######## block 1 ########
Fig. 1: block 1, signal wires on met1
Bar = 20 um.
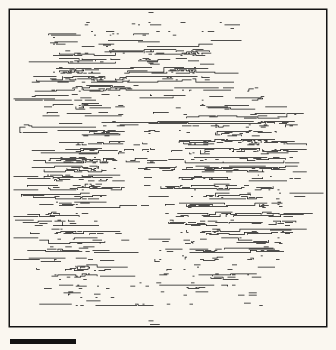
Fig. 2: block 1, the metal 2 layer
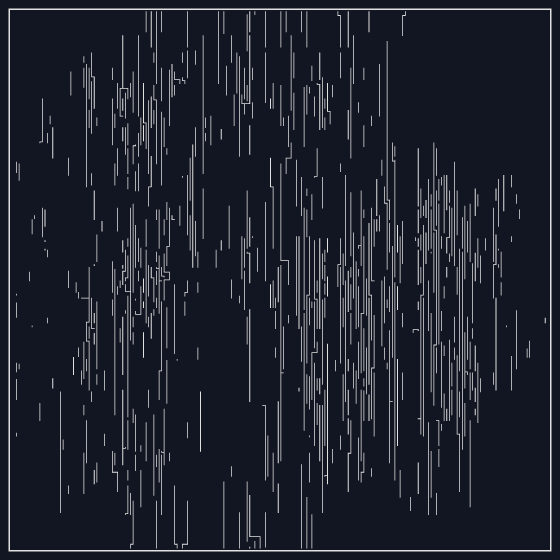
==> config.mk <==
export PLATFORM = sky130hd
export DESIGN_NAME = pipeline_ctrl
export DESIGN_NICKNAME = d
export VERILOG_FILES = /design/src/rtl/pipeline_ctrl.sv
export SDC_FILE = /design/constraint.sdc
export NUM_CORES = 1
export LEC_CHECK = 0
export CAP_MARGIN = 20
export CORE_MARGIN = 3
export CORE_UTILIZATION = 40
export CTS_CLUSTER_SIZE = 20
export DETAILED_ROUTE_END_ITERATION = 8
export PLACE_DENSITY = 0.65
export SLEW_MARGIN = 20
export SYNTH_ARGS = -nofsm -noshare
export SYNTH_HDL_FRONTEND = slang
export SYNTH_SLANG_ARGS = --single-unit
==> constraint.sdc <==
create_clock -name clk -period 3 [get_ports clk]
set_clock_uncertainty 0.05 [all_clocks]
set_input_delay 0.6 -clock clk [delete_from_list [all_inputs] [get_ports clk]]
set_output_delay 0.6 -clock clk [all_outputs]
set_load 0.01 [all_outputs]
==> src/rtl/pipeline_ctrl.sv <==
// pipeline_ctrl: hazard and flow controller for the five-stage pipeline.
// Tracks in-flight producers in EX/MEM/WB and decides, each cycle, whether
// decode advances, whether a bubble enters EX, and whether fetch/decode is
// redirected by a taken branch or jump. Also drives EX forwarding selects,
// the decode-stage WB bypass, and saturating stall/flush counters.
//
// Parameters:
//   FWD_EN  1 = forward MEM/WB results to EX, 0 = stall on every EX/MEM dependence
//   CNT_W   width of the stall/flush counters
// Ports:
//   clk, rst                      clock, asynchronous active-high reset
//   id_*                          decode-stage instruction description
//   pc_write, ifid_write          0 = hold PC / IF-ID register
//   ifid_flush, pc_sel_target     redirect to decode's target and squash IF-ID
//   idex_bubble                   ID/EX loads a NOP
//   fwd_a, fwd_b                  EX operand select (00 reg, 01 MEM ALU, 10 WB)
//   id_byp_a, id_byp_b            decode operand takes WB write data
//   stall_cnt, flush_cnt          saturating event counters
module pipeline_ctrl #(
  parameter bit          FWD_EN = 1'b1,
  parameter int unsigned CNT_W  = 16
) (
  input  logic             clk,
  input  logic             rst,
  input  logic             id_valid,
  input  logic [4:0]       id_rs,
  input  logic [4:0]       id_rt,
  input  logic             id_rs_src,
  input  logic             id_rt_src,
  input  logic             id_wr_reg,
  input  logic             id_is_lw,
  input  logic [4:0]       id_targ_reg,
  input  logic             id_is_beq,
  input  logic             id_is_jump,
  input  logic             id_eq,
  output logic             pc_write,
  output logic             ifid_write,
  output logic             ifid_flush,
  output logic             pc_sel_target,
  output logic             idex_bubble,
  output logic [1:0]       fwd_a,
  output logic [1:0]       fwd_b,
  output logic             id_byp_a,
  output logic             id_byp_b,
  output logic [CNT_W-1:0] stall_cnt,
  output logic [CNT_W-1:0] flush_cnt
);

  // EX keeps its sources for forwarding; MEM and WB only need what a
  // producer match looks at, so their source fields are not carried.
  typedef struct packed {
    logic       valid;
    logic       wr;
    logic       is_lw;
    logic [4:0] dst;
    logic [4:0] rs;
    logic [4:0] rt;
    logic       rs_src;
    logic       rt_src;
  } ex_entry_t;

  typedef struct packed {
    logic       valid;
    logic       wr;
    logic       is_lw;
    logic [4:0] dst;
  } mem_entry_t;

  typedef struct packed {
    logic       valid;
    logic       wr;
    logic [4:0] dst;
  } wb_entry_t;

  ex_entry_t      ex_q;
  mem_entry_t     mem_q;
  wb_entry_t      wb_q;
  logic [CNT_W-1:0] stall_cnt_q, flush_cnt_q;

  // Register 0 is hard-wired, so it never creates a dependence.
  function automatic logic hit(input logic valid, input logic wr, input logic [4:0] dst,
                               input logic [4:0] src, input logic used);
    return valid & wr & used & (src != 5'd0) & (dst == src);
  endfunction

  logic rs_used, rt_used, ex_dep, mem_dep, load_use, stall, redirect;
  logic mem_to_a, mem_to_b, wb_to_a, wb_to_b;

  // A jump reads no operands, so it can never be held by a dependence.
  assign rs_used = id_rs_src & ~id_is_jump;
  assign rt_used = id_rt_src & ~id_is_jump;

  assign ex_dep  = hit(ex_q.valid, ex_q.wr, ex_q.dst, id_rs, rs_used) |
                   hit(ex_q.valid, ex_q.wr, ex_q.dst, id_rt, rt_used);
  assign mem_dep = hit(mem_q.valid, mem_q.wr, mem_q.dst, id_rs, rs_used) |
                   hit(mem_q.valid, mem_q.wr, mem_q.dst, id_rt, rt_used);
  assign load_use = ex_dep & ex_q.is_lw;

  // Branches compare in decode, which only sees the register file plus the
  // WB bypass, so any EX/MEM producer must drain first.
  assign stall    = id_valid & (load_use | ((~FWD_EN | id_is_beq) & (ex_dep | mem_dep)));
  assign redirect = id_valid & ~stall & (id_is_jump | (id_is_beq & id_eq));

  assign pc_write      = ~stall;
  assign ifid_write    = ~stall;
  assign idex_bubble   = stall;
  assign ifid_flush    = redirect;
  assign pc_sel_target = redirect;

  // A load in MEM has no ALU result worth forwarding; load-use stalls cover it.
  assign mem_to_a = hit(mem_q.valid, mem_q.wr, mem_q.dst, ex_q.rs, ex_q.valid & ex_q.rs_src) &
                    ~mem_q.is_lw;
  assign mem_to_b = hit(mem_q.valid, mem_q.wr, mem_q.dst, ex_q.rt, ex_q.valid & ex_q.rt_src) &
                    ~mem_q.is_lw;
  assign wb_to_a  = hit(wb_q.valid, wb_q.wr, wb_q.dst, ex_q.rs, ex_q.valid & ex_q.rs_src);
  assign wb_to_b  = hit(wb_q.valid, wb_q.wr, wb_q.dst, ex_q.rt, ex_q.valid & ex_q.rt_src);

  assign fwd_a = !FWD_EN ? 2'b00 : mem_to_a ? 2'b01 : wb_to_a ? 2'b10 : 2'b00;
  assign fwd_b = !FWD_EN ? 2'b00 : mem_to_b ? 2'b01 : wb_to_b ? 2'b10 : 2'b00;

  // The register file write is not visible to a same-cycle read.
  assign id_byp_a = hit(wb_q.valid, wb_q.wr, wb_q.dst, id_rs, id_rs_src);
  assign id_byp_b = hit(wb_q.valid, wb_q.wr, wb_q.dst, id_rt, id_rt_src);

  assign stall_cnt = stall_cnt_q;
  assign flush_cnt = flush_cnt_q;

  always_ff @(posedge clk or posedge rst) begin
    if (rst) begin
      ex_q        <= '0;
      mem_q       <= '0;
      wb_q        <= '0;
      stall_cnt_q <= '0;
      flush_cnt_q <= '0;
    end else begin
      ex_q.valid  <= id_valid & ~stall;
      ex_q.wr     <= id_wr_reg;
      ex_q.is_lw  <= id_is_lw;
      ex_q.dst    <= id_targ_reg;
      ex_q.rs     <= id_rs;
      ex_q.rt     <= id_rt;
      ex_q.rs_src <= rs_used;
      ex_q.rt_src <= rt_used;
      mem_q.valid <= ex_q.valid;
      mem_q.wr    <= ex_q.wr;
      mem_q.is_lw <= ex_q.is_lw;
      mem_q.dst   <= ex_q.dst;
      wb_q.valid  <= mem_q.valid;
      wb_q.wr     <= mem_q.wr;
      wb_q.dst    <= mem_q.dst;
      if (stall && stall_cnt_q != '1) stall_cnt_q <= stall_cnt_q + CNT_W'(1);
      if (redirect && flush_cnt_q != '1) flush_cnt_q <= flush_cnt_q + CNT_W'(1);
    end
  end

endmodule

==> flow_summary.yaml <==
# synthesis and place-and-route metrics
setup_path:
  criticalPathCategory: "input pin to output port"
  crit_cells: 7
pwr:
  intPower_mw: 1.61
route:
  met3_length_um: 380
cts:
  clock.latency.late_pin_ns: 0.34
place:
  numPortBuffers: 67
finish:
  largest_class: "sequential cells"
  clock_buffers: 11
sta:
  fin_hold_ws_ns: 0.314
min_path:
  holdPathStages: 0
run_status:
  status: "finished clean"
global_routing:
  grt_use_met1_pct: 23.5
logic_synthesis:
  yosys_warnings: 0
  topCellsByArea: "dfrtp_1 52%, xnor2_1 16%, xor2_1 4.3%"
  ys_ff: 67
## Picture notes: Fig. 1
share of all routed wire: 45%
main direction: horizontal
nets with wire on the layer: 344
Vias: 2417
DRT Wirelength: 7210 um

## Picture notes: Fig. 2
nets with wire on the layer: 357
longest straight run: 35.0 um
main direction: vertical
GR Util met2: 27.7%


######## block 2 ########
Fig. 3: block 2, signal wires on met1
Bar = 20 um.
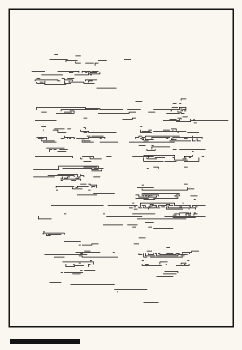
Fig. 4: block 2, the metal 2 layer
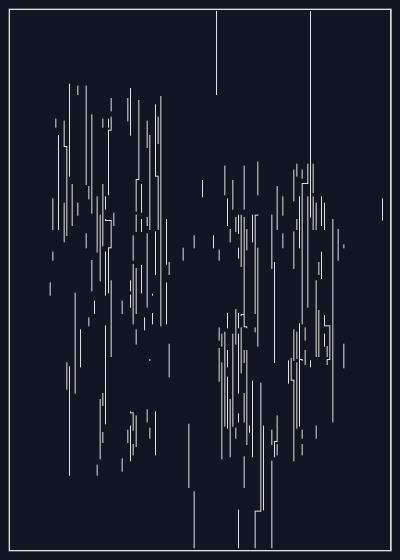
**config.mk**
```make
export PLATFORM = sky130hd
export DESIGN_NAME = seq_det_ctrl
export DESIGN_NICKNAME = d
export VERILOG_FILES = /design/src/rtl/seq_det_pkg.sv /design/src/rtl/tick_gen.sv /design/src/rtl/seq_det_ctrl.sv
export SDC_FILE = /design/constraint.sdc
export NUM_CORES = 1
export LEC_CHECK = 0
export ABC_AREA = 1
export CAP_MARGIN = 0
export CORE_ASPECT_RATIO = 1.5
export CORE_MARGIN = 5
export CORE_UTILIZATION = 28
export CTS_BUF_LIST = sky130_fd_sc_hd__clkbuf_2 sky130_fd_sc_hd__clkbuf_4 sky130_fd_sc_hd__clkbuf_8
export CTS_CLUSTER_SIZE = 28
export DETAILED_ROUTE_END_ITERATION = 10
export DONT_BUFFER_PORTS = 1
export PLACE_DENSITY_LB_ADDON = 0.1
export SLEW_MARGIN = 10
export SYNTH_ARGS = -nofsm -noshare
export SYNTH_HDL_FRONTEND = slang
export SYNTH_SLANG_ARGS = --single-unit
```
**constraint.sdc**
```tcl
create_clock -name CLK -period 2.8 [get_ports CLK]
set_clock_uncertainty 0.15 [all_clocks]
set_input_delay 0.56 -clock CLK [delete_from_list [all_inputs] [get_ports CLK]]
set_output_delay 0.56 -clock CLK [all_outputs]
set_load 0.03 [all_outputs]
```
**src/rtl/seq_det_pkg.sv**
```systemverilog
// rtl/seq_det_pkg.sv - shared state encoding for the serial pattern detector
//
// Purpose: state type and encoding shared by seq_det_ctrl and anything that
// decodes its state output (display logic, benches).
// Ports: none (package).

package seq_det_pkg;

    localparam int STATE_W = 2;

    // ILLEGAL is never entered on purpose; it exists so the decoder has a
    // name for the fourth code and can steer it back to IDLE.
    typedef enum logic [STATE_W-1:0] {
        IDLE    = 2'd0,
        FILL    = 2'd1,
        RUN     = 2'd2,
        ILLEGAL = 2'd3
    } state_t;

endpackage : seq_det_pkg

```
**src/rtl/tick_gen.sv**
```systemverilog
// rtl/tick_gen.sv - prescaler producing a one-cycle sample strobe every DIV clocks
//
// Purpose: replaces the old divided clock. While EN is high a counter walks
// 0..DIV-1 and wraps; the strobe is a registered image of the terminal count,
// so the first strobe is high in the cycle that starts DIV edges after the
// first edge that sees EN=1, and one strobe follows every DIV cycles after.
// Ports:
//   CLK  - system clock, rising edge
//   RST  - asynchronous active-high reset
//   EN   - run enable; low holds the counter at 0 and suppresses the strobe
//   tick - one-cycle sample strobe (registered)

module tick_gen #(
    parameter int DIV = 5
) (
    input  logic CLK,
    input  logic RST,
    input  logic EN,
    output logic tick
);

    localparam int CW = (DIV > 2) ? $clog2(DIV) : 1;
    localparam logic [CW-1:0] TOP = CW'(DIV - 1);

    logic [CW-1:0] cnt_q, cnt_d;
    logic          tick_q, tick_d;

    always_comb begin
        cnt_d  = '0;
        tick_d = 1'b0;
        if (EN) begin
            tick_d = (cnt_q == TOP);
            cnt_d  = (cnt_q == TOP) ? '0 : cnt_q + 1'b1;
        end
    end

    always_ff @(posedge CLK or posedge RST) begin
        if (RST) begin
            cnt_q  <= '0;
            tick_q <= 1'b0;
        end else begin
            cnt_q  <= cnt_d;
            tick_q <= tick_d;
        end
    end

    assign tick = tick_q;

endmodule : tick_gen

```
**src/rtl/seq_det_ctrl.sv**
```systemverilog
// rtl/seq_det_ctrl.sv - single-clock controller for the overlapping serial pattern matcher
//
// Purpose: arms on EN, fills a shift register with PAT_W bits of code taken
// on sample ticks, then compares every new window against PATTERN, pulsing
// detected and bumping a saturating match counter.
// Ports:
//   CLK       - system clock, rising edge
//   RST       - asynchronous active-high reset
//   EN        - run enable (level); low returns to IDLE and drops history
//   clr       - synchronous clear of det_count, wins over an increment
//   code      - serial data bit, used only on tick cycles
//   tick      - one-cycle sample strobe from the prescaler
//   detected  - one-cycle match pulse, one cycle after the sampling edge
//   det_count - saturating match count
//   state     - current FSM state (IDLE=0, FILL=1, RUN=2)

module seq_det_ctrl
    import seq_det_pkg::*;
#(
    parameter int                PAT_W   = 4,
    parameter logic [PAT_W-1:0]  PATTERN = 4'b1011,
    parameter int                DIV     = 5,
    parameter int                CNT_W   = 8
) (
    input  logic               CLK,
    input  logic               RST,
    input  logic               EN,
    input  logic               clr,
    input  logic               code,
    output logic               tick,
    output logic               detected,
    output logic [CNT_W-1:0]   det_count,
    output logic [1:0]         state
);

    localparam int FW = $clog2(PAT_W);
    localparam logic [FW-1:0] FILL_LAST = FW'(PAT_W - 1);

    logic tick_w;

    tick_gen #(
        .DIV (DIV)
    ) u_tick_gen (
        .CLK  (CLK),
        .RST  (RST),
        .EN   (EN),
        .tick (tick_w)
    );

    state_t             state_q, state_d;
    // Only the newest PAT_W-1 bits are kept: the oldest bit of a window is
    // shifted out on the very edge it is compared, so it never needs storage.
    logic [PAT_W-2:0]   sreg_q, sreg_d;
    logic [FW-1:0]      fill_q, fill_d;
    logic               det_q, det_d;
    logic [CNT_W-1:0]   cnt_q, cnt_d;

    logic [PAT_W-1:0]   window;
    logic               hit;

    assign window = {sreg_q, code};
    assign hit    = (window == PATTERN);

    always_comb begin
        state_d = state_q;
        sreg_d  = sreg_q;
        fill_d  = fill_q;
        det_d   = 1'b0;

        case (state_q)
            IDLE: begin
                if (EN) begin
                    state_d = FILL;
                    sreg_d  = '0;
                    fill_d  = '0;
                end
            end
            FILL: begin
                if (!EN) begin
                    state_d = IDLE;
                    sreg_d  = '0;
                    fill_d  = '0;
                end else if (tick_w) begin
                    sreg_d = window[PAT_W-2:0];
                    fill_d = fill_q + 1'b1;
                    // The bit that completes the window is compared right away,
                    // so a match is possible on the PAT_W-th sample.
                    if (fill_q == FILL_LAST) begin
                        state_d = RUN;
                        det_d   = hit;
                    end
                end
            end
            RUN: begin
                if (!EN) begin
                    state_d = IDLE;
                    sreg_d  = '0;
                    fill_d  = '0;
                end else if (tick_w) begin
                    sreg_d = window[PAT_W-2:0];
                    det_d  = hit;
                end
            end
            default: begin
                state_d = IDLE;
                sreg_d  = '0;
                fill_d  = '0;
            end
        endcase

        cnt_d = cnt_q;
        if (clr) begin
            cnt_d = '0;
        end else if (det_d && (cnt_q != '1)) begin
            cnt_d = cnt_q + 1'b1;
        end
    end

    always_ff @(posedge CLK or posedge RST) begin
        if (RST) begin
            state_q <= IDLE;
            sreg_q  <= '0;
            fill_q  <= '0;
            det_q   <= 1'b0;
            cnt_q   <= '0;
        end else begin
            state_q <= state_d;
            sreg_q  <= sreg_d;
            fill_q  <= fill_d;
            det_q   <= det_d;
            cnt_q   <= cnt_d;
        end
    end

    assign tick      = tick_w;
    assign detected  = det_q;
    assign det_count = cnt_q;
    assign state     = state_q;

endmodule : seq_det_ctrl

```
==> flow_summary.yaml <==
# synthesis and place-and-route metrics
run_status:
  status: "finished clean"
floorplanning:
  taps: 46
  die_area_um2: 5660
  ios: 17
job:
  tool_warnings: 29
finish:
  seq_share_pct: 38.7
  diodes: 0
  buf_share_pct: 0.581
  comb_share_pct: 45.3
pwr:
  seq_power_mw: 0.408
  intPower_mw: 0.534
logic_synthesis:
  yosys_cells: 153
  syn_inst: 153
  avgSynthCellArea_um2: 7.74
  flop_cell: "dfrtp_1"
  top_cell_area_share_pct: 42.2
  synth.distinct_cells: 24
  yosysChipArea_um2: 1180
  fp_nets: 165
  largest_area_cell: "dfrtp_1"
  topCellsByArea: "dfrtp_1 42%, nand2_1 14%, ha_1 7.4%"
global_routing:
  antenna_found_initial: 0
  grt_max_degree: 21
sta:
  finalSetupViolCount: 0
route:
  top_layer: "met4"
  ant_nets: 0
  drt_iter0_drc: 43
cts:
  cts-htree-levels: 1
  cts_resized: 0
  tritoncts: "built"
place:
  dpl.hpwl_um: 1900
  dpl-instance-area_um2: 1240
## Picture notes: Fig. 3
nets with wire on the layer: 150
main direction: horizontal
share of all routed wire: 42%
wire length on this layer: 1000 um
Vias: 907
grt met1 use: 9.48%

## Picture notes: Fig. 4
longest straight run: 38.1 um
nets with wire on the layer: 120
share of all routed wire: 51%
GR Util met2: 17.7%
DRT Wirelength: 2380 um


######## block 3 ########
Fig. 5: block 3, signal wires on met1
Bar = 20 um.
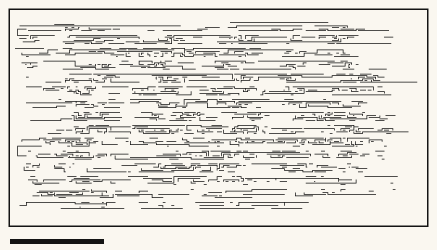
Fig. 6: block 3, the metal 2 layer
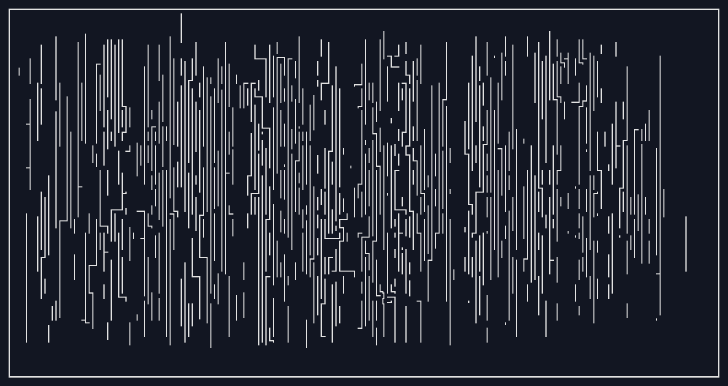
### src/rtl/sos_led_module.sv
// Morse "SOS" LED sequencer: one S-O-S pattern per SOS_En pulse, then a one-cycle Done.
// All mark/gap durations are parameters counted in CLK cycles.
module sos_led_module #(
    parameter int T_DOT    = 25_000_000,
    parameter int T_DASH   = 75_000_000,
    parameter int T_GAP    = 25_000_000,
    parameter int T_LETTER = 75_000_000,
    parameter int CW       = 27
) (
    input  logic CLK,
    input  logic RST_n,
    input  logic SOS_En,
    output logic LED_Out,
    output logic Busy,
    output logic Done
);

    typedef enum logic [1:0] {IDLE, MARK, SPACE} state_t;

    localparam logic [3:0] LAST_IDX = 4'd8;

    state_t          state_q, state_d;
    logic [3:0]      idx_q, idx_d;
    logic [CW-1:0]   cnt_q, cnt_d;
    logic            led_q, led_d;
    logic            busy_q, busy_d;
    logic            done_q, done_d;
    logic            mark_end, space_end;

    // Terminal count of the mark for element i: dashes are the middle letter.
    function automatic logic [CW-1:0] mark_last(input logic [3:0] i);
        if (i >= 4'd3 && i <= 4'd5) return CW'(T_DASH - 1);
        return CW'(T_DOT - 1);
    endfunction

    // Terminal count of the gap after element i: letter gap closes S and O.
    function automatic logic [CW-1:0] gap_last(input logic [3:0] i);
        if (i == 4'd2 || i == 4'd5) return CW'(T_LETTER - 1);
        return CW'(T_GAP - 1);
    endfunction

    assign mark_end  = (state_q == MARK)  && (cnt_q == mark_last(idx_q));
    assign space_end = (state_q == SPACE) && (cnt_q == gap_last(idx_q));

    always_ff @(posedge CLK or negedge RST_n) begin
        if (!RST_n) begin
            state_q <= IDLE;
            idx_q   <= '0;
            cnt_q   <= '0;
            led_q   <= 1'b0;
            busy_q  <= 1'b0;
            done_q  <= 1'b0;
        end else begin
            state_q <= state_d;
            idx_q   <= idx_d;
            cnt_q   <= cnt_d;
            led_q   <= led_d;
            busy_q  <= busy_d;
            done_q  <= done_d;
        end
    end

    always_comb begin
        state_d = state_q;
        idx_d   = idx_q;
        cnt_d   = cnt_q;
        case (state_q)
            IDLE: begin
                if (SOS_En) begin
                    state_d = MARK;
                    idx_d   = '0;
                    cnt_d   = '0;
                end
            end
            MARK: begin
                if (mark_end) begin
                    cnt_d = '0;
                    if (idx_q == LAST_IDX) begin
                        state_d = IDLE;
                        idx_d   = '0;
                    end else begin
                        state_d = SPACE;
                    end
                end else begin
                    cnt_d = cnt_q + CW'(1);
                end
            end
            SPACE: begin
                if (space_end) begin
                    cnt_d   = '0;
                    idx_d   = idx_q + 4'd1;
                    state_d = MARK;
                end else begin
                    cnt_d = cnt_q + CW'(1);
                end
            end
            default: state_d = IDLE;
        endcase
    end

    // Outputs are decoded from the next state so they register alongside it.
    always_comb begin
        led_d  = (state_d == MARK);
        busy_d = (state_d != IDLE);
        done_d = mark_end && (idx_q == LAST_IDX);
    end

    assign LED_Out = led_q;
    assign Busy    = busy_q;
    assign Done    = done_q;

endmodule
### config.mk
export PLATFORM = sky130hd
export DESIGN_NAME = sos_led_module
export DESIGN_NICKNAME = d
export VERILOG_FILES = /design/src/rtl/sos_led_module.sv
export SDC_FILE = /design/constraint.sdc
export NUM_CORES = 1
export LEC_CHECK = 0
export ABC_AREA = 1
export CORE_ASPECT_RATIO = 0.5
export CORE_MARGIN = 1.5
export CORE_UTILIZATION = 67
export DETAILED_ROUTE_END_ITERATION = 12
export GPL_TIMING_DRIVEN = 0
export PLACE_DENSITY_LB_ADDON = 0.3
export SYNTH_ARGS = -nofsm -noshare
export SYNTH_HDL_FRONTEND = slang
export SYNTH_SLANG_ARGS = --single-unit
### constraint.sdc
create_clock -name CLK -period 3.9 [get_ports CLK]
set_clock_uncertainty 0.15 [all_clocks]
set_input_delay 0.39 -clock CLK [delete_from_list [all_inputs] [get_ports CLK]]
set_output_delay 0.39 -clock CLK [all_outputs]
set_load 0.01 [all_outputs]
==> flow_summary.yaml <==
# synthesis and place-and-route metrics
sta:
  layout_min_cycle_time_ns: 2.37
  fin_hold_ws_ns: 0.0256
  slew_viol_final: 0
  timing.final.ws_setup_ns: 1.53
place:
  place_ws_ns: 1.45
global_routing:
  grt_remaining_overflow: 0
  grtUsageTotal_pct: 33.6
  first_global_vias: 2091
floorplanning:
  num_rows: 15
  ios: 6
setup_path:
  cp-endpoint: "cnt_q[11]$_DFFE_PN0P_"
  criticalPathCategory: "flip-flop to flip-flop"
  max_stage_delay_ns: 0.42
finish:
  final_cell_count_no_fill: 413
  final-clk-cell-share_pct: 4.18
  clock_buffers: 5
logic_synthesis:
  yosys_warnings: 0
  ys_seq_share_pct: 36.9
  synth.most_common_cell: "nand2_1"
  yosys_cells: 349
  flop_cell: "dfrtp_1"
  edf_count: 0
  top_cells_by_count: "92 x nand2_1, 52 x nor2_1, 49 x inv_1"
  synth.distinct_cells: 31
  synth_adder_area_share_pct: 4.61
run_status:
  status: "finished clean"
cts:
  clk_path_buf_depth: 2
  cts-htree-levels: 2
  cts.sinks: 36
  holdBufCountCts: 0
route:
  drt-vias-per-instance: 5.57
min_path:
  min_path_type: "input pin to asynchronous set/reset pin"
pwr:
  clkPwrFrac_pct: 30.4
Notes on Fig. 5 above:
wire length on this layer: 2520 um
share of all routed wire: 42%
DRT Wirelength: 5970 um
Vias: 2300
grt met1 use: 41.1%

Notes on Fig. 6 above:
main direction: vertical
nets with wire on the layer: 297
longest straight run: 32.3 um
GR Util met2: 56.6%


######## block 4 ########
Fig. 7: block 4, M3 wires
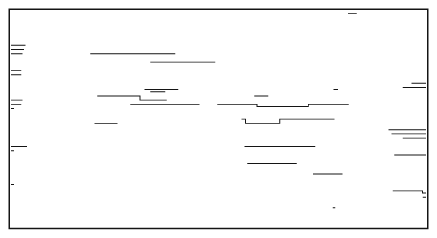
Fig. 8: block 4, the metal 2 layer
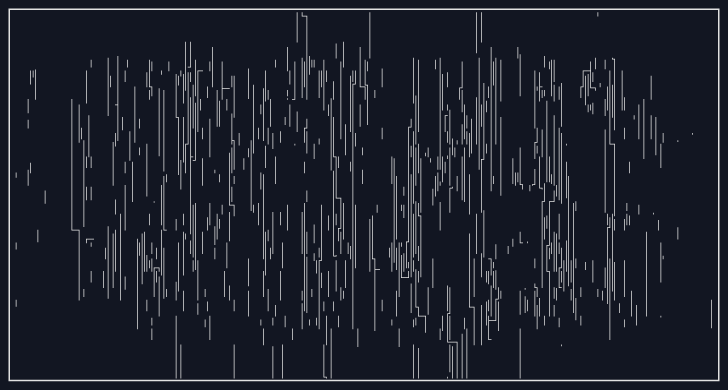
File: config.mk
export PLATFORM = sky130hd
export DESIGN_NAME = i2s_tx
export DESIGN_NICKNAME = d
export VERILOG_FILES = /design/src/rtl/i2s_tx.sv
export SDC_FILE = /design/constraint.sdc
export NUM_CORES = 1
export LEC_CHECK = 0
export CAP_MARGIN = 15
export CORE_ASPECT_RATIO = 0.5
export CORE_MARGIN = 3
export CORE_UTILIZATION = 40
export CTS_CLUSTER_DIAMETER = 100
export DETAILED_ROUTE_END_ITERATION = 8
export PLACE_DENSITY = 0.62
export SYNTH_ARGS = -nofsm -noshare
export SYNTH_HDL_FRONTEND = slang
export SYNTH_SLANG_ARGS = --single-unit
File: constraint.sdc
create_clock -name sclk_i -period 3 [get_ports sclk_i]
set_input_delay 0.6 -clock sclk_i [delete_from_list [all_inputs] [get_ports sclk_i]]
set_output_delay 0.6 -clock sclk_i [all_outputs]
set_load 0.05 [all_outputs]
File: src/rtl/i2s_tx.sv
// I2S master transmitter (Philips format).
// Takes one stereo sample pair per frame through a valid/ready handshake and
// serialises it MSB first, with the standard one-bit delay after ws_o changes.
// bclk_o and ws_o are generated from sclk_i by an integer divider.
// One sample is buffered ahead of the frame currently being transmitted.
// Handshake: a pair transfers on any rising sclk_i edge where pktValid_i and
// pktReady_o are both high. pktReady_o is high exactly when the pending buffer
// is empty. pktValid_i and the channel inputs may change freely otherwise.
module i2s_tx #(
  parameter int WIDTH    = 16,
  parameter int SLOT     = 16,
  parameter int BCLK_DIV = 4
) (
  input  logic             sclk_i,
  input  logic             rst_i,
  input  logic [WIDTH-1:0] leftChan_i,
  input  logic [WIDTH-1:0] rightChan_i,
  input  logic             pktValid_i,
  output logic             pktReady_o,
  output logic             bclk_o,
  output logic             ws_o,
  output logic             sdata_o,
  output logic             underrun_o
);

  localparam int FW = 2 * SLOT;
  localparam int DW = (BCLK_DIV > 1) ? $clog2(BCLK_DIV) : 1;
  localparam int BW = (FW > 1) ? $clog2(FW) : 1;

  // Bit i of the frame vector is frame index i, i.e. the i-th bit sent.
  function automatic logic [FW-1:0] build_frame(input logic [WIDTH-1:0] l,
                                                input logic [WIDTH-1:0] r);
    logic [FW-1:0] f;
    f = '0;
    for (int i = 0; i < WIDTH; i++) begin
      f[i]        = l[WIDTH-1-i];
      f[SLOT + i] = r[WIDTH-1-i];
    end
    return f;
  endfunction

  logic [DW-1:0]    div_q, div_d;
  logic [BW-1:0]    bit_q, bit_d;
  logic [FW-1:0]    frame_q, frame_d;
  logic [WIDTH-1:0] pend_left_q, pend_left_d;
  logic [WIDTH-1:0] pend_right_q, pend_right_d;
  logic             pend_valid_q, pend_valid_d;
  logic             bclk_q, bclk_d;
  logic             ws_q, ws_d;
  logic             sdata_q, sdata_d;
  logic             underrun_q, underrun_d;

  logic             fall_tick;
  logic             accept;
  logic             load;
  logic [BW-1:0]    prev_idx;

  // Next-state logic: divider, bit counter, frame load, pending buffer.
  always_comb begin
    fall_tick    = (div_q == DW'(BCLK_DIV - 1));
    accept       = pktValid_i && !pend_valid_q;
    load         = fall_tick && (bit_q == '0);
    prev_idx     = bit_q - BW'(1);

    div_d        = fall_tick ? '0 : div_q + DW'(1);
    bclk_d       = (div_d >= DW'(BCLK_DIV / 2));

    bit_d        = bit_q;
    frame_d      = frame_q;
    ws_d         = ws_q;
    sdata_d      = sdata_q;
    underrun_d   = 1'b0;
    pend_left_d  = pend_left_q;
    pend_right_d = pend_right_q;
    pend_valid_d = pend_valid_q;

    if (fall_tick) begin
      ws_d  = (bit_q >= BW'(SLOT));
      bit_d = (bit_q == BW'(FW - 1)) ? '0 : bit_q + BW'(1);
      if (load) begin
        // Last bit of the previous frame goes out during the first slot bit.
        sdata_d = frame_q[FW-1];
        if (pend_valid_q) begin
          frame_d      = build_frame(pend_left_q, pend_right_q);
          pend_valid_d = 1'b0;
        end else begin
          frame_d    = '0;
          underrun_d = 1'b1;
        end
      end else begin
        sdata_d = frame_q[prev_idx];
      end
    end

    // Accept only happens with an empty buffer, so it never races a load.
    if (accept) begin
      pend_left_d  = leftChan_i;
      pend_right_d = rightChan_i;
      pend_valid_d = 1'b1;
    end
  end

  // State registers with synchronous active-low reset.
  always_ff @(posedge sclk_i) begin
    if (!rst_i) begin
      div_q        <= '0;
      bit_q        <= '0;
      frame_q      <= '0;
      pend_left_q  <= '0;
      pend_right_q <= '0;
      pend_valid_q <= 1'b0;
      bclk_q       <= 1'b0;
      ws_q         <= 1'b1;
      sdata_q      <= 1'b0;
      underrun_q   <= 1'b0;
    end else begin
      div_q        <= div_d;
      bit_q        <= bit_d;
      frame_q      <= frame_d;
      pend_left_q  <= pend_left_d;
      pend_right_q <= pend_right_d;
      pend_valid_q <= pend_valid_d;
      bclk_q       <= bclk_d;
      ws_q         <= ws_d;
      sdata_q      <= sdata_d;
      underrun_q   <= underrun_d;
    end
  end

  assign pktReady_o = !pend_valid_q;
  assign bclk_o     = bclk_q;
  assign ws_o       = ws_q;
  assign sdata_o    = sdata_q;
  assign underrun_o = underrun_q;

endmodule

==> flow_summary.yaml <==
# synthesis and place-and-route metrics
run_status:
  status: "finished clean"
global_routing:
  antenna_found_initial: 0
  grt_max_degree: 52
cts:
  cts_setup_buffers: 0
  cts-htree-levels: 3
  cts_buffers: 9
setup_path:
  crit_arrival_ns: 2.47
  cp_data_required_time_ns: 3.21
sta:
  finalClockPeriodUsage_pct: 75.4
floorplanning:
  core-area_um2: 7650
  fp.dieW_um: 134
  ios: 40
pwr:
  p_seq_share_pct: 45.9
  ir_drop_mv: 0.312
  p_clk_mw: 0.993
route:
  top_layer: "met4"
logic_synthesis:
  logic_family: "simple AND/OR/NAND/NOR gates"
  flop_cell: "dfxtp_1"
  synth.distinct_cells: 39
  yosys_cells: 369
  ys_sh_aoi_pct: 18.2
finish:
  comb_area_um2: 1640
About Fig. 7:
nets with wire on the layer: 28
main direction: horizontal
met3 usage: 4.39%
DRT Wirelength: 6950 um
Vias: 2565

About Fig. 8:
main direction: vertical
nets with wire on the layer: 343
longest straight run: 46.4 um
GR Util met2: 23.0%


######## block 5 ########
Fig. 9: block 5, signal wires on met1
Bar = 50 um.
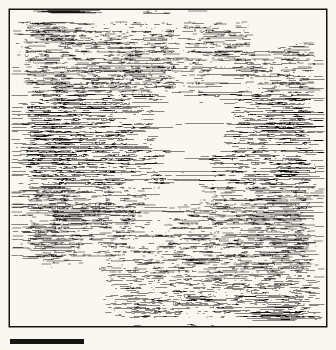
==> src/rtl/sid_pkg.sv <==
// Shared SID types plus the scheduler additions: FSM states, slot index and
// the {valid, slot} tag carried alongside the shared voice pipeline.
package sid;

  typedef enum logic {
    MOS6581 = 1'b0,
    MOS8580 = 1'b1
  } model_e;

  typedef logic [7:0]         reg8_t;
  typedef logic signed [23:0] s24_t;

  typedef struct packed {
    logic [3:0]  selector;
    logic [11:0] acc;
    logic [7:0]  envelope;
  } voice_i_t;

  typedef enum logic [1:0] {
    IDLE  = 2'd0,
    ISSUE = 2'd1,
    DRAIN = 2'd2,
    DONE  = 2'd3
  } sched_state_e;

  localparam int VOICES_PER_SID = 3;
  localparam int MAX_SLOTS      = VOICES_PER_SID * 4;

  typedef logic [$clog2(MAX_SLOTS)-1:0] slot_t;

  typedef struct packed {
    logic  valid;
    slot_t slot;
  } slot_tag_t;

endpackage

==> src/rtl/sid_voice_sched_slot_delay.sv <==
// VOICE_LAT-stage shift register of {valid, slot}; VOICE_LAT=0 is a wire.
// Lets results be matched to slots independently of the scheduler state.
module sid_slot_delay
  import sid::*;
#(
  parameter int VOICE_LAT = 1
) (
  input  logic      clk,
  input  logic      rst_n,
  input  slot_tag_t tag_i,
  output slot_tag_t tag_o
);

  generate
    if (VOICE_LAT == 0) begin : g_pass
      assign tag_o = tag_i;
    end else begin : g_pipe
      slot_tag_t pipe_q [VOICE_LAT];

      always_ff @(posedge clk or negedge rst_n) begin
        if (!rst_n) begin
          for (int i = 0; i < VOICE_LAT; i++) pipe_q[i] <= '0;
        end else begin
          pipe_q[0] <= tag_i;
          for (int i = 1; i < VOICE_LAT; i++) pipe_q[i] <= pipe_q[i-1];
        end
      end

      assign tag_o = pipe_q[VOICE_LAT-1];
    end
  endgenerate

endmodule

==> src/rtl/sid_voice_sched.sv <==
// Time-multiplexes one shared sid_voice across 3*NSIDS voices: snapshot on
// tick, issue one slot per clk, realign results, publish a whole frame at once.
module sid_voice_sched
  import sid::*;
#(
  parameter int NSIDS     = 2,
  parameter int VOICE_LAT = 1
) (
  input  logic     clk,
  input  logic     rst_n,
  input  logic     tick_i,
  input  model_e   model_i [NSIDS],
  input  voice_i_t voice_i [NSIDS][VOICES_PER_SID],
  output model_e   dca_model_o,
  output voice_i_t dca_voice_o,
  input  s24_t     dca_res_i,
  input  reg8_t    dca_osc_i,
  output s24_t     voice_o [NSIDS][VOICES_PER_SID],
  output reg8_t    osc3_o [NSIDS],
  output logic     busy_o,
  output logic     done_o,
  output logic     overrun_o
);

  localparam int              NSLOTS    = VOICES_PER_SID * NSIDS;
  localparam int              SW        = $clog2(NSLOTS);
  localparam logic [SW-1:0]   LAST_SLOT = SW'(NSLOTS - 1);
  localparam slot_t           LAST_TAG  = slot_t'(NSLOTS - 1);

  sched_state_e  state_q, state_d;
  logic [SW-1:0] slot_q, slot_d;
  model_e        snap_model_q [NSIDS], snap_model_d [NSIDS];
  voice_i_t      snap_voice_q [NSIDS][VOICES_PER_SID], snap_voice_d [NSIDS][VOICES_PER_SID];
  s24_t          stage_q [NSIDS][VOICES_PER_SID], stage_d [NSIDS][VOICES_PER_SID];
  reg8_t         ostage_q [NSIDS], ostage_d [NSIDS];
  s24_t          voice_q [NSIDS][VOICES_PER_SID], voice_d [NSIDS][VOICES_PER_SID];
  reg8_t         osc3_q [NSIDS], osc3_d [NSIDS];
  model_e        last_model_q, last_model_d;
  logic          busy_q, busy_d, done_q, done_d, overrun_q, overrun_d;

  model_e        dca_model_c;
  voice_i_t      dca_voice_c;
  slot_tag_t     tag_in, tag_out;
  logic          accept, cap_last;

  sid_slot_delay #(.VOICE_LAT(VOICE_LAT)) u_slot_delay (
    .clk   (clk),
    .rst_n (rst_n),
    .tag_i (tag_in),
    .tag_o (tag_out)
  );

  always_comb begin
    state_d      = state_q;
    slot_d       = slot_q;
    snap_model_d = snap_model_q;
    snap_voice_d = snap_voice_q;
    stage_d      = stage_q;
    ostage_d     = ostage_q;
    voice_d      = voice_q;
    osc3_d       = osc3_q;
    overrun_d    = overrun_q;
    done_d       = 1'b0;

    accept       = tick_i && (state_q == IDLE || state_q == DONE);
    tag_in.valid = (state_q == ISSUE);
    tag_in.slot  = slot_t'(slot_q);
    cap_last     = tag_out.valid && (tag_out.slot == LAST_TAG);

    if (tick_i && !accept) overrun_d = 1'b1;

    // Issue mux: drives the shared pipeline only while a slot is live.
    dca_voice_c = '0;
    dca_model_c = last_model_q;
    for (int s = 0; s < NSIDS; s++) begin
      for (int v = 0; v < VOICES_PER_SID; v++) begin
        if (state_q == ISSUE && slot_q == SW'(s * VOICES_PER_SID + v)) begin
          dca_voice_c = snap_voice_q[s][v];
          dca_model_c = snap_model_q[s];
        end
        if (tag_out.valid && tag_out.slot == slot_t'(s * VOICES_PER_SID + v)) begin
          stage_d[s][v] = dca_res_i;
          if (v == VOICES_PER_SID - 1) ostage_d[s] = dca_osc_i;
        end
      end
    end
    last_model_d = dca_model_c;

    case (state_q)
      IDLE:  if (accept) state_d = ISSUE;
      ISSUE: begin
        if (slot_q == LAST_SLOT) begin
          slot_d  = '0;
          state_d = cap_last ? DONE : DRAIN;
        end else begin
          slot_d = slot_q + SW'(1);
        end
      end
      DRAIN: if (cap_last) state_d = DONE;
      DONE:  state_d = accept ? ISSUE : IDLE;
      default: state_d = IDLE;
    endcase

    // The final capture is merged in here so the frame publishes in one edge.
    if (cap_last) begin
      voice_d = stage_d;
      osc3_d  = ostage_d;
      done_d  = 1'b1;
    end

    if (accept) begin
      snap_model_d = model_i;
      snap_voice_d = voice_i;
    end

    busy_d = (state_d == ISSUE) || (state_d == DRAIN);
  end

  always_ff @(posedge clk or negedge rst_n) begin
    if (!rst_n) begin
      state_q      <= IDLE;
      slot_q       <= '0;
      last_model_q <= MOS6581;
      busy_q       <= 1'b0;
      done_q       <= 1'b0;
      overrun_q    <= 1'b0;
      for (int s = 0; s < NSIDS; s++) begin
        snap_model_q[s] <= MOS6581;
        ostage_q[s]     <= '0;
        osc3_q[s]       <= '0;
        for (int v = 0; v < VOICES_PER_SID; v++) begin
          snap_voice_q[s][v] <= '0;
          stage_q[s][v]      <= '0;
          voice_q[s][v]      <= '0;
        end
      end
    end else begin
      state_q      <= state_d;
      slot_q       <= slot_d;
      last_model_q <= last_model_d;
      busy_q       <= busy_d;
      done_q       <= done_d;
      overrun_q    <= overrun_d;
      snap_model_q <= snap_model_d;
      snap_voice_q <= snap_voice_d;
      stage_q      <= stage_d;
      ostage_q     <= ostage_d;
      voice_q      <= voice_d;
      osc3_q       <= osc3_d;
    end
  end

  assign dca_voice_o = dca_voice_c;
  assign dca_model_o = dca_model_c;
  assign voice_o     = voice_q;
  assign osc3_o      = osc3_q;
  assign busy_o      = busy_q;
  assign done_o      = done_q;
  assign overrun_o   = overrun_q;

endmodule

==> config.mk <==
export PLATFORM = sky130hd
export DESIGN_NAME = sid_voice_sched
export DESIGN_NICKNAME = d
export VERILOG_FILES = /design/src/rtl/sid_pkg.sv /design/src/rtl/sid_voice_sched_slot_delay.sv /design/src/rtl/sid_voice_sched.sv
export SDC_FILE = /design/constraint.sdc
export NUM_CORES = 1
export LEC_CHECK = 0
export CORE_MARGIN = 5
export CORE_UTILIZATION = 45
export CTS_BUF_LIST = sky130_fd_sc_hd__clkbuf_16
export CTS_CLUSTER_DIAMETER = 200
export DETAILED_ROUTE_END_ITERATION = 10
export PLACE_DENSITY = 0.7
export SETUP_SLACK_MARGIN = 0.15
export SLEW_MARGIN = 30
export SYNTH_ARGS = -nofsm -noshare
export SYNTH_HDL_FRONTEND = slang
export SYNTH_SLANG_ARGS = --single-unit
export TNS_END_PERCENT = 20
==> constraint.sdc <==
create_clock -name clk -period 3 [get_ports clk]
set_input_delay 0.3 -clock clk [delete_from_list [all_inputs] [get_ports clk]]
set_output_delay 0.3 -clock clk [all_outputs]
set_load 0.02 [all_outputs]
==> flow_summary.yaml <==
# synthesis and place-and-route metrics
run_status:
  status: "finished clean"
place:
  place_ws_ns: 0.270
  dp.cells: 2519
  dpl-instance-area_um2: 23100
pwr:
  power_leader: "combinational logic"
  sw_frac_of_total_pct: 37.3
finish:
  lay_top_count: "nand2_1"
  diodes: 2
  comb_area_um2: 7130
sta:
  timing.final.ws_setup_ns: 0.114
  tns_ns: 0
cts:
  cts.sinks: 447
global_routing:
  grtUsageMet2_pct: 37.7
  grt_use_met3_pct: 4.91
setup_path:
  worstSetupStartpointType: "flip-flop"
  worstPathCellList: "and2_1 -> ha_2 -> nor3b_2 -> nand3b_1 -> buf_4 -> o21ai_0 -> a21oi_1 -> dlygate4sd2_1"
  regToRegSetupSlack_ns: 0.73
route:
  met3_length_um: 2970
  ant_nets: 0
logic_synthesis:
  yosys_cells: 1680
  syn_inst: 1680
  synth_adder_area_share_pct: 0.333
Notes on Fig. 9 above:
wire length on this layer: 23.4 mm
longest straight run: 59.8 um
main direction: horizontal
share of all routed wire: 44%
nets with wire on the layer: 2017
Vias: 13600
DRT Wirelength: 53800 um
grt met1 use: 31.3%


######## block 6 ########
Fig. 10: block 6, signal wires on met1
Bar = 50 um.
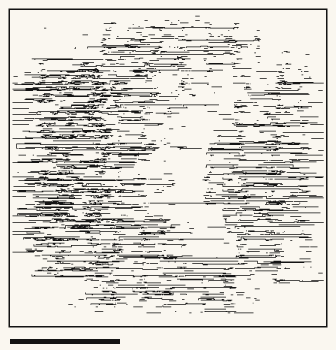
Fig. 11: block 6, the metal 2 layer
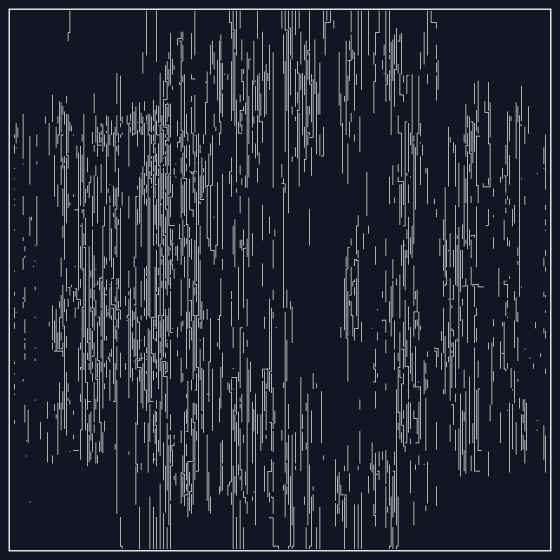
Fig. 12: block 6, M3 wires
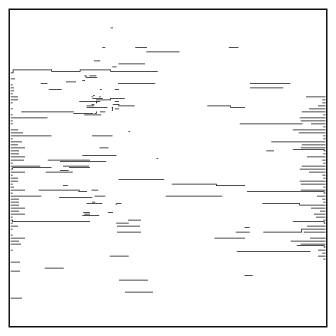
$ cat config.mk
export PLATFORM = sky130hd
export DESIGN_NAME = fetch_stage
export DESIGN_NICKNAME = d
export VERILOG_FILES = /design/src/rtl/fetch_stage.sv
export SDC_FILE = /design/constraint.sdc
export NUM_CORES = 1
export LEC_CHECK = 0
export CORE_MARGIN = 3
export CORE_UTILIZATION = 40
export CTS_CLUSTER_DIAMETER = 40
export CTS_CLUSTER_SIZE = 8
export DETAILED_ROUTE_END_ITERATION = 8
export PLACE_DENSITY = 0.66
export SYNTH_ARGS = -nofsm -noshare
export SYNTH_HDL_FRONTEND = slang
export SYNTH_SLANG_ARGS = --single-unit
$ cat constraint.sdc
create_clock -name i_clk -period 6.7 [get_ports i_clk]
set_input_delay 1.675 -clock i_clk [delete_from_list [all_inputs] [get_ports i_clk]]
set_output_delay 1.675 -clock i_clk [all_outputs]
set_load 0.005 [all_outputs]
$ cat src/rtl/fetch_stage.sv
// Instruction fetch stage: owns the PC, drives the instruction memory address and
// buffers {pc, word} pairs in a 2-entry FIFO towards decode over valid/ready.
// A redirect reloads the PC with the word-aligned target and flushes the buffer.
module fetch_stage #(
   parameter int unsigned              ADDRESS_WIDTH = 32,
   parameter logic [ADDRESS_WIDTH-1:0] RESET_PC      = '0
) (
   input  logic                     i_clk,
   input  logic                     i_rst,
   output logic [ADDRESS_WIDTH-1:0] o_imem_addr,
   input  logic [31:0]              i_imem_instr,
   input  logic                     i_redirect_en,
   input  logic [ADDRESS_WIDTH-1:0] i_redirect_pc,
   output logic                     o_instr_valid,
   input  logic                     i_instr_ready,
   output logic [31:0]              o_instr,
   output logic [ADDRESS_WIDTH-1:0] o_instr_pc,
   output logic [1:0]               o_buf_count
);

   typedef logic [ADDRESS_WIDTH-1:0] addr_t;

   addr_t       r_pc;
   addr_t       r_buf_pc   [2];
   logic [31:0] r_buf_word [2];
   logic [1:0]  r_count;
   logic        r_rd_ptr;

   addr_t       w_pc_d;
   logic [1:0]  w_count_d;
   logic        w_rd_ptr_d;
   logic        w_valid;
   logic        w_pop;
   logic        w_push;
   logic        w_wr_idx;
   addr_t       w_redirect_aligned;

   assign w_valid            = (r_count != 2'd0);
   assign w_pop              = w_valid & i_instr_ready;
   assign w_push             = ~i_redirect_en & ((r_count < 2'd2) | w_pop);
   // Tail slot: one past the head when one entry is held; the head slot itself when
   // empty or when full (full implies a pop is freeing that slot this cycle).
   assign w_wr_idx           = r_rd_ptr ^ r_count[0];
   assign w_redirect_aligned = i_redirect_pc & ~addr_t'(3);

   assign o_imem_addr   = r_pc;
   assign o_instr_valid = w_valid;
   assign o_instr       = r_buf_word[r_rd_ptr];
   assign o_instr_pc    = r_buf_pc[r_rd_ptr];
   assign o_buf_count   = r_count;

   // Next-state for PC, occupancy and read pointer; redirect overrides push and pop.
   always_comb begin
      w_pc_d     = r_pc;
      w_count_d  = r_count;
      w_rd_ptr_d = r_rd_ptr;
      if (i_redirect_en) begin
         w_pc_d     = w_redirect_aligned;
         w_count_d  = 2'd0;
         w_rd_ptr_d = 1'b0;
      end else begin
         if (w_push) begin
            w_pc_d = r_pc + addr_t'(4);
         end
         if (w_pop) begin
            w_rd_ptr_d = ~r_rd_ptr;
         end
         case ({w_push, w_pop})
            2'b10:   w_count_d = r_count + 2'd1;
            2'b01:   w_count_d = r_count - 2'd1;
            default: w_count_d = r_count;
         endcase
      end
   end

   // Control state register with synchronous reset.
   always_ff @(posedge i_clk) begin
      if (i_rst) begin
         r_pc     <= RESET_PC;
         r_count  <= 2'd0;
         r_rd_ptr <= 1'b0;
      end else begin
         r_pc     <= w_pc_d;
         r_count  <= w_count_d;
         r_rd_ptr <= w_rd_ptr_d;
      end
   end

   // FIFO storage; cleared on reset so head outputs are never X.
   always_ff @(posedge i_clk) begin
      if (i_rst) begin
         r_buf_pc[0]   <= '0;
         r_buf_pc[1]   <= '0;
         r_buf_word[0] <= '0;
         r_buf_word[1] <= '0;
      end else if (w_push) begin
         r_buf_pc[w_wr_idx]   <= r_pc;
         r_buf_word[w_wr_idx] <= i_imem_instr;
      end
   end

endmodule

==> flow_summary.yaml <==
# synthesis and place-and-route metrics
finish:
  comb_area_um2: 2860
  diodes: 0
  buf_share_pct: 17.0
  lay_top_cells: "160 x clkdlybuf4s50_1, 125 x and3_1, 124 x edfxtp_1"
  largest_class: "sequential cells"
route:
  top_layer: "met4"
  drt-met1-wl_um: 8660
  drtPass1Iterations: 5
setup_path:
  crit_top_cell: "buf_4"
  worstSetupStartpointType: "input pin"
  criticalPathCategory: "input pin to flip-flop"
  crit_path_top_delay_cell: "nor3_2"
  r2r-start: "o_buf_count[1]$_SDFFE_PP0P_"
  worstPathCellList: "clkdlybuf4s50_1 -> buf_4 -> nor3_2 -> a21o_2 -> buf_4"
  crit_path_max_fanout: 44
  cp-endpoint: "r_buf_word[0][10]$_SDFFCE_PN0P_"
pwr:
  p_clk_mw: 0.942
  intPower_mw: 1.86
  p_seq_share_pct: 48.4
  p_per_area_nw_per_um2: 246
  sw_frac_of_total_pct: 23.1
logic_synthesis:
  ys_sh_aoi_pct: 5.70
  logic_family: "simple AND/OR/NAND/NOR gates"
  ys_sh_simple_pct: 20.5
  topCellsByArea: "edfxtp_1 50%, and3_1 10%, mux2_2 9.3%"
  syn_inst: 630
  largest_area_cell: "edfxtp_1"
  synth.most_common_cell: "and3_1"
  avgSynthCellArea_um2: 11.9
  top_cells_by_count: "125 x and3_1, 124 x edfxtp_1, 62 x mux2_2"
  ys_seq_share_pct: 58.6
global_routing:
  grt_max_degree: 110
  first_global_vias: 5680
  grt_remaining_overflow: 0
  antenna_found_initial: 0
floorplanning:
  core-area_um2: 18200
  die_area_um2: 20500
cts:
  cts_buffers: 17
  clk_path_buf_depth: 2
sta:
  tns_ns: 0
  max_freq_ghz: 0.222
  hold_violations: 0
place:
  gp_congestion: 0.796
  dpl.hpwl_um: 12100
run_status:
  status: "finished clean"
Notes on Fig. 10 above:
share of all routed wire: 45%
wire length on this layer: 8660 um
nets with wire on the layer: 748
DRT Wirelength: 19400 um
grt met1 use: 26.3%

Notes on Fig. 11 above:
share of all routed wire: 47%
nets with wire on the layer: 709
Vias: 5678
GR Util met2: 29.9%

Notes on Fig. 12 above:
share of all routed wire: 7.2%
longest straight run: 35.0 um
wire length on this layer: 1400 um
main direction: horizontal
met3 usage: 3.78%


######## block 7 ########
Fig. 13: block 7, signal wires on met1
Bar = 50 um.
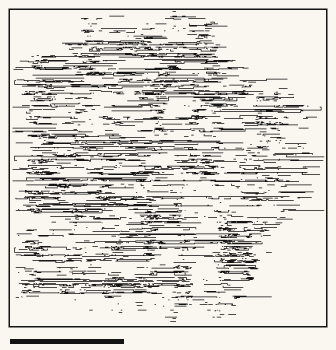
Fig. 14: block 7, the metal 2 layer
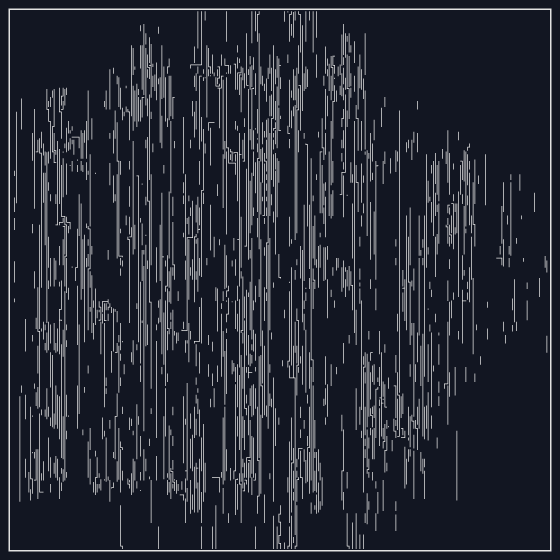
Fig. 15: block 7, M3 wires
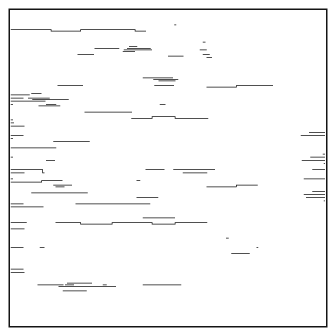
`src/rtl/seg_scan_capture.sv`:
```
// Observes an active-low multiplexed 7-segment bus and rebuilds the displayed {dp, hex} frame.
// Optional build macro SEG_SCAN_CAPTURE_CHANGE_ONLY_EN: suppress frames identical to the last delivered one.
module seg_scan_capture #(
  parameter int NUM_DIGITS = 8,
  parameter int STABLE_CYC = 4
) (
  input  logic                    clk,
  input  logic                    rst_n,
  input  logic [7:0]              i_seg_n,
  input  logic [NUM_DIGITS-1:0]   i_dig_sel_n,
  output logic [5*NUM_DIGITS-1:0] o_code,
  output logic [NUM_DIGITS-1:0]   o_err_mask,
  output logic                    o_frame_valid,
  input  logic                    i_frame_ready,
  output logic                    o_overrun
);

  localparam int CNT_W = $clog2(STABLE_CYC);
  localparam logic [CNT_W-1:0] CNT_MAX = CNT_W'(STABLE_CYC - 1);
  localparam logic [CNT_W-1:0] CNT_PRE = CNT_W'(STABLE_CYC - 2);

  typedef enum logic {S_COLLECT = 1'b0, S_HOLD = 1'b1} state_t;

  state_t                  state_q, state_d;
  logic [7:0]              seg_q, seg_d, seg_prev_q, seg_prev_d;
  logic [NUM_DIGITS-1:0]   sel_q, sel_d, sel_prev_q, sel_prev_d;
  logic [CNT_W-1:0]        cnt_q, cnt_d;
  logic [5*NUM_DIGITS-1:0] shadow_code_q, shadow_code_d, code_q, code_d;
  logic [NUM_DIGITS-1:0]   shadow_err_q, shadow_err_d, err_q, err_d;
  logic [NUM_DIGITS-1:0]   seen_q, seen_d;
  logic                    valid_q, valid_d, overrun_q, overrun_d;
  logic                    commit, sel_onehot, same_smp, seen_full, handshake, frame_same;
  logic [6:0]              pat;
  logic [3:0]              enc_hex;
  logic                    enc_dp, enc_err;
`ifdef SEG_SCAN_CAPTURE_CHANGE_ONLY_EN
  logic [6*NUM_DIGITS-1:0] last_q, last_d;
`endif

  // Input registers, previous-sample copy and stability counter.
  always_comb begin
    seg_d      = i_seg_n;
    sel_d      = i_dig_sel_n;
    seg_prev_d = seg_q;
    sel_prev_d = sel_q;
    sel_onehot = $onehot(~sel_q);
    same_smp   = (seg_q == seg_prev_q) && (sel_q == sel_prev_q);
    commit     = 1'b0;
    cnt_d      = '0;
    if (sel_onehot && same_smp) begin
      cnt_d  = (cnt_q == CNT_MAX) ? CNT_MAX : cnt_q + CNT_W'(1);
      commit = (cnt_q == CNT_PRE);
    end
  end

  always_comb begin
    pat     = ~seg_q[6:0];
    enc_dp  = ~seg_q[7];
    enc_hex = 4'h0;
    enc_err = 1'b0;
    case (pat)
      7'h3f: enc_hex = 4'h0;
      7'h06: enc_hex = 4'h1;
      7'h5b: enc_hex = 4'h2;
      7'h4f: enc_hex = 4'h3;
      7'h66: enc_hex = 4'h4;
      7'h6d: enc_hex = 4'h5;
      7'h7d: enc_hex = 4'h6;
      7'h07: enc_hex = 4'h7;
      7'h7f: enc_hex = 4'h8;
      7'h6f: enc_hex = 4'h9;
      7'h77: enc_hex = 4'ha;
      7'h7c: enc_hex = 4'hb;
      7'h39: enc_hex = 4'hc;
      7'h5e: enc_hex = 4'hd;
      7'h79: enc_hex = 4'he;
      7'h71: enc_hex = 4'hf;
      default: enc_err = 1'b1;
    endcase
  end

  // Output handshake: a frame transfers on any cycle with o_frame_valid & i_frame_ready;
  // while valid is high and ready low, o_code/o_err_mask are held unchanged.
  always_comb begin
    state_d       = state_q;
    shadow_code_d = shadow_code_q;
    shadow_err_d  = shadow_err_q;
    seen_d        = seen_q;
    code_d        = code_q;
    err_d         = err_q;
    valid_d       = valid_q;
    overrun_d     = overrun_q;
    handshake     = valid_q & i_frame_ready;
    for (int k = 0; k < NUM_DIGITS; k++) begin
      if (commit && !sel_q[k]) begin
        shadow_code_d[5*k +: 5] = {enc_dp, enc_hex};
        shadow_err_d[k]         = enc_err;
        seen_d[k]               = 1'b1;
      end
    end
    seen_full = &seen_d;
`ifdef SEG_SCAN_CAPTURE_CHANGE_ONLY_EN
    last_d = last_q;
    if (handshake) last_d = {code_q, err_q};
    frame_same = ({shadow_code_d, shadow_err_d} == last_d);
`else
    frame_same = 1'b0;
`endif
    if (handshake) valid_d = 1'b0;
    case (state_q)
      S_COLLECT: begin
        if (seen_full) begin
          seen_d = '0;
          if (!frame_same) begin
            if (!valid_q || handshake) begin
              code_d  = shadow_code_d;
              err_d   = shadow_err_d;
              valid_d = 1'b1;
            end else begin
              // Pending frame now lives in the shadow; seen restarts to detect a second one.
              state_d = S_HOLD;
            end
          end
        end
      end
      S_HOLD: begin
        if (i_frame_ready) begin
          state_d = S_COLLECT;
          seen_d  = '0;
          if (!frame_same) begin
            code_d  = shadow_code_d;
            err_d   = shadow_err_d;
            valid_d = 1'b1;
          end
        end else if (seen_full) begin
          seen_d = '0;
          if (!frame_same) overrun_d = 1'b1;
        end
      end
      default: state_d = S_COLLECT;
    endcase
  end

  always_ff @(posedge clk) begin
    if (!rst_n) begin
      state_q       <= S_COLLECT;
      seg_q         <= '1;
      sel_q         <= '1;
      seg_prev_q    <= '1;
      sel_prev_q    <= '1;
      cnt_q         <= '0;
      shadow_code_q <= '0;
      shadow_err_q  <= '0;
      seen_q        <= '0;
      code_q        <= '0;
      err_q         <= '0;
      valid_q       <= 1'b0;
      overrun_q     <= 1'b0;
    end else begin
      state_q       <= state_d;
      seg_q         <= seg_d;
      sel_q         <= sel_d;
      seg_prev_q    <= seg_prev_d;
      sel_prev_q    <= sel_prev_d;
      cnt_q         <= cnt_d;
      shadow_code_q <= shadow_code_d;
      shadow_err_q  <= shadow_err_d;
      seen_q        <= seen_d;
      code_q        <= code_d;
      err_q         <= err_d;
      valid_q       <= valid_d;
      overrun_q     <= overrun_d;
    end
  end

`ifdef SEG_SCAN_CAPTURE_CHANGE_ONLY_EN
  always_ff @(posedge clk) begin
    if (!rst_n) last_q <= '0;
    else        last_q <= last_d;
  end
`endif

  assign o_code        = code_q;
  assign o_err_mask    = err_q;
  assign o_frame_valid = valid_q;
  assign o_overrun     = overrun_q;

endmodule

```
`config.mk`:
```
export PLATFORM = sky130hd
export DESIGN_NAME = seg_scan_capture
export DESIGN_NICKNAME = d
export VERILOG_FILES = /design/src/rtl/seg_scan_capture.sv
export SDC_FILE = /design/constraint.sdc
export NUM_CORES = 1
export LEC_CHECK = 0
export CORE_MARGIN = 2
export CORE_UTILIZATION = 37
export CTS_CLUSTER_SIZE = 10
export DETAILED_ROUTE_END_ITERATION = 8
export GPL_ROUTABILITY_DRIVEN = 0
export PLACE_DENSITY = 0.53
export SETUP_SLACK_MARGIN = 0.05
export SKIP_LAST_GASP = 1
export SLEW_MARGIN = 20
export SYNTH_ARGS = -nofsm -noshare
export SYNTH_HDL_FRONTEND = slang
export SYNTH_SLANG_ARGS = --single-unit
```
`constraint.sdc`:
```
create_clock -name clk -period 6.15 [get_ports clk]
set_clock_uncertainty 0.1 [all_clocks]
set_input_delay 0.9225 -clock clk [delete_from_list [all_inputs] [get_ports clk]]
set_output_delay 0.9225 -clock clk [all_outputs]
set_load 0.05 [all_outputs]
```
==> flow_summary.yaml <==
# synthesis and place-and-route metrics
logic_synthesis:
  edf_count: 0
  synth.most_common_cell: "dfxtp_1"
  topCellsByArea: "dfxtp_1 42%, mux2_2 6.8%, a32oi_1 6.4%"
  ys_seq_share_pct: 42.4
  yosysChipArea_um2: 6660
  ys_sh_aoi_pct: 16.2
pwr:
  seq_power_mw: 0.942
  power_leader: "the clock network"
  comb_power_mw: 0.101
  sw_frac_of_total_pct: 22.8
setup_path:
  cp_data_required_time_ns: 6.34
  criticalPathCategory: "flip-flop to flip-flop"
  cpLargestDelayFamily: "adder cells"
sta:
  max_freq_ghz: 0.180
min_path:
  worstHoldStart: "cnt_q[0]$_SDFF_PN0_"
  holdPathStages: 1
run_status:
  status: "finished clean"
cts:
  cts_setup_buffers: 0
place:
  numPortBuffers: 68
  dpl-instance-area_um2: 7450
floorplanning:
  fp_util_pct: 37.4
finish:
  fin_util_pct: 45.6
  nNetsFinal: 746
  lay_top_count: "dfxtp_1"
About Fig. 13:
nets with wire on the layer: 681
wire length on this layer: 8490 um
share of all routed wire: 47%
main direction: horizontal
Vias: 5540
grt met1 use: 24.9%

About Fig. 14:
wire length on this layer: 8500 um
nets with wire on the layer: 634
longest straight run: 72.1 um
share of all routed wire: 47%
main direction: vertical
DRT Wirelength: 18100 um
GR Util met2: 30.6%

About Fig. 15:
share of all routed wire: 4.7%
nets with wire on the layer: 61
main direction: horizontal
met3 usage: 4.57%


######## block 8 ########
Fig. 16: block 8, signal wires on met1
Bar = 200 um.
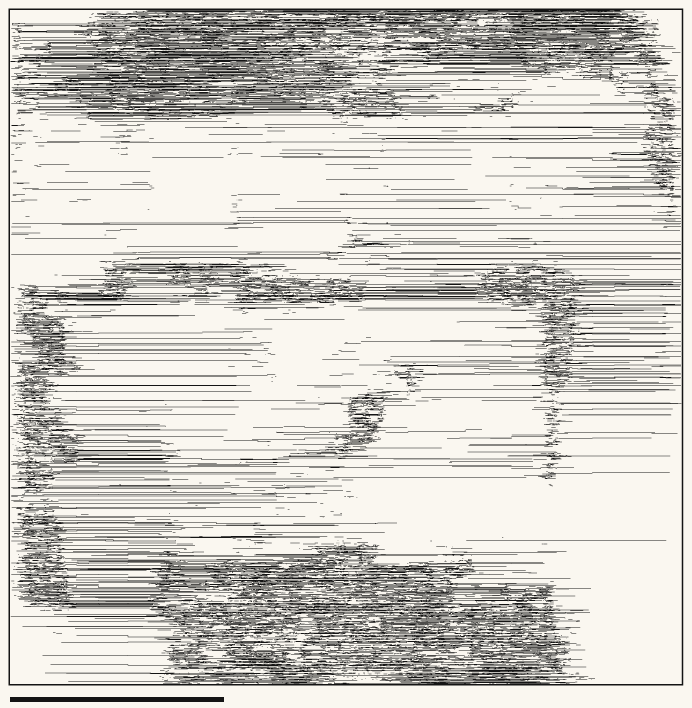
Fig. 17: block 8, the metal 2 layer
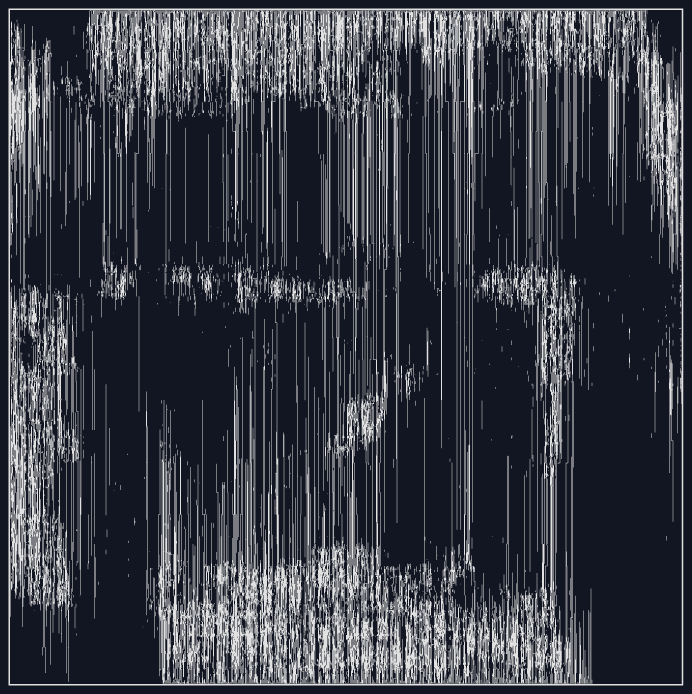
`config.mk`:
```
export PLATFORM = sky130hd
export DESIGN_NAME = exec_sequencer
export DESIGN_NICKNAME = d
export VERILOG_FILES = /design/src/rtl/exec_sequencer.sv
export SDC_FILE = /design/constraint.sdc
export NUM_CORES = 2
export LEC_CHECK = 0
export ABC_AREA = 1
export CORE_AREA = 2 2 627 629
export DETAILED_ROUTE_END_ITERATION = 8
export DIE_AREA = 0 0 629 631
export GPL_TIMING_DRIVEN = 0
export HOLD_SLACK_MARGIN = 0.08
export RECOVER_POWER = 100
export SLEW_MARGIN = 20
export SYNTH_ARGS = -nofsm -noshare
export SYNTH_HDL_FRONTEND = slang
export SYNTH_SLANG_ARGS = --single-unit
export TNS_END_PERCENT = 20
```
`constraint.sdc`:
```
create_clock -name clk -period 4.47 [get_ports clk]
set_clock_uncertainty 0.1 [all_clocks]
set_input_delay 0.894 -clock clk [delete_from_list [all_inputs] [get_ports clk]]
set_output_delay 0.894 -clock clk [all_outputs]
set_load 0.05 [all_outputs]
```
`src/rtl/exec_sequencer.sv`:
```
// Control sequencer for the matrix execution engine: fetch, decode, operand read, dispatch, writeback.
// Latency: each bus handshake costs one EN-high cycle plus the responder's delay; one gap cycle follows each handshake.
// Backpressure: every request holds its EN until the matching Fleg is sampled; a missing Fleg stalls indefinitely.
module exec_sequencer #(
   parameter int OP_AW  = 4,
   parameter int MEM_AW = 8,
   parameter int EW     = 16,
   parameter int DW     = 16 * EW
) (
   input  logic              clk,
   input  logic              RESET,
   input  logic              start,
   output logic [OP_AW-1:0]  opCounter,
   output logic              opEN,
   input  logic              opFleg,
   input  logic [31:0]       fromOpBus,
   output logic              memEN,
   output logic              memRW,
   output logic [MEM_AW-1:0] memAddr,
   input  logic              memFleg,
   input  logic [DW-1:0]     fromMemBus,
   output logic [DW-1:0]     toMemBus,
   output logic              regEN,
   output logic              regRW,
   input  logic              regFleg,
   input  logic [DW-1:0]     fromRegBus,
   output logic [DW-1:0]     toRegBus,
   output logic [1:0]        fuSel,
   output logic              add1sub0,
   output logic              fuEN,
   input  logic              fuFleg,
   output logic [DW-1:0]     toModuleBus,
   input  logic [DW-1:0]     fromModBus,
   output logic              busy,
   output logic              done,
   output logic              err
);

   typedef enum logic [3:0] {
      S_IDLE, S_FETCH, S_DECODE, S_RDA, S_RDB, S_DISPA, S_DISPB, S_WAITR,
      S_WB_MEM, S_WB_REG, S_WB_NONE, S_DONE, S_ERR
   } state_t;

   localparam logic [3:0] OPC_STOP = 4'd0;
   localparam logic [3:0] OPC_SUM  = 4'd1;
   localparam logic [3:0] OPC_SUB  = 4'd2;
   localparam logic [3:0] OPC_MUL  = 4'd3;
   localparam logic [3:0] OPC_SCA  = 4'd4;
   localparam logic [3:0] OPC_TRA  = 4'd5;

   localparam logic [1:0] DST_MEM  = 2'b00;
   localparam logic [1:0] DST_REG  = 2'b01;
   localparam logic [1:0] DST_BOTH = 2'b10;

   state_t          state;
   state_t          next_state;
   logic            hs_done;   // high for the cycle right after a completed handshake: forces EN low
   logic            ack;
   logic            start_ok;
   logic            leave_wb;
   logic [31:0]     op_word;
   logic [DW-1:0]   mat_a;
   logic [DW-1:0]   mat_b;
   logic [DW-1:0]   res;
   logic [DW-1:0]   sca_mat;

   // op word fields
   logic [3:0]      opcode;
   logic [1:0]      dest;
   logic [7:0]      dest_addr;
   logic            src1_reg;
   logic [7:0]      addr1;
   logic            src2_reg;
   logic [7:0]      addr2;

   assign opcode    = op_word[31:28];
   assign dest      = op_word[27:26];
   assign dest_addr = op_word[25:18];
   assign src1_reg  = op_word[17];
   assign addr1     = op_word[16:9];
   assign src2_reg  = op_word[8];
   assign addr2     = op_word[7:0];

   // Only one EN is ever active, so any EN/Fleg pair completes the current handshake.
   assign ack      = (opEN & opFleg) | (memEN & memFleg) | (regEN & regFleg) | (fuEN & fuFleg);
   assign start_ok = start && (state inside {S_IDLE, S_DONE, S_ERR});
   assign leave_wb = (state inside {S_WB_MEM, S_WB_REG, S_WB_NONE}) && (next_state == S_FETCH);

   // Scale operand: zero-extended immediate on the diagonal, zeros elsewhere.
   always_comb begin
      sca_mat = '0;
      for (int i = 0; i < 16; i++) begin
         if (i % 5 == 0) sca_mat[i*EW +: EW] = EW'(addr2);
      end
   end

   // State register.
   always_ff @(posedge clk) begin
      if (!RESET) state <= S_IDLE;
      else        state <= next_state;
   end

   // Next-state selection; handshake states advance only on ack.
   always_comb begin
      next_state = state;
      case (state)
         S_IDLE, S_DONE, S_ERR: if (start) next_state = S_FETCH;
         S_FETCH:  if (ack) next_state = S_DECODE;
         S_DECODE: begin
            if (opcode == OPC_STOP)     next_state = S_DONE;
            else if (opcode > OPC_TRA)  next_state = S_ERR;
            else                        next_state = S_RDA;
         end
         S_RDA: begin
            if (ack) begin
               if (opcode == OPC_TRA || opcode == OPC_SCA) next_state = S_DISPA;
               else                                        next_state = S_RDB;
            end
         end
         S_RDB:   if (ack) next_state = S_DISPA;
         S_DISPA: if (ack) next_state = (opcode == OPC_TRA) ? S_WAITR : S_DISPB;
         S_DISPB: if (ack) next_state = S_WAITR;
         S_WAITR: begin
            if (ack) begin
               case (dest)
                  DST_MEM, DST_BOTH: next_state = S_WB_MEM;
                  DST_REG:           next_state = S_WB_REG;
                  default:           next_state = S_WB_NONE;
               endcase
            end
         end
         S_WB_MEM:  if (ack) next_state = (dest == DST_BOTH) ? S_WB_REG : S_FETCH;
         S_WB_REG:  if (ack) next_state = S_FETCH;
         S_WB_NONE: next_state = S_FETCH;
         default:   next_state = S_IDLE;
      endcase
   end

   // Output decode: bus requests, data and status driven purely from state and latched data.
   always_comb begin
      opEN        = 1'b0;
      memEN       = 1'b0;
      memRW       = 1'b0;
      memAddr     = '0;
      toMemBus    = '0;
      regEN       = 1'b0;
      regRW       = 1'b0;
      toRegBus    = '0;
      fuEN        = 1'b0;
      fuSel       = 2'b00;
      add1sub0    = 1'b0;
      toModuleBus = '0;
      done        = 1'b0;
      err         = 1'b0;
      case (state)
         S_FETCH: opEN = !hs_done;
         S_RDA: begin
            if (src1_reg) begin
               regEN = !hs_done;
               regRW = 1'b1;
            end else begin
               memEN   = !hs_done;
               memRW   = 1'b1;
               memAddr = MEM_AW'(addr1);
            end
         end
         S_RDB: begin
            if (src2_reg) begin
               regEN = !hs_done;
               regRW = 1'b1;
            end else begin
               memEN   = !hs_done;
               memRW   = 1'b1;
               memAddr = MEM_AW'(addr2);
            end
         end
         S_DISPA: begin
            fuEN        = !hs_done;
            toModuleBus = mat_a;
         end
         S_DISPB: begin
            fuEN        = !hs_done;
            toModuleBus = mat_b;
         end
         S_WAITR: fuEN = !hs_done;
         S_WB_MEM: begin
            memEN    = !hs_done;
            memAddr  = MEM_AW'(dest_addr);
            toMemBus = res;
         end
         S_WB_REG: begin
            regEN    = !hs_done;
            toRegBus = res;
         end
         S_DONE: done = 1'b1;
         S_ERR:  err  = 1'b1;
         default: ;
      endcase
      busy = !(state inside {S_IDLE, S_DONE, S_ERR});
      // Unit select stays stable for the whole op, decode through writeback.
      if (state inside {S_DECODE, S_RDA, S_RDB, S_DISPA, S_DISPB, S_WAITR,
                        S_WB_MEM, S_WB_REG, S_WB_NONE}) begin
         case (opcode)
            OPC_SUM: begin fuSel = 2'b00; add1sub0 = 1'b1; end
            OPC_SUB: fuSel = 2'b00;
            OPC_MUL, OPC_SCA: fuSel = 2'b01;
            OPC_TRA: fuSel = 2'b10;
            default: fuSel = 2'b00;
         endcase
      end
   end

   // Datapath: op counter, handshake gap flag and data captured on the completing edge.
   always_ff @(posedge clk) begin
      if (!RESET) begin
         opCounter <= '0;
         hs_done   <= 1'b0;
         op_word   <= '0;
         mat_a     <= '0;
         mat_b     <= '0;
         res       <= '0;
      end else begin
         hs_done <= ack;
         if (start_ok)      opCounter <= '0;
         else if (leave_wb) opCounter <= opCounter + OP_AW'(1);
         if (state == S_FETCH && ack) op_word <= fromOpBus;
         if (state == S_RDA && ack) begin
            mat_a <= src1_reg ? fromRegBus : fromMemBus;
            if (opcode == OPC_SCA) mat_b <= sca_mat;
         end
         if (state == S_RDB && ack)   mat_b <= src2_reg ? fromRegBus : fromMemBus;
         if (state == S_WAITR && ack) res   <= fromModBus;
      end
   end

endmodule

```
==> flow_summary.yaml <==
# synthesis and place-and-route metrics
logic_synthesis:
  yosysChipArea_um2: 38100
  top_cell_area_share_pct: 42.5
  synth.distinct_cells: 31
  ys_sh_aoi_pct: 32.1
finish:
  seq_area_um2: 16200
  fillers: 45200
  inverters: 505
  nMultiInputCombCells: 3557
cts:
  cts.sinks: 809
  cts_buffers: 109
  holdBufCountCts: 0
floorplanning:
  core-area_um2: 391000
  fp_util_pct: 9.75
  die_area_um2: 397000
  fp.dieW_um: 629
setup_path:
  cp-endpoint: "toRegBus[125]"
  r2r-start: "op_word[17]$_SDFFE_PN0P_"
pwr:
  clkPwrFrac_pct: 42.3
  combPwrFrac_pct: 23.3
  p_seq_share_pct: 34.4
min_path:
  min_path_type: "flip-flop to flip-flop"
place:
  place_ws_ns: -1.44
run_status:
  status: "finished clean"
route:
  drt-met1-wl_um: 171000
  top_layer: "met5"
About Fig. 16:
share of all routed wire: 40%
nets with wire on the layer: 7436
longest straight run: 320 um
wire length on this layer: 171 mm
main direction: horizontal
grt met1 use: 25.2%
Vias: 50000

About Fig. 17:
main direction: vertical
longest straight run: 477 um
nets with wire on the layer: 6732
wire length on this layer: 167 mm
DRT Wirelength: 424000 um
GR Util met2: 28.3%


######## block 9 ########
Fig. 18: block 9, signal wires on met1
Bar = 20 um.
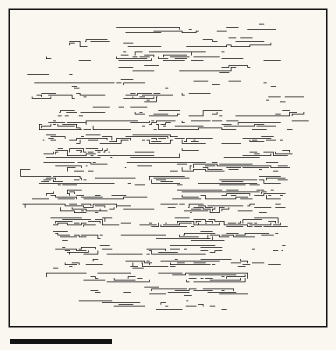
Fig. 19: block 9, the metal 2 layer
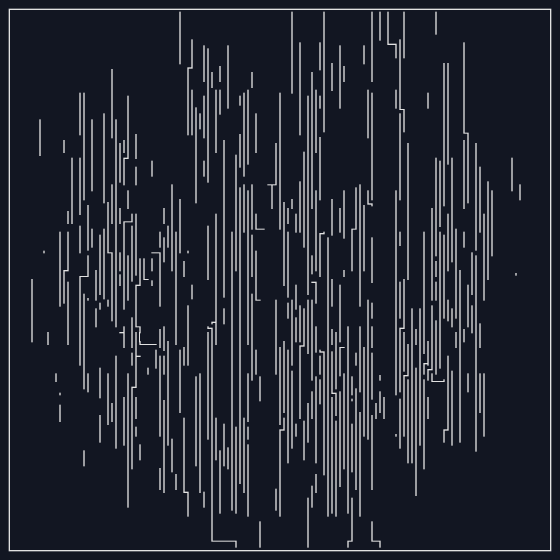
===== src/rtl/placar_controlador.sv =====
// rtl/placar_controlador.sv - debounced button sequencer, saturating 0..99 score and digit scan
module placar_controlador #(
    parameter int DEB_CYCLES = 4,
    parameter int SCAN_DIV   = 16,
    parameter int MAX_SCORE  = 99
) (
    input  logic       clk,
    input  logic       rst,
    input  logic [2:0] btn,
    input  logic       sinal,
    input  logic       ch,
    output logic [6:0] pontos,
    output logic       upd,
    output logic       alerta,
    output logic [1:0] sclk,
    output logic       dig_sel
);

    localparam int CNT_W  = $clog2(DEB_CYCLES + 1);
    localparam int SCAN_W = $clog2(SCAN_DIV);

    localparam logic [CNT_W-1:0]  DEB_MAX   = CNT_W'(DEB_CYCLES);
    localparam logic [CNT_W-1:0]  DEB_LAST  = CNT_W'(DEB_CYCLES - 1);
    localparam logic [SCAN_W-1:0] SCAN_LAST = SCAN_W'(SCAN_DIV - 1);
    localparam logic signed [7:0] MAX_S     = 8'(MAX_SCORE);
    localparam logic [6:0]        MAX_P     = 7'(MAX_SCORE);
    localparam logic [6:0]        FORCED    = 7'd99;

    typedef enum logic [1:0] {
        IDLE,
        DEBOUNCE,
        APPLY,
        WAIT_RELEASE
    } state_t;

    state_t            state;
    logic [1:0]        code;
    logic [1:0]        lcode;
    logic [CNT_W-1:0]  cnt;
    logic [SCAN_W-1:0] scnt;
    logic signed [7:0] raw;

    // Highest-valued button wins when several are held together.
    always_comb begin
        code = 2'd0;
        if (btn[2]) begin
            code = 2'd3;
        end else if (btn[1]) begin
            code = 2'd2;
        end else if (btn[0]) begin
            code = 2'd1;
        end
    end

    always_comb begin
        raw = 8'sd0;
        if (sinal) begin
            raw = $signed({1'b0, pontos}) - $signed({6'b0, lcode});
        end else begin
            raw = $signed({1'b0, pontos}) + $signed({6'b0, lcode});
        end
    end

    always_ff @(posedge clk or posedge rst) begin
        if (rst) begin
            state  <= IDLE;
            lcode  <= 2'd0;
            cnt    <= '0;
            pontos <= 7'd0;
            upd    <= 1'b0;
            alerta <= 1'b0;
        end else begin
            upd <= 1'b0;
            case (state)
                IDLE: begin
                    if (code != 2'd0) begin
                        lcode <= code;
                        cnt   <= CNT_W'(1);
                        state <= (DEB_CYCLES == 1) ? APPLY : DEBOUNCE;
                    end
                end
                DEBOUNCE: begin
                    if (code == 2'd0) begin
                        state <= IDLE;
                    end else if (code != lcode) begin
                        lcode <= code;
                        cnt   <= CNT_W'(1);
                    end else if (cnt == DEB_MAX) begin
                        state <= APPLY;
                    end else begin
                        cnt <= cnt + CNT_W'(1);
                    end
                end
                APPLY: begin
                    if (raw > MAX_S) begin
                        pontos <= MAX_P;
                        alerta <= 1'b1;
                    end else if (raw < 8'sd0) begin
                        pontos <= 7'd0;
                        alerta <= 1'b1;
                    end else begin
                        pontos <= raw[6:0];
                        alerta <= 1'b0;
                    end
                    upd   <= 1'b1;
                    cnt   <= '0;
                    state <= WAIT_RELEASE;
                end
                WAIT_RELEASE: begin
                    // Any press while waiting restarts the release window.
                    if (code != 2'd0) begin
                        cnt <= '0;
                    end else if (cnt == DEB_LAST) begin
                        cnt   <= '0;
                        state <= IDLE;
                    end else begin
                        cnt <= cnt + CNT_W'(1);
                    end
                end
                default: state <= IDLE;
            endcase
            // The override wins over any write made by APPLY in the same cycle.
            if (ch) begin
                pontos <= FORCED;
                alerta <= 1'b0;
                upd    <= 1'b0;
            end
        end
    end

    always_ff @(posedge clk or posedge rst) begin
        if (rst) begin
            scnt    <= '0;
            dig_sel <= 1'b0;
            sclk    <= 2'b01;
        end else if (scnt == SCAN_LAST) begin
            scnt    <= '0;
            dig_sel <= ~dig_sel;
            sclk    <= dig_sel ? 2'b01 : 2'b10;
        end else begin
            scnt <= scnt + SCAN_W'(1);
        end
    end

endmodule


===== config.mk =====
export PLATFORM = sky130hd
export DESIGN_NAME = placar_controlador
export DESIGN_NICKNAME = d
export VERILOG_FILES = /design/src/rtl/placar_controlador.sv
export SDC_FILE = /design/constraint.sdc
export NUM_CORES = 1
export LEC_CHECK = 0
export ABC_CLOCK_PERIOD_IN_PS = 2400
export CORE_MARGIN = 2
export CORE_UTILIZATION = 45
export CTS_BUF_LIST = sky130_fd_sc_hd__clkbuf_16
export CTS_CLUSTER_DIAMETER = 100
export DETAILED_ROUTE_END_ITERATION = 8
export PLACE_DENSITY = 0.74
export SLEW_MARGIN = 0
export SYNTH_ARGS = -nofsm -noshare
export SYNTH_HDL_FRONTEND = slang
export SYNTH_SLANG_ARGS = --single-unit

===== constraint.sdc =====
create_clock -name clk -period 2.4 [get_ports clk]
set_input_delay 0.48 -clock clk [delete_from_list [all_inputs] [get_ports clk]]
set_output_delay 0.48 -clock clk [all_outputs]
set_load 0.005 [all_outputs]

==> flow_summary.yaml <==
# synthesis and place-and-route metrics
setup_path:
  crit_path_end_kind: "flip-flop"
  regToRegSetupSlack_ns: 0.007
route:
  drtPass1Iterations: 4
  wl_per_cell_um: 15.3
  drc: 0
run_status:
  status: "finished clean"
logic_synthesis:
  topCellsByArea: "dfrtp_1 35%, ha_1 11%, inv_1 4.0%"
  top_cells_by_count: "21 x dfrtp_1, 16 x inv_1, 13 x ha_1"
  edf_count: 0
job:
  tool_warnings: 30
cts:
  cts_setup_buffers: 4
min_path:
  holdPathStages: 1
finish:
  buf_share_pct: 15.8
  diodes: 0
  fillers: 248
place:
  dpl-instance-area_um2: 1940
  dp.cells: 240
pwr:
  total_power_mw: 1.79
  comb_power_mw: 0.895
global_routing:
  top_usage_layer: "met2"
Notes on Fig. 18 above:
nets with wire on the layer: 210
share of all routed wire: 42%
longest straight run: 15.6 um
Vias: 1400
grt met1 use: 22.9%
DRT Wirelength: 3800 um

Notes on Fig. 19 above:
nets with wire on the layer: 203
share of all routed wire: 54%
wire length on this layer: 2070 um
longest straight run: 34.0 um
main direction: vertical
GR Util met2: 38.6%


######## block 10 ########
Fig. 20: block 10, signal wires on met1
Bar = 50 um.
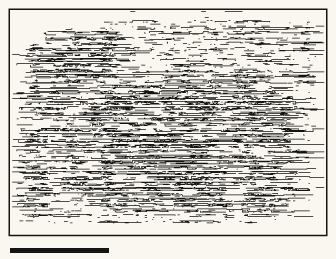
`src/rtl/ahb_pkg.sv`:
```
// Shared AHB-Lite encodings and the copy-master state enumeration.
package ahb_pkg;

    localparam logic [1:0] HTRANS_IDLE   = 2'b00;
    localparam logic [1:0] HTRANS_BUSY   = 2'b01;
    localparam logic [1:0] HTRANS_NONSEQ = 2'b10;
    localparam logic [1:0] HTRANS_SEQ    = 2'b11;

    localparam logic [2:0] HSIZE_WORD    = 3'b010;
    localparam logic [2:0] HBURST_SINGLE = 3'b000;
    localparam logic [3:0] HPROT_DEFAULT = 4'b0011;

    typedef enum logic [2:0] {
        ST_IDLE    = 3'd0,
        ST_RD_ADDR = 3'd1,
        ST_RD_DATA = 3'd2,
        ST_WR_ADDR = 3'd3,
        ST_WR_DATA = 3'd4
    } copy_state_e;

endpackage

```
`src/rtl/ahb_copy_master.sv`:
```
// AHB-Lite word-copy initiator: non-pipelined single read then single write per word,
// stopping at the programmed length or on the first ERROR response.
module ahb_copy_master
    import ahb_pkg::*;
#(
    parameter int LENW = 16
) (
    input  logic            HCLK,
    input  logic            HRESETn,
    input  logic            start,
    input  logic [31:0]     src_addr,
    input  logic [31:0]     dst_addr,
    input  logic [LENW-1:0] len,
    output logic            busy,
    output logic            done,
    output logic            error,
    output logic [LENW-1:0] words_done,
    output logic [31:0]     HADDR,
    output logic [1:0]      HTRANS,
    output logic            HWRITE,
    output logic [2:0]      HSIZE,
    output logic [31:0]     HWDATA,
    output logic [2:0]      HBURST,
    output logic [3:0]      HPROT,
    output logic            HMASTLOCK,
    input  logic            HREADY,
    input  logic [31:0]     HRDATA,
    input  logic            HRESP
);

    copy_state_e     state_q, state_d;
    logic [31:0]     src_ptr_q, src_ptr_d;
    logic [31:0]     dst_ptr_q, dst_ptr_d;
    logic [LENW-1:0] cnt_q, cnt_d;
    logic [31:0]     buf_q, buf_d;
    logic [31:0]     haddr_q, haddr_d;
    logic [1:0]      htrans_q, htrans_d;
    logic            hwrite_q, hwrite_d;
    logic            busy_q, busy_d;
    logic            done_q, done_d;
    logic            error_q, error_d;
    logic [LENW-1:0] words_done_q, words_done_d;

    always_comb begin
        state_d      = state_q;
        src_ptr_d    = src_ptr_q;
        dst_ptr_d    = dst_ptr_q;
        cnt_d        = cnt_q;
        buf_d        = buf_q;
        error_d      = error_q;
        words_done_d = words_done_q;
        done_d       = 1'b0;

        case (state_q)
            ST_IDLE: begin
                if (start) begin
                    error_d = 1'b0;
                    if (len != '0) begin
                        src_ptr_d    = {src_addr[31:2], 2'b00};
                        dst_ptr_d    = {dst_addr[31:2], 2'b00};
                        cnt_d        = len;
                        words_done_d = '0;
                        state_d      = ST_RD_ADDR;
                    end else begin
                        done_d = 1'b1;
                    end
                end
            end
            ST_RD_ADDR: begin
                if (HREADY) state_d = ST_RD_DATA;
            end
            ST_RD_DATA: begin
                if (HREADY) begin
                    if (HRESP) begin
                        error_d = 1'b1;
                        done_d  = 1'b1;
                        state_d = ST_IDLE;
                    end else begin
                        buf_d   = HRDATA;
                        state_d = ST_WR_ADDR;
                    end
                end
            end
            ST_WR_ADDR: begin
                if (HREADY) state_d = ST_WR_DATA;
            end
            ST_WR_DATA: begin
                if (HREADY) begin
                    if (HRESP) begin
                        error_d = 1'b1;
                        done_d  = 1'b1;
                        state_d = ST_IDLE;
                    end else begin
                        words_done_d = words_done_q + LENW'(1);
                        src_ptr_d    = src_ptr_q + 32'd4;
                        dst_ptr_d    = dst_ptr_q + 32'd4;
                        cnt_d        = cnt_q - LENW'(1);
                        if (cnt_q == LENW'(1)) begin
                            done_d  = 1'b1;
                            state_d = ST_IDLE;
                        end else begin
                            state_d = ST_RD_ADDR;
                        end
                    end
                end
            end
            default: state_d = ST_IDLE;
        endcase

        // Bus outputs are derived from the next state so they appear registered.
        // HADDR only moves on entry to an address phase, so it holds through data phases.
        haddr_d  = haddr_q;
        htrans_d = HTRANS_IDLE;
        if (state_d == ST_RD_ADDR) begin
            haddr_d  = src_ptr_d;
            htrans_d = HTRANS_NONSEQ;
        end else if (state_d == ST_WR_ADDR) begin
            haddr_d  = dst_ptr_d;
            htrans_d = HTRANS_NONSEQ;
        end
        hwrite_d = (state_d == ST_WR_ADDR) || (state_d == ST_WR_DATA);
        busy_d   = (state_d != ST_IDLE);
    end

    always_ff @(posedge HCLK or negedge HRESETn) begin
        if (!HRESETn) begin
            state_q      <= ST_IDLE;
            src_ptr_q    <= '0;
            dst_ptr_q    <= '0;
            cnt_q        <= '0;
            buf_q        <= '0;
            haddr_q      <= '0;
            htrans_q     <= HTRANS_IDLE;
            hwrite_q     <= 1'b0;
            busy_q       <= 1'b0;
            done_q       <= 1'b0;
            error_q      <= 1'b0;
            words_done_q <= '0;
        end else begin
            state_q      <= state_d;
            src_ptr_q    <= src_ptr_d;
            dst_ptr_q    <= dst_ptr_d;
            cnt_q        <= cnt_d;
            buf_q        <= buf_d;
            haddr_q      <= haddr_d;
            htrans_q     <= htrans_d;
            hwrite_q     <= hwrite_d;
            busy_q       <= busy_d;
            done_q       <= done_d;
            error_q      <= error_d;
            words_done_q <= words_done_d;
        end
    end

    assign HADDR      = haddr_q;
    assign HTRANS     = htrans_q;
    assign HWRITE     = hwrite_q;
    assign HSIZE      = HSIZE_WORD;
    assign HWDATA     = buf_q;
    assign HBURST     = HBURST_SINGLE;
    assign HPROT      = HPROT_DEFAULT;
    assign HMASTLOCK  = 1'b0;
    assign busy       = busy_q;
    assign done       = done_q;
    assign error      = error_q;
    assign words_done = words_done_q;

endmodule

```
`config.mk`:
```
export PLATFORM = sky130hd
export DESIGN_NAME = ahb_copy_master
export DESIGN_NICKNAME = d
export VERILOG_FILES = /design/src/rtl/ahb_pkg.sv /design/src/rtl/ahb_copy_master.sv
export SDC_FILE = /design/constraint.sdc
export NUM_CORES = 1
export LEC_CHECK = 0
export CAP_MARGIN = 25
export CORE_ASPECT_RATIO = 0.7
export CORE_MARGIN = 3
export CORE_UTILIZATION = 54
export DETAILED_ROUTE_END_ITERATION = 10
export HOLD_SLACK_MARGIN = 0.08
export PLACE_DENSITY_LB_ADDON = 0.1
export SLEW_MARGIN = 10
export SYNTH_ARGS = -nofsm -noshare
export SYNTH_HDL_FRONTEND = slang
export SYNTH_SLANG_ARGS = --single-unit
```
`constraint.sdc`:
```
create_clock -name HCLK -period 3.8 [get_ports HCLK]
set_input_delay 0.76 -clock HCLK [delete_from_list [all_inputs] [get_ports HCLK]]
set_output_delay 0.76 -clock HCLK [all_outputs]
set_load 0.1 [all_outputs]
```
==> flow_summary.yaml <==
# synthesis and place-and-route metrics
run_status:
  status: "finished clean"
job:
  tool_warnings: 31
place:
  numPortBuffers: 197
  place_ws_ns: 0.0754
sta:
  timing.final.ws_setup_ns: 0.488
finish:
  seq_share_pct: 35.8
  lay_top_cells: "196 x clkdlybuf4s50_1, 168 x dfrtp_1, 93 x nand2_1"
  final_cell_count_no_fill: 1352
  nNetsFinal: 1242
  ff_count: 168
  fillers: 1239
  clock_buffers: 17
global_routing:
  grt_use_met3_pct: 6.75
  grt_max_degree: 76
  top_usage_layer: "met2"
  grt_pass1_wl_um: 43600
logic_synthesis:
  top_cells_by_count: "168 x dfrtp_1, 93 x nand2_1, 69 x nor2_1"
  edf_count: 0
  ys_sh_simple_pct: 21.8
  yosys_warnings: 0
setup_path:
  crit_arrival_ns: 3.68
  cp-endpoint: "HADDR[12]$_DFFE_PN0P_"
route:
  drtPass1Iterations: 5
  drc: 0
  met3_length_um: 2560
floorplanning:
  fp.dieW_um: 160
pwr:
  clkPwrFrac_pct: 15.3
  seq_power_mw: 3.35
Notes on Fig. 20 above:
nets with wire on the layer: 1097
longest straight run: 41.4 um
share of all routed wire: 43%
wire length on this layer: 11700 um
DRT Wirelength: 27200 um
Vias: 8427
grt met1 use: 43.6%


######## block 11 ########
Fig. 21: block 11, signal wires on met1
Bar = 10 um.
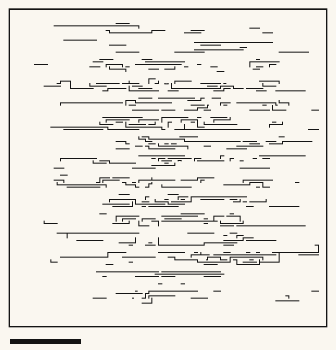
[src/rtl/counter_pkg.sv]
// rtl/counter_pkg.sv - shared types and constants for the counters family
package counter_pkg;

    typedef enum logic {
        IDLE = 1'b0,
        RUN  = 1'b1
    } seq_state_t;

    localparam logic DIR_UP   = 1'b1;
    localparam logic DIR_DOWN = 1'b0;

endpackage

[src/rtl/updown_count_core.sv]
// rtl/updown_count_core.sv - WIDTH-bit loadable up/down count register with wrap detect
//
// Ports:
//   clk, reset      clock, asynchronous active-low reset
//   load/load_value synchronous load (has priority over enable)
//   enable, dir     step q by one in direction dir (1 = up, 0 = down)
//   q               registered count value
//   wrap            combinational: the step taken at the next edge wraps
module updown_count_core
    import counter_pkg::*;
#(
    parameter int WIDTH = 3
) (
    input  logic             clk,
    input  logic             reset,
    input  logic             load,
    input  logic [WIDTH-1:0] load_value,
    input  logic             enable,
    input  logic             dir,
    output logic [WIDTH-1:0] q,
    output logic             wrap
);

    localparam logic [WIDTH-1:0] Q_MAX = '1;

    // A load is never a step, so it can never report a wrap.
    assign wrap = enable && !load &&
                  ((dir == DIR_UP && q == Q_MAX) || (dir == DIR_DOWN && q == '0));

    always_ff @(posedge clk or negedge reset) begin
        if (!reset) begin
            q <= '0;
        end else if (load) begin
            q <= load_value;
        end else if (enable) begin
            q <= (dir == DIR_UP) ? q + 1'b1 : q - 1'b1;
        end
    end

endmodule

[src/rtl/updown_count_sequencer.sv]
// rtl/updown_count_sequencer.sv - command-driven up/down counter sequencer
//
// Ports:
//   clk, reset                  clock, asynchronous active-low reset
//   cmd_valid/cmd_ready         command handshake (ready while IDLE)
//   cmd_dir/start/steps/reload  command fields, sampled on acceptance
//   pause, abort                run-time controls, ignored in IDLE
//   q                           registered count value
//   busy                        high while a command is running
//   done, wrap                  one-cycle event pulses
module updown_count_sequencer
    import counter_pkg::*;
#(
    parameter int WIDTH = 3
) (
    input  logic             clk,
    input  logic             reset,
    input  logic             cmd_valid,
    output logic             cmd_ready,
    input  logic             cmd_dir,
    input  logic [WIDTH-1:0] cmd_start,
    input  logic [WIDTH-1:0] cmd_steps,
    input  logic             cmd_reload,
    input  logic             pause,
    input  logic             abort,
    output logic [WIDTH-1:0] q,
    output logic             busy,
    output logic             done,
    output logic             wrap
);

    seq_state_t       state;
    logic [WIDTH-1:0] rem;
    logic             dir_lat;
    logic [WIDTH-1:0] start_lat;
    logic [WIDTH-1:0] steps_lat;
    logic             reload_lat;

    logic             accept;
    logic             active;
    logic             do_reload;
    logic             do_step;
    logic             step_wrap;

    assign cmd_ready = (state == IDLE);
    assign accept    = (state == IDLE) && cmd_valid;
    // RUN cycle that is neither aborted nor paused: either terminal or a step.
    assign active    = (state == RUN) && !abort && !pause;
    assign do_reload = active && (rem == '0) && reload_lat;
    assign do_step   = active && (rem != '0);

    updown_count_core #(
        .WIDTH(WIDTH)
    ) u_core (
        .clk       (clk),
        .reset     (reset),
        .load      (accept || do_reload),
        .load_value(accept ? cmd_start : start_lat),
        .enable    (do_step),
        .dir       (dir_lat),
        .q         (q),
        .wrap      (step_wrap)
    );

    always_ff @(posedge clk or negedge reset) begin
        if (!reset) begin
            state      <= IDLE;
            rem        <= '0;
            dir_lat    <= 1'b0;
            start_lat  <= '0;
            steps_lat  <= '0;
            reload_lat <= 1'b0;
            busy       <= 1'b0;
            done       <= 1'b0;
            wrap       <= 1'b0;
        end else begin
            done <= 1'b0;
            wrap <= 1'b0;
            case (state)
                IDLE: begin
                    if (cmd_valid) begin
                        dir_lat    <= cmd_dir;
                        start_lat  <= cmd_start;
                        steps_lat  <= cmd_steps;
                        reload_lat <= cmd_reload;
                        rem        <= cmd_steps;
                        busy       <= 1'b1;
                        state      <= RUN;
                    end
                end
                RUN: begin
                    if (abort) begin
                        busy  <= 1'b0;
                        state <= IDLE;
                    end else if (pause) begin
                        // hold everything
                    end else if (rem == '0) begin
                        done <= 1'b1;
                        if (reload_lat) begin
                            rem <= steps_lat;
                        end else begin
                            busy  <= 1'b0;
                            state <= IDLE;
                        end
                    end else begin
                        rem  <= rem - 1'b1;
                        wrap <= step_wrap;
                    end
                end
            endcase
        end
    end

endmodule

[config.mk]
export PLATFORM = sky130hd
export DESIGN_NAME = updown_count_sequencer
export DESIGN_NICKNAME = d
export VERILOG_FILES = /design/src/rtl/counter_pkg.sv /design/src/rtl/updown_count_core.sv /design/src/rtl/updown_count_sequencer.sv
export SDC_FILE = /design/constraint.sdc
export NUM_CORES = 1
export LEC_CHECK = 0
export CAP_MARGIN = 10
export CORE_UTILIZATION = 53
export CTS_CLUSTER_DIAMETER = 30
export DETAILED_ROUTE_END_ITERATION = 16
export PLACE_DENSITY = 0.88
export SYNTH_ARGS = -nofsm -noshare
export SYNTH_HDL_FRONTEND = slang
export SYNTH_SLANG_ARGS = --single-unit
[constraint.sdc]
create_clock -name clk -period 2.5 [get_ports clk]
set_input_delay 0.25 -clock clk [delete_from_list [all_inputs] [get_ports clk]]
set_output_delay 0.25 -clock clk [all_outputs]
set_load 0.01 [all_outputs]
==> flow_summary.yaml <==
# synthesis and place-and-route metrics
run_status:
  status: "finished clean"
sta:
  hold_violations: 0
  clock_skew_ns: 0.00549
  tns_ns: 0
floorplanning:
  die_area_um2: 1980
  num_rows: 15
finish:
  lay_top_cells: "30 x nand2_1, 19 x clkdlybuf4s50_1, 18 x dfrtp_1"
  fillers: 133
  comb_share_pct: 39.8
  comb_area_um2: 474
  final-clk-cell-share_pct: 1.89
  clock_buffers: 3
  lay_top_count: "nand2_1"
  largest_class: "combinational gates"
  diodes: 0
pwr:
  power_leader: "sequential cells"
  p_seq_share_pct: 47.6
  total_power_mw: 0.968
  seq_power_mw: 0.461
logic_synthesis:
  ys_seq_share_pct: 46.9
  yosys_warnings: 0
  avgSynthCellArea_um2: 9.41
  ys_sh_simple_pct: 25.9
  flop_cell: "dfrtp_1"
  ys_sh_aoi_pct: 16.9
  synth.most_common_cell: "nand2_1"
  yosysChipArea_um2: 960
setup_path:
  cpLargestDelayFamily: "AND-OR/OR-AND gates"
  crit_path_max_fanout: 12
  worstSetupStartpointType: "flip-flop"
  crit_path_top_delay_cell: "dfrtp_1"
place:
  gp_congestion: 0.811
  place_ws_ns: 0.755
job:
  max-cap-violations: 0
cts:
  cts_buffers: 3
  tritoncts: "built"
  clk_path_buf_depth: 2
  clock.latency.late_pin_ns: 0.30
  cts.sinks: 18
global_routing:
  grt_remaining_overflow: 0
  top_usage_layer: "met2"
Notes on Fig. 21 above:
longest straight run: 12.0 um
main direction: horizontal
share of all routed wire: 37%
Vias: 881
grt met1 use: 30.3%
DRT Wirelength: 2110 um


######## block 12 ########
**src/rtl/rhd_spi_frame_engine.sv**
```systemverilog
// SPI frame engine for one RHD2000 headstage port: steps channels, shifts MOSI, captures MISO.
// Optional build macro RHD_MISO_DELAY_EN adds a cable-delay line on the MISO sample strobe.
module rhd_spi_frame_engine #(
    parameter int CLK_DIV        = 2,
    parameter int CS_HIGH_CYCLES = 4,
    parameter int NUM_CHANNELS   = 35
) (
    input  logic        dataclk,
    input  logic        reset,
    input  logic        run,
    input  logic [15:0] mosi_cmd,
    input  logic        miso,
    input  logic [3:0]  miso_delay,
    output logic [5:0]  channel,
    output logic        cs_b,
    output logic        sclk,
    output logic        mosi,
    output logic [15:0] miso_word,
    output logic [5:0]  miso_channel,
    output logic        miso_valid,
    output logic        sample_done,
    output logic        busy
);

    localparam logic [2:0] IDLE     = 3'd0;
    localparam logic [2:0] CS_SETUP = 3'd1;
    localparam logic [2:0] SHIFT    = 3'd2;
    localparam logic [2:0] CS_HOLD  = 3'd3;
    localparam logic [2:0] CS_HIGH  = 3'd4;

    localparam logic [15:0] DIV_LAST  = 16'(CLK_DIV - 1);
    localparam logic [15:0] HIGH_LAST = 16'(CS_HIGH_CYCLES - 1);
    localparam logic [5:0]  LAST_CH   = 6'(NUM_CHANNELS - 1);

    logic [2:0]  state;
    logic [15:0] cnt;
    logic        hi;
    logic [3:0]  bit_cnt;
    logic [15:0] tx;
    logic [15:0] rx;
    logic [15:0] tx_load;
    logic        load;
    logic        strobe;
    logic        capture;
    logic [15:0] hold_last;

    always_comb begin
        load    = (state == CS_SETUP) && (cnt == DIV_LAST);
        tx_load = load ? mosi_cmd : tx;
        strobe  = (state == SHIFT) && hi && (cnt == 16'd0);
    end

`ifdef RHD_MISO_DELAY_EN
    logic [3:0]  dly_q;
    logic [14:0] dline;

    // Delay latched once per frame so a mid-frame change cannot split the strobes.
    always_ff @(posedge dataclk or posedge reset) begin
        if (reset) begin
            dly_q <= 4'd0;
            dline <= 15'd0;
        end else begin
            dline <= {dline[13:0], strobe};
            if (load) dly_q <= miso_delay;
        end
    end

    always_comb begin
        capture   = (dly_q == 4'd0) ? strobe : dline[dly_q - 4'd1];
        hold_last = DIV_LAST + {12'd0, dly_q};
    end
`else
    logic unused_delay;

    assign unused_delay = ^miso_delay;

    always_comb begin
        capture   = strobe;
        hold_last = DIV_LAST;
    end
`endif

    // Shift registers carry data only; they are fully rewritten every frame.
    always_ff @(posedge dataclk) begin
        if (load) tx <= mosi_cmd;
        else if (strobe) tx <= {tx[14:0], 1'b0};
        if (capture) rx <= {rx[14:0], miso};
    end

    always_ff @(posedge dataclk or posedge reset) begin
        if (reset) begin
            state        <= IDLE;
            cnt          <= 16'd0;
            hi           <= 1'b0;
            bit_cnt      <= 4'd0;
            channel      <= 6'd0;
            cs_b         <= 1'b1;
            sclk         <= 1'b0;
            mosi         <= 1'b0;
            miso_word    <= 16'd0;
            miso_channel <= 6'd0;
            miso_valid   <= 1'b0;
            sample_done  <= 1'b0;
            busy         <= 1'b0;
        end else begin
            miso_valid  <= 1'b0;
            sample_done <= 1'b0;
            case (state)
                IDLE: begin
                    channel <= 6'd0;
                    if (run) begin
                        state <= CS_SETUP;
                        cnt   <= DIV_LAST;
                        cs_b  <= 1'b0;
                        busy  <= 1'b1;
                    end
                end
                CS_SETUP: begin
                    if (cnt == 16'd0) begin
                        state   <= SHIFT;
                        cnt     <= DIV_LAST;
                        hi      <= 1'b0;
                        bit_cnt <= 4'd0;
                        mosi    <= tx_load[15];
                    end else begin
                        cnt <= cnt - 16'd1;
                    end
                end
                SHIFT: begin
                    if (cnt != 16'd0) begin
                        cnt <= cnt - 16'd1;
                    end else if (!hi) begin
                        hi   <= 1'b1;
                        sclk <= 1'b1;
                        cnt  <= DIV_LAST;
                    end else begin
                        hi   <= 1'b0;
                        sclk <= 1'b0;
                        if (bit_cnt == 4'd15) begin
                            state <= CS_HOLD;
                            mosi  <= 1'b0;
                            cnt   <= hold_last;
                        end else begin
                            bit_cnt <= bit_cnt + 4'd1;
                            mosi    <= tx[14];
                            cnt     <= DIV_LAST;
                        end
                    end
                end
                CS_HOLD: begin
                    if (cnt == 16'd0) begin
                        state        <= CS_HIGH;
                        cnt          <= HIGH_LAST;
                        cs_b         <= 1'b1;
                        miso_valid   <= 1'b1;
                        miso_word    <= rx;
                        miso_channel <= channel;
                        if (HIGH_LAST == 16'd0 && channel == LAST_CH) sample_done <= 1'b1;
                    end else begin
                        cnt <= cnt - 16'd1;
                    end
                end
                CS_HIGH: begin
                    // sample_done is raised so that it is visible during the final CS_HIGH cycle.
                    if (cnt == 16'd1 && channel == LAST_CH) sample_done <= 1'b1;
                    if (cnt != 16'd0) begin
                        cnt <= cnt - 16'd1;
                    end else if (channel == LAST_CH) begin
                        channel <= 6'd0;
                        if (run) begin
                            state <= CS_SETUP;
                            cnt   <= DIV_LAST;
                            cs_b  <= 1'b0;
                        end else begin
                            state <= IDLE;
                            busy  <= 1'b0;
                        end
                    end else begin
                        channel <= channel + 6'd1;
                        state   <= CS_SETUP;
                        cnt     <= DIV_LAST;
                        cs_b    <= 1'b0;
                    end
                end
                default: begin
                    state <= IDLE;
                    busy  <= 1'b0;
                    cs_b  <= 1'b1;
                    sclk  <= 1'b0;
                    mosi  <= 1'b0;
                end
            endcase
        end
    end

endmodule

```
**config.mk**
```make
export PLATFORM = sky130hd
export DESIGN_NAME = rhd_spi_frame_engine
export DESIGN_NICKNAME = d
export VERILOG_FILES = /design/src/rtl/rhd_spi_frame_engine.sv
export SDC_FILE = /design/constraint.sdc
export NUM_CORES = 1
export LEC_CHECK = 0
export CAP_MARGIN = 30
export CORE_ASPECT_RATIO = 0.7
export CORE_MARGIN = 2
export CORE_UTILIZATION = 55
export DETAILED_ROUTE_END_ITERATION = 8
export PLACE_DENSITY = 0.81
export RECOVER_POWER = 100
export SLEW_MARGIN = 10
export SYNTH_ARGS = -nofsm -noshare
export SYNTH_HDL_FRONTEND = slang
export SYNTH_SLANG_ARGS = --single-unit
export TNS_END_PERCENT = 1
```
**constraint.sdc**
```tcl
create_clock -name dataclk -period 4.25 [get_ports dataclk]
set_input_delay 1.0625 -clock dataclk [delete_from_list [all_inputs] [get_ports dataclk]]
set_output_delay 1.0625 -clock dataclk [all_outputs]
set_load 0.005 [all_outputs]
```
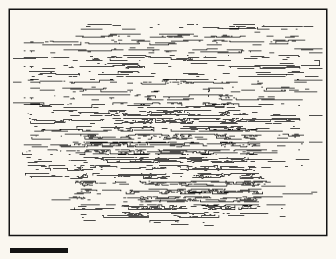
Fig. 22. Signal wires on met1 (block 12).
Bar = 20 um.
nets with wire on the layer: 392
wire length on this layer: 4000 um
Vias: 3102
grt met1 use: 32.2%
DRT Wirelength: 8910 um

==> flow_summary.yaml <==
# synthesis and place-and-route metrics
floorplanning:
  die_area_um2: 8540
  taps: 98
  die_h_um: 77.9
job:
  max-cap-violations: 1
min_path:
  holdPathStages: 0
logic_synthesis:
  ys_sh_simple_pct: 11.9
run_status:
  violations: "max-capacitance violations, max-slew violations"
  status: "finished, violations left"
place:
  numPortBuffers: 53
  place_ws_ns: 1.10
  gp_congestion: 0.847
pwr:
  total_power_mw: 2.81
  p_seq_share_pct: 43.6
global_routing:
  grt_pass1_wl_um: 14700
  antenna_found_initial: 0
setup_path:
  max_stage_delay_ns: 0.74
  worstSetupStartpoint: "cnt[1]$_DFFE_PP0N_"
sta:
  slew_viol_final: 41
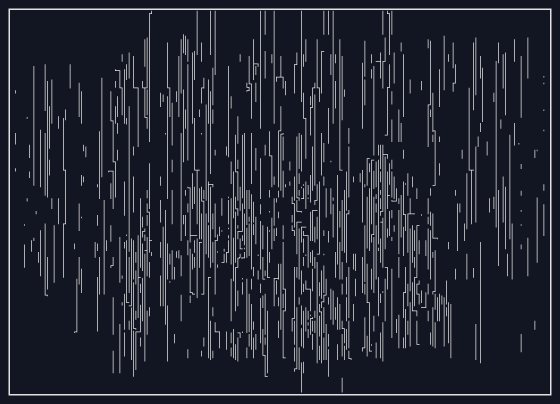
Fig. 23. The metal 2 layer (block 12).
wire length on this layer: 4030 um
longest straight run: 33.7 um
nets with wire on the layer: 364
GR Util met2: 32.0%


######## block 13 ########
Fig. 24: block 13, signal wires on met1
Bar = 20 um.
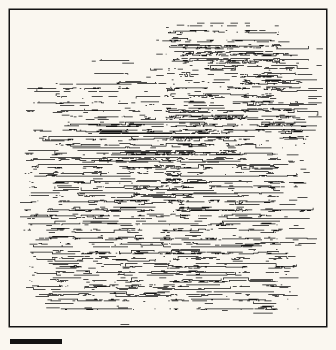
Fig. 25: block 13, the metal 2 layer
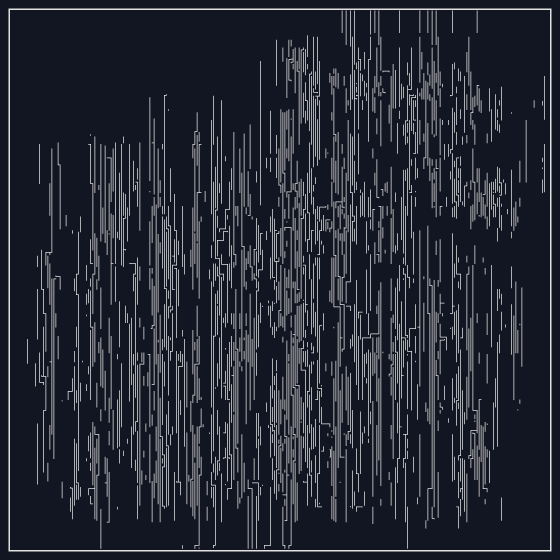
[config.mk]
export PLATFORM = sky130hd
export DESIGN_NAME = branch_resolve_unit
export DESIGN_NICKNAME = d
export VERILOG_FILES = /design/src/rtl/branch_pkg.sv /design/src/rtl/branch_cond_eval.sv /design/src/rtl/branch_resolve_unit.sv
export SDC_FILE = /design/constraint.sdc
export NUM_CORES = 1
export LEC_CHECK = 0
export CAP_MARGIN = 20
export CORE_MARGIN = 3
export CORE_UTILIZATION = 56
export CTS_CLUSTER_SIZE = 25
export DETAILED_ROUTE_END_ITERATION = 16
export GPL_ROUTABILITY_DRIVEN = 0
export PLACE_DENSITY = 0.81
export SYNTH_ARGS = -nofsm -noshare
export SYNTH_HDL_FRONTEND = slang
export SYNTH_SLANG_ARGS = --single-unit
[constraint.sdc]
create_clock -name clk -period 24.4 [get_ports clk]
set_input_delay 4.88 -clock clk [delete_from_list [all_inputs] [get_ports clk]]
set_output_delay 4.88 -clock clk [all_outputs]
set_load 0.02 [all_outputs]
[src/rtl/branch_pkg.sv]
// Shared constants and types for the branch resolution unit and its
// condition evaluator.
package branch_pkg;

  localparam logic [3:0] COND_NE  = 4'h0;
  localparam logic [3:0] COND_EQ  = 4'h1;
  localparam logic [3:0] COND_GT  = 4'h2;
  localparam logic [3:0] COND_LT  = 4'h3;
  localparam logic [3:0] COND_GE  = 4'h4;
  localparam logic [3:0] COND_LE  = 4'h5;
  localparam logic [3:0] COND_VS  = 4'h6;
  localparam logic [3:0] COND_AL  = 4'h7;
  localparam logic [3:0] COND_HI  = 4'h8;
  localparam logic [3:0] COND_LO  = 4'h9;
  localparam logic [3:0] COND_HS  = 4'hA;
  localparam logic [3:0] COND_LS  = 4'hB;
  localparam logic [3:0] COND_VC  = 4'hC;
  localparam logic [3:0] COND_SGT = 4'hD;
  localparam logic [3:0] COND_SLT = 4'hE;
  localparam logic [3:0] COND_NV  = 4'hF;

  localparam logic [1:0] CTR_SNT = 2'b00;
  localparam logic [1:0] CTR_WNT = 2'b01;
  localparam logic [1:0] CTR_WT  = 2'b10;
  localparam logic [1:0] CTR_ST  = 2'b11;

  typedef enum logic [0:0] {INIT, RUN} state_e;

endpackage

[src/rtl/branch_cond_eval.sv]
// Combinational branch condition evaluator: 4-bit condition code plus ALU
// flags to a taken/not-taken decision.
module branch_cond_eval
  import branch_pkg::*;
(
  input  logic [3:0] res_cond,
  input  logic       Z,
  input  logic       N,
  input  logic       V,
  input  logic       C,
  output logic       taken
);

  always_comb begin
    taken = 1'b0;
    unique case (res_cond)
      COND_NE:  taken = ~Z;
      COND_EQ:  taken = Z;
      COND_GT:  taken = ~(Z | N);
      COND_LT:  taken = N;
      COND_GE:  taken = Z | ~N;
      COND_LE:  taken = N | Z;
      COND_VS:  taken = V;
      COND_AL:  taken = 1'b1;
      COND_HI:  taken = C & ~Z;
      COND_LO:  taken = ~C;
      COND_HS:  taken = C;
      COND_LS:  taken = ~C | Z;
      COND_VC:  taken = ~V;
      COND_SGT: taken = ~Z & (N ~^ V);
      COND_SLT: taken = N ^ V;
      COND_NV:  taken = 1'b0;
    endcase
  end

endmodule

[src/rtl/branch_resolve_unit.sv]
// Branch resolution with bimodal prediction table, registered outcome,
// mispredict pulse and saturating mispredict statistics.
module branch_resolve_unit
  import branch_pkg::*;
#(
  parameter int unsigned PC_W      = 32,
  parameter int unsigned BHT_IDX_W = 6,
  parameter int unsigned CNT_W     = 16
) (
  input  logic             clk,
  input  logic             rst,
  input  logic [PC_W-1:0]  pred_pc,
  output logic             pred_taken,
  input  logic             res_valid,
  input  logic [PC_W-1:0]  res_pc,
  input  logic [3:0]       res_cond,
  input  logic             res_pred_taken,
  input  logic             Z,
  input  logic             N,
  input  logic             V,
  input  logic             C,
  output logic             brch,
  output logic             brch_valid,
  output logic             mispredict,
  output logic [CNT_W-1:0] mispredict_cnt,
  output logic             init_busy
);

  localparam int unsigned            Entries = 2 ** BHT_IDX_W;
  localparam logic [BHT_IDX_W-1:0]   IdxMax  = '1;
  localparam logic [BHT_IDX_W-1:0]   IdxOne  = BHT_IDX_W'(1);
  localparam logic [CNT_W-1:0]       CntMax  = '1;
  localparam logic [CNT_W-1:0]       CntOne  = CNT_W'(1);

  state_e                 state_q, state_d;
  logic [BHT_IDX_W-1:0]   init_idx_q, init_idx_d;
  logic [1:0]             bht_q [Entries];
  logic [BHT_IDX_W-1:0]   pred_idx, res_idx;
  logic [1:0]             ctr_cur, ctr_upd;
  logic                   taken, res_act;
  logic                   brch_q, brch_valid_q, mispredict_q;
  logic                   mispredict_d;
  logic [CNT_W-1:0]       cnt_q, cnt_d;

  logic unused_pc_bits;
  assign unused_pc_bits = ^{pred_pc[PC_W-1:BHT_IDX_W+2], pred_pc[1:0],
                            res_pc[PC_W-1:BHT_IDX_W+2], res_pc[1:0]};

  branch_cond_eval u_cond_eval (
    .res_cond (res_cond),
    .Z        (Z),
    .N        (N),
    .V        (V),
    .C        (C),
    .taken    (taken)
  );

  assign pred_idx   = pred_pc[BHT_IDX_W+1:2];
  assign res_idx    = res_pc[BHT_IDX_W+1:2];
  assign init_busy  = (state_q == INIT);
  assign pred_taken = ~init_busy & bht_q[pred_idx][1];
  assign res_act    = ~init_busy & res_valid;

  always_comb begin
    state_d    = state_q;
    init_idx_d = init_idx_q;
    if (state_q == INIT) begin
      init_idx_d = init_idx_q + IdxOne;
      if (init_idx_q == IdxMax) state_d = RUN;
    end
  end

  always_comb begin
    ctr_cur = bht_q[res_idx];
    ctr_upd = ctr_cur;
    if (taken && ctr_cur != CTR_ST) begin
      ctr_upd = ctr_cur + 2'd1;
    end else if (!taken && ctr_cur != CTR_SNT) begin
      ctr_upd = ctr_cur - 2'd1;
    end
  end

  // Count on the same edge that raises the pulse so both appear together.
  always_comb begin
    mispredict_d = res_act & (taken != res_pred_taken);
    cnt_d        = cnt_q;
    if (mispredict_d && cnt_q != CntMax) cnt_d = cnt_q + CntOne;
  end

  always_ff @(posedge clk) begin
    if (rst) begin
      state_q    <= INIT;
      init_idx_q <= '0;
    end else begin
      state_q    <= state_d;
      init_idx_q <= init_idx_d;
    end
  end

  // Table has no reset; the init sweep restores every entry.
  always_ff @(posedge clk) begin
    if (!rst) begin
      if (state_q == INIT) begin
        bht_q[init_idx_q] <= CTR_WNT;
      end else if (res_valid) begin
        bht_q[res_idx] <= ctr_upd;
      end
    end
  end

  always_ff @(posedge clk) begin
    if (rst) begin
      brch_q       <= 1'b0;
      brch_valid_q <= 1'b0;
      mispredict_q <= 1'b0;
      cnt_q        <= '0;
    end else begin
      if (res_act) brch_q <= taken;
      brch_valid_q <= res_act;
      mispredict_q <= mispredict_d;
      cnt_q        <= cnt_d;
    end
  end

  assign brch           = brch_q;
  assign brch_valid     = brch_valid_q;
  assign mispredict     = mispredict_q;
  assign mispredict_cnt = cnt_q;

endmodule

==> flow_summary.yaml <==
# synthesis and place-and-route metrics
cts:
  cts-root-buf: "clkbuf_16"
  holdBufCountCts: 0
  cts_resized: 0
  cts.sinks: 154
  clock.latency.late_pin_ns: 0.43
  tritoncts: "built"
  cts_setup_buffers: 0
run_status:
  status: "finished clean"
route:
  drt-vias-per-instance: 6.37
  wl_per_cell_um: 21.9
  met3_length_um: 1410
  wl_met2_um: 8190
pwr:
  p_per_area_nw_per_um2: 65.5
  sw_frac_of_total_pct: 22.3
  p_clk_mw: 0.244
  combPwrFrac_pct: 6.5
  comb_power_mw: 0.0368
  power_leader: "sequential cells"
logic_synthesis:
  muxShareOfSynthArea_pct: 18.9
  synth.distinct_cells: 55
  yosys_cells: 541
  ys_sh_aoi_pct: 5.76
setup_path:
  worstSetupStartpoint: "pred_pc[3]"
  cpLargestDelayFamily: "buffers and inverters"
  max_stage_delay_ns: 1.17
place:
  place_ws_ns: 11.58
  numPortBuffers: 44
global_routing:
  grtUsageTotal_pct: 24.2
  grt_remaining_overflow: 0
sta:
  tns_ns: 0
  timing.final.ws_setup_ns: 11.53
floorplanning:
  core-area_um2: 12800
finish:
  clock_buffers: 18
  final-clk-cell-share_pct: 6.38
  fillers: 895
  diodes: 0
job:
  tool_warnings: 79
About Fig. 24:
wire length on this layer: 6730 um
share of all routed wire: 40%
longest straight run: 34.5 um
main direction: horizontal
nets with wire on the layer: 573
Vias: 4894
DRT Wirelength: 16900 um
grt met1 use: 32.1%

About Fig. 25:
nets with wire on the layer: 561
main direction: vertical
GR Util met2: 38.3%


######## block 14 ########
Fig. 26: block 14, signal wires on met1
Bar = 20 um.
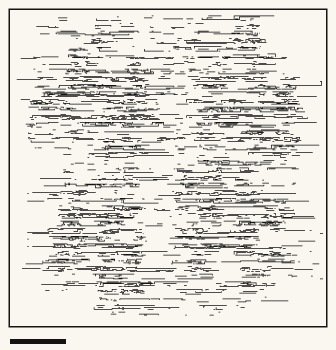
Fig. 27: block 14, the metal 2 layer
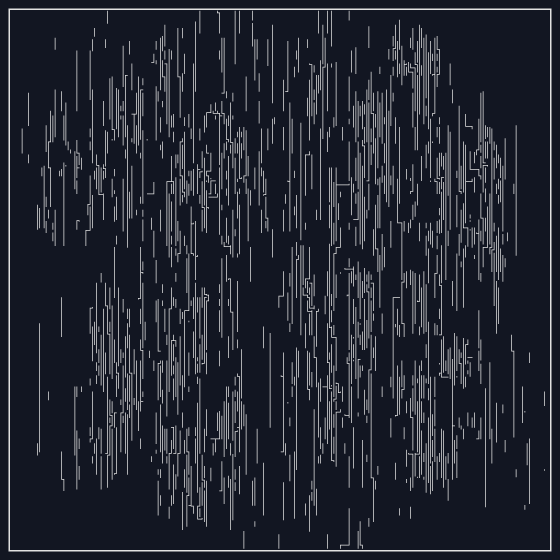
[src/rtl/input_conditioner_pkg.sv]
// Shared definitions for the input conditioner: debounce state encodings and
// default timing constants.
package input_conditioner_pkg;

  typedef enum logic [1:0] {
    ST_STABLE_LO = 2'b00,
    ST_WAIT_HI   = 2'b01,
    ST_STABLE_HI = 2'b11,
    ST_WAIT_LO   = 2'b10
  } db_state_e;

  localparam int DEFAULT_WIDTH           = 4;
  localparam int DEFAULT_DEBOUNCE_CYCLES = 500000;
  localparam int DEFAULT_CNT_W           = 19;

endpackage

[src/rtl/input_conditioner_debounce_channel.sv]
// One conditioned input bit: 2-flop synchroniser, debounce FSM with stability
// counter, registered level, rise/fall pulses and a press-toggled latch.
module debounce_channel
  import input_conditioner_pkg::*;
#(
  parameter int DEBOUNCE_CYCLES = DEFAULT_DEBOUNCE_CYCLES,
  parameter int CNT_W           = DEFAULT_CNT_W
) (
  input  logic clk,
  input  logic rst_n,
  input  logic raw_in,
  output logic level_out,
  output logic rise_pulse,
  output logic fall_pulse,
  output logic toggle_out
);

  // state        | meaning
  // ST_STABLE_LO | accepted level is 0, watching for a 1
  // ST_WAIT_HI   | input is 1, counting stable cycles before accepting
  // ST_STABLE_HI | accepted level is 1, watching for a 0
  // ST_WAIT_LO   | input is 0, counting stable cycles before accepting

  localparam logic [CNT_W-1:0] CNT_LAST = CNT_W'(DEBOUNCE_CYCLES - 1);

  logic             sync1_q, sync2_q;
  db_state_e        state_q, state_d;
  logic [CNT_W-1:0] cnt_q, cnt_d;
  logic             level_q, level_d;
  logic             rise_q, rise_d;
  logic             fall_q, fall_d;
  logic             toggle_q, toggle_d;

  always_ff @(posedge clk or negedge rst_n) begin
    if (!rst_n) begin
      sync1_q  <= 1'b0;
      sync2_q  <= 1'b0;
      state_q  <= ST_STABLE_LO;
      cnt_q    <= '0;
      level_q  <= 1'b0;
      rise_q   <= 1'b0;
      fall_q   <= 1'b0;
      toggle_q <= 1'b0;
    end else begin
      sync1_q  <= raw_in;
      sync2_q  <= sync1_q;
      state_q  <= state_d;
      cnt_q    <= cnt_d;
      level_q  <= level_d;
      rise_q   <= rise_d;
      fall_q   <= fall_d;
      toggle_q <= toggle_d;
    end
  end

  // The counter only advances while below CNT_LAST, so it can never wrap.
  always_comb begin
    state_d  = state_q;
    cnt_d    = cnt_q;
    level_d  = level_q;
    rise_d   = 1'b0;
    fall_d   = 1'b0;
    toggle_d = toggle_q;
    case (state_q)
      ST_STABLE_LO: begin
        if (sync2_q) begin
          state_d = ST_WAIT_HI;
          cnt_d   = '0;
        end
      end
      ST_WAIT_HI: begin
        if (!sync2_q) begin
          state_d = ST_STABLE_LO;
          cnt_d   = '0;
        end else if (cnt_q == CNT_LAST) begin
          state_d  = ST_STABLE_HI;
          level_d  = 1'b1;
          rise_d   = 1'b1;
          toggle_d = ~toggle_q;
        end else begin
          cnt_d = cnt_q + 1'b1;
        end
      end
      ST_STABLE_HI: begin
        if (!sync2_q) begin
          state_d = ST_WAIT_LO;
          cnt_d   = '0;
        end
      end
      ST_WAIT_LO: begin
        if (sync2_q) begin
          state_d = ST_STABLE_HI;
          cnt_d   = '0;
        end else if (cnt_q == CNT_LAST) begin
          state_d = ST_STABLE_LO;
          level_d = 1'b0;
          fall_d  = 1'b1;
        end else begin
          cnt_d = cnt_q + 1'b1;
        end
      end
      default: begin
        state_d = ST_STABLE_LO;
        cnt_d   = '0;
      end
    endcase
  end

  assign level_out  = level_q;
  assign rise_pulse = rise_q;
  assign fall_pulse = fall_q;
  assign toggle_out = toggle_q;

endmodule

[src/rtl/input_conditioner.sv]
// Conditions WIDTH raw board inputs into debounced levels, edge pulses and
// toggle latches; each channel is an independent debounce_channel.
module input_conditioner
  import input_conditioner_pkg::*;
#(
  parameter int WIDTH           = DEFAULT_WIDTH,
  parameter int DEBOUNCE_CYCLES = DEFAULT_DEBOUNCE_CYCLES,
  parameter int CNT_W           = DEFAULT_CNT_W
) (
  input  logic             clk,
  input  logic             rst_n,
  input  logic [WIDTH-1:0] raw_in,
  output logic [WIDTH-1:0] level_out,
  output logic [WIDTH-1:0] rise_pulse,
  output logic [WIDTH-1:0] fall_pulse,
  output logic [WIDTH-1:0] toggle_out
);

  for (genvar i = 0; i < WIDTH; i++) begin : g_chan
    debounce_channel #(
      .DEBOUNCE_CYCLES (DEBOUNCE_CYCLES),
      .CNT_W           (CNT_W)
    ) u_chan (
      .clk        (clk),
      .rst_n      (rst_n),
      .raw_in     (raw_in[i]),
      .level_out  (level_out[i]),
      .rise_pulse (rise_pulse[i]),
      .fall_pulse (fall_pulse[i]),
      .toggle_out (toggle_out[i])
    );
  end

endmodule
[config.mk]
export PLATFORM = sky130hd
export DESIGN_NAME = input_conditioner
export DESIGN_NICKNAME = d
export VERILOG_FILES = /design/src/rtl/input_conditioner_pkg.sv /design/src/rtl/input_conditioner_debounce_channel.sv /design/src/rtl/input_conditioner.sv
export SDC_FILE = /design/constraint.sdc
export NUM_CORES = 1
export LEC_CHECK = 0
export CAP_MARGIN = 20
export CORE_MARGIN = 1.5
export CORE_UTILIZATION = 50
export CTS_BUF_LIST = sky130_fd_sc_hd__clkbuf_8
export DETAILED_ROUTE_END_ITERATION = 8
export PLACE_DENSITY = 0.69
export SYNTH_ARGS = -nofsm -noshare
export SYNTH_HDL_FRONTEND = slang
export SYNTH_HIERARCHICAL = 1
export SYNTH_SLANG_ARGS = --single-unit
export TNS_END_PERCENT = 1
[constraint.sdc]
create_clock -name clk -period 3.3 [get_ports clk]
set_input_delay 0.66 -clock clk [delete_from_list [all_inputs] [get_ports clk]]
set_output_delay 0.66 -clock clk [all_outputs]
set_load 0.01 [all_outputs]
==> flow_summary.yaml <==
# synthesis and place-and-route metrics
global_routing:
  grt_pass1_wl_um: 21500
  first_global_vias: 4712
  antenna_found_initial: 0
  grt_remaining_overflow: 0
logic_synthesis:
  synthXorXnorAreaFrac_pct: 5.78
  yosys_warnings: 6
route:
  drt-vias-per-instance: 5.88
  wl_per_cell_um: 14.8
job:
  max-cap-violations: 0
cts:
  clk_pin_slew_ns: 0.10
sta:
  layout_min_cycle_time_ns: 2.20
  finalSetupViolCount: 0
setup_path:
  max_stage_delay_ns: 0.62
  crit_path_max_fanout: 15
finish:
  stdcell_area_um2: 6620
  clock_buffers: 10
run_status:
  status: "finished clean"
About Fig. 26:
main direction: horizontal
longest straight run: 24.8 um
share of all routed wire: 47%
wire length on this layer: 5680 um
nets with wire on the layer: 647
Vias: 4777
grt met1 use: 27.0%
DRT Wirelength: 12100 um

About Fig. 27:
nets with wire on the layer: 567
wire length on this layer: 5860 um
longest straight run: 27.2 um
share of all routed wire: 49%
main direction: vertical
GR Util met2: 33.4%



==> screenshots <==
Metal 4.
picture 1
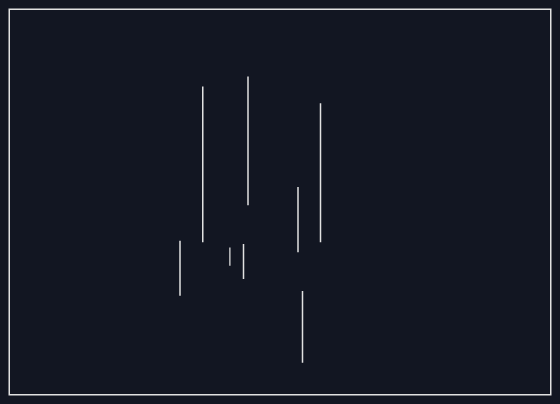
picture 2
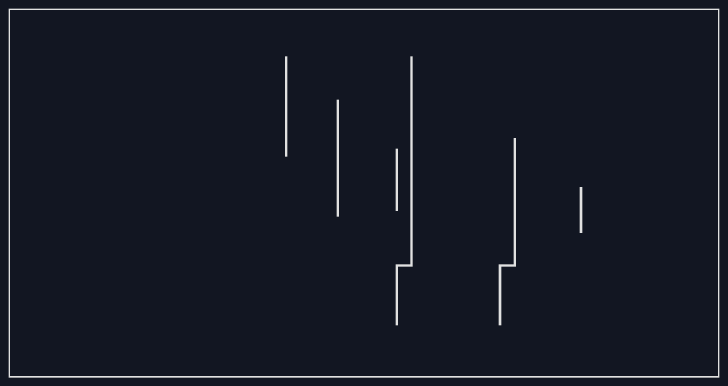
picture 3
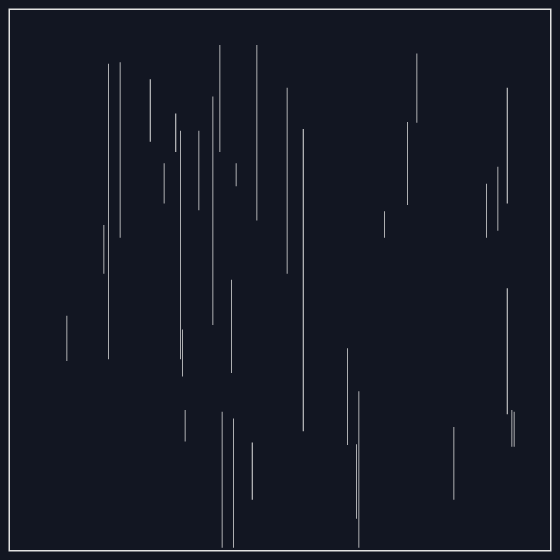
picture 4
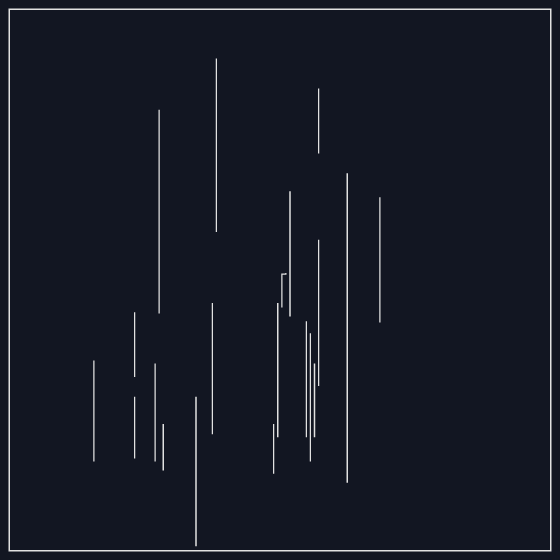
picture 5
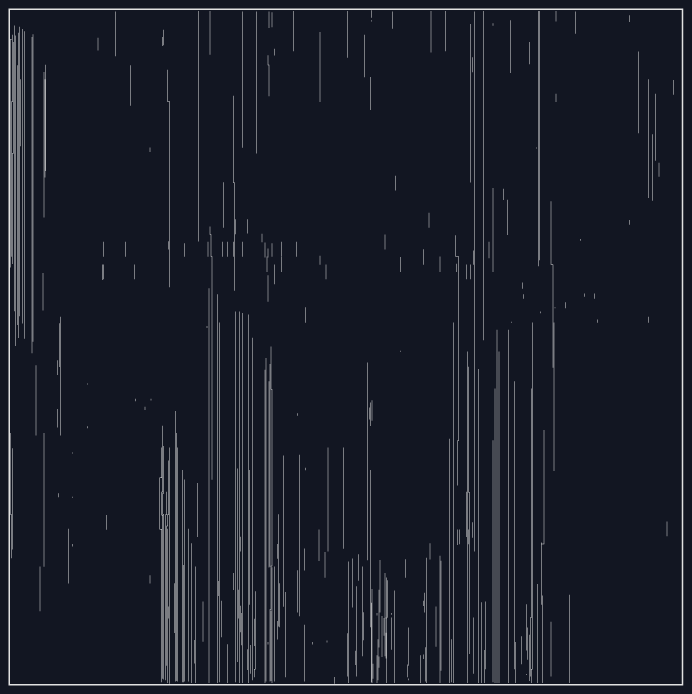
picture 6
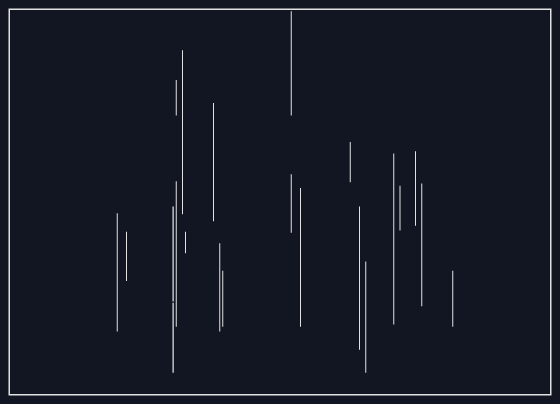
| picture | from |
|---|---|
| picture 2 | block 3 |
| picture 4 | block 13 |
| picture 1 | block 12 |
| picture 3 | block 5 |
| picture 5 | block 8 |
| picture 6 | block 10 |


==> gallery <==
The metal 2 layer.
shot_01.png
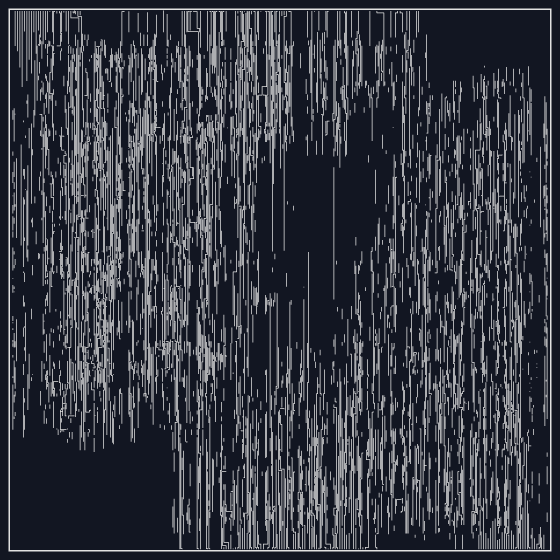
shot_02.png
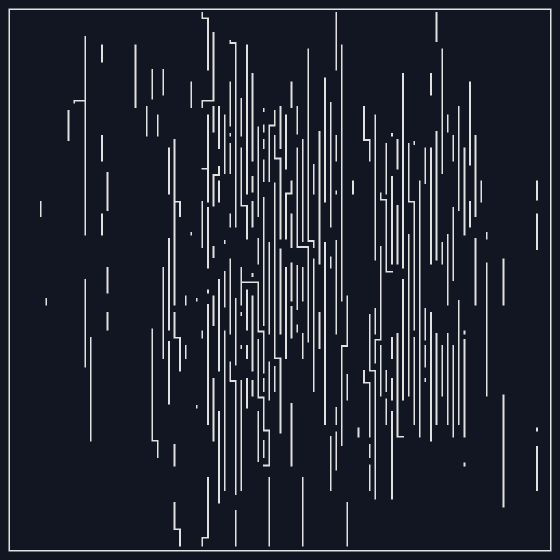
shot_03.png
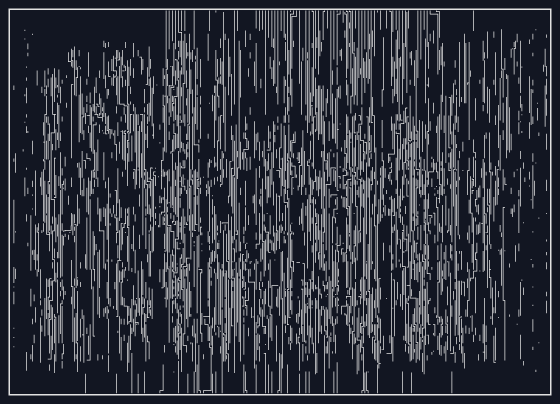
Block 10 is shot_03.png.
Block 5 is shot_01.png.
Block 11 is shot_02.png.

Key to shot_01.png:
main direction: vertical
longest straight run: 106 um
nets with wire on the layer: 1884
share of all routed wire: 48%

Power figures rest on the tool's default switching activity, not on a simulated workload.
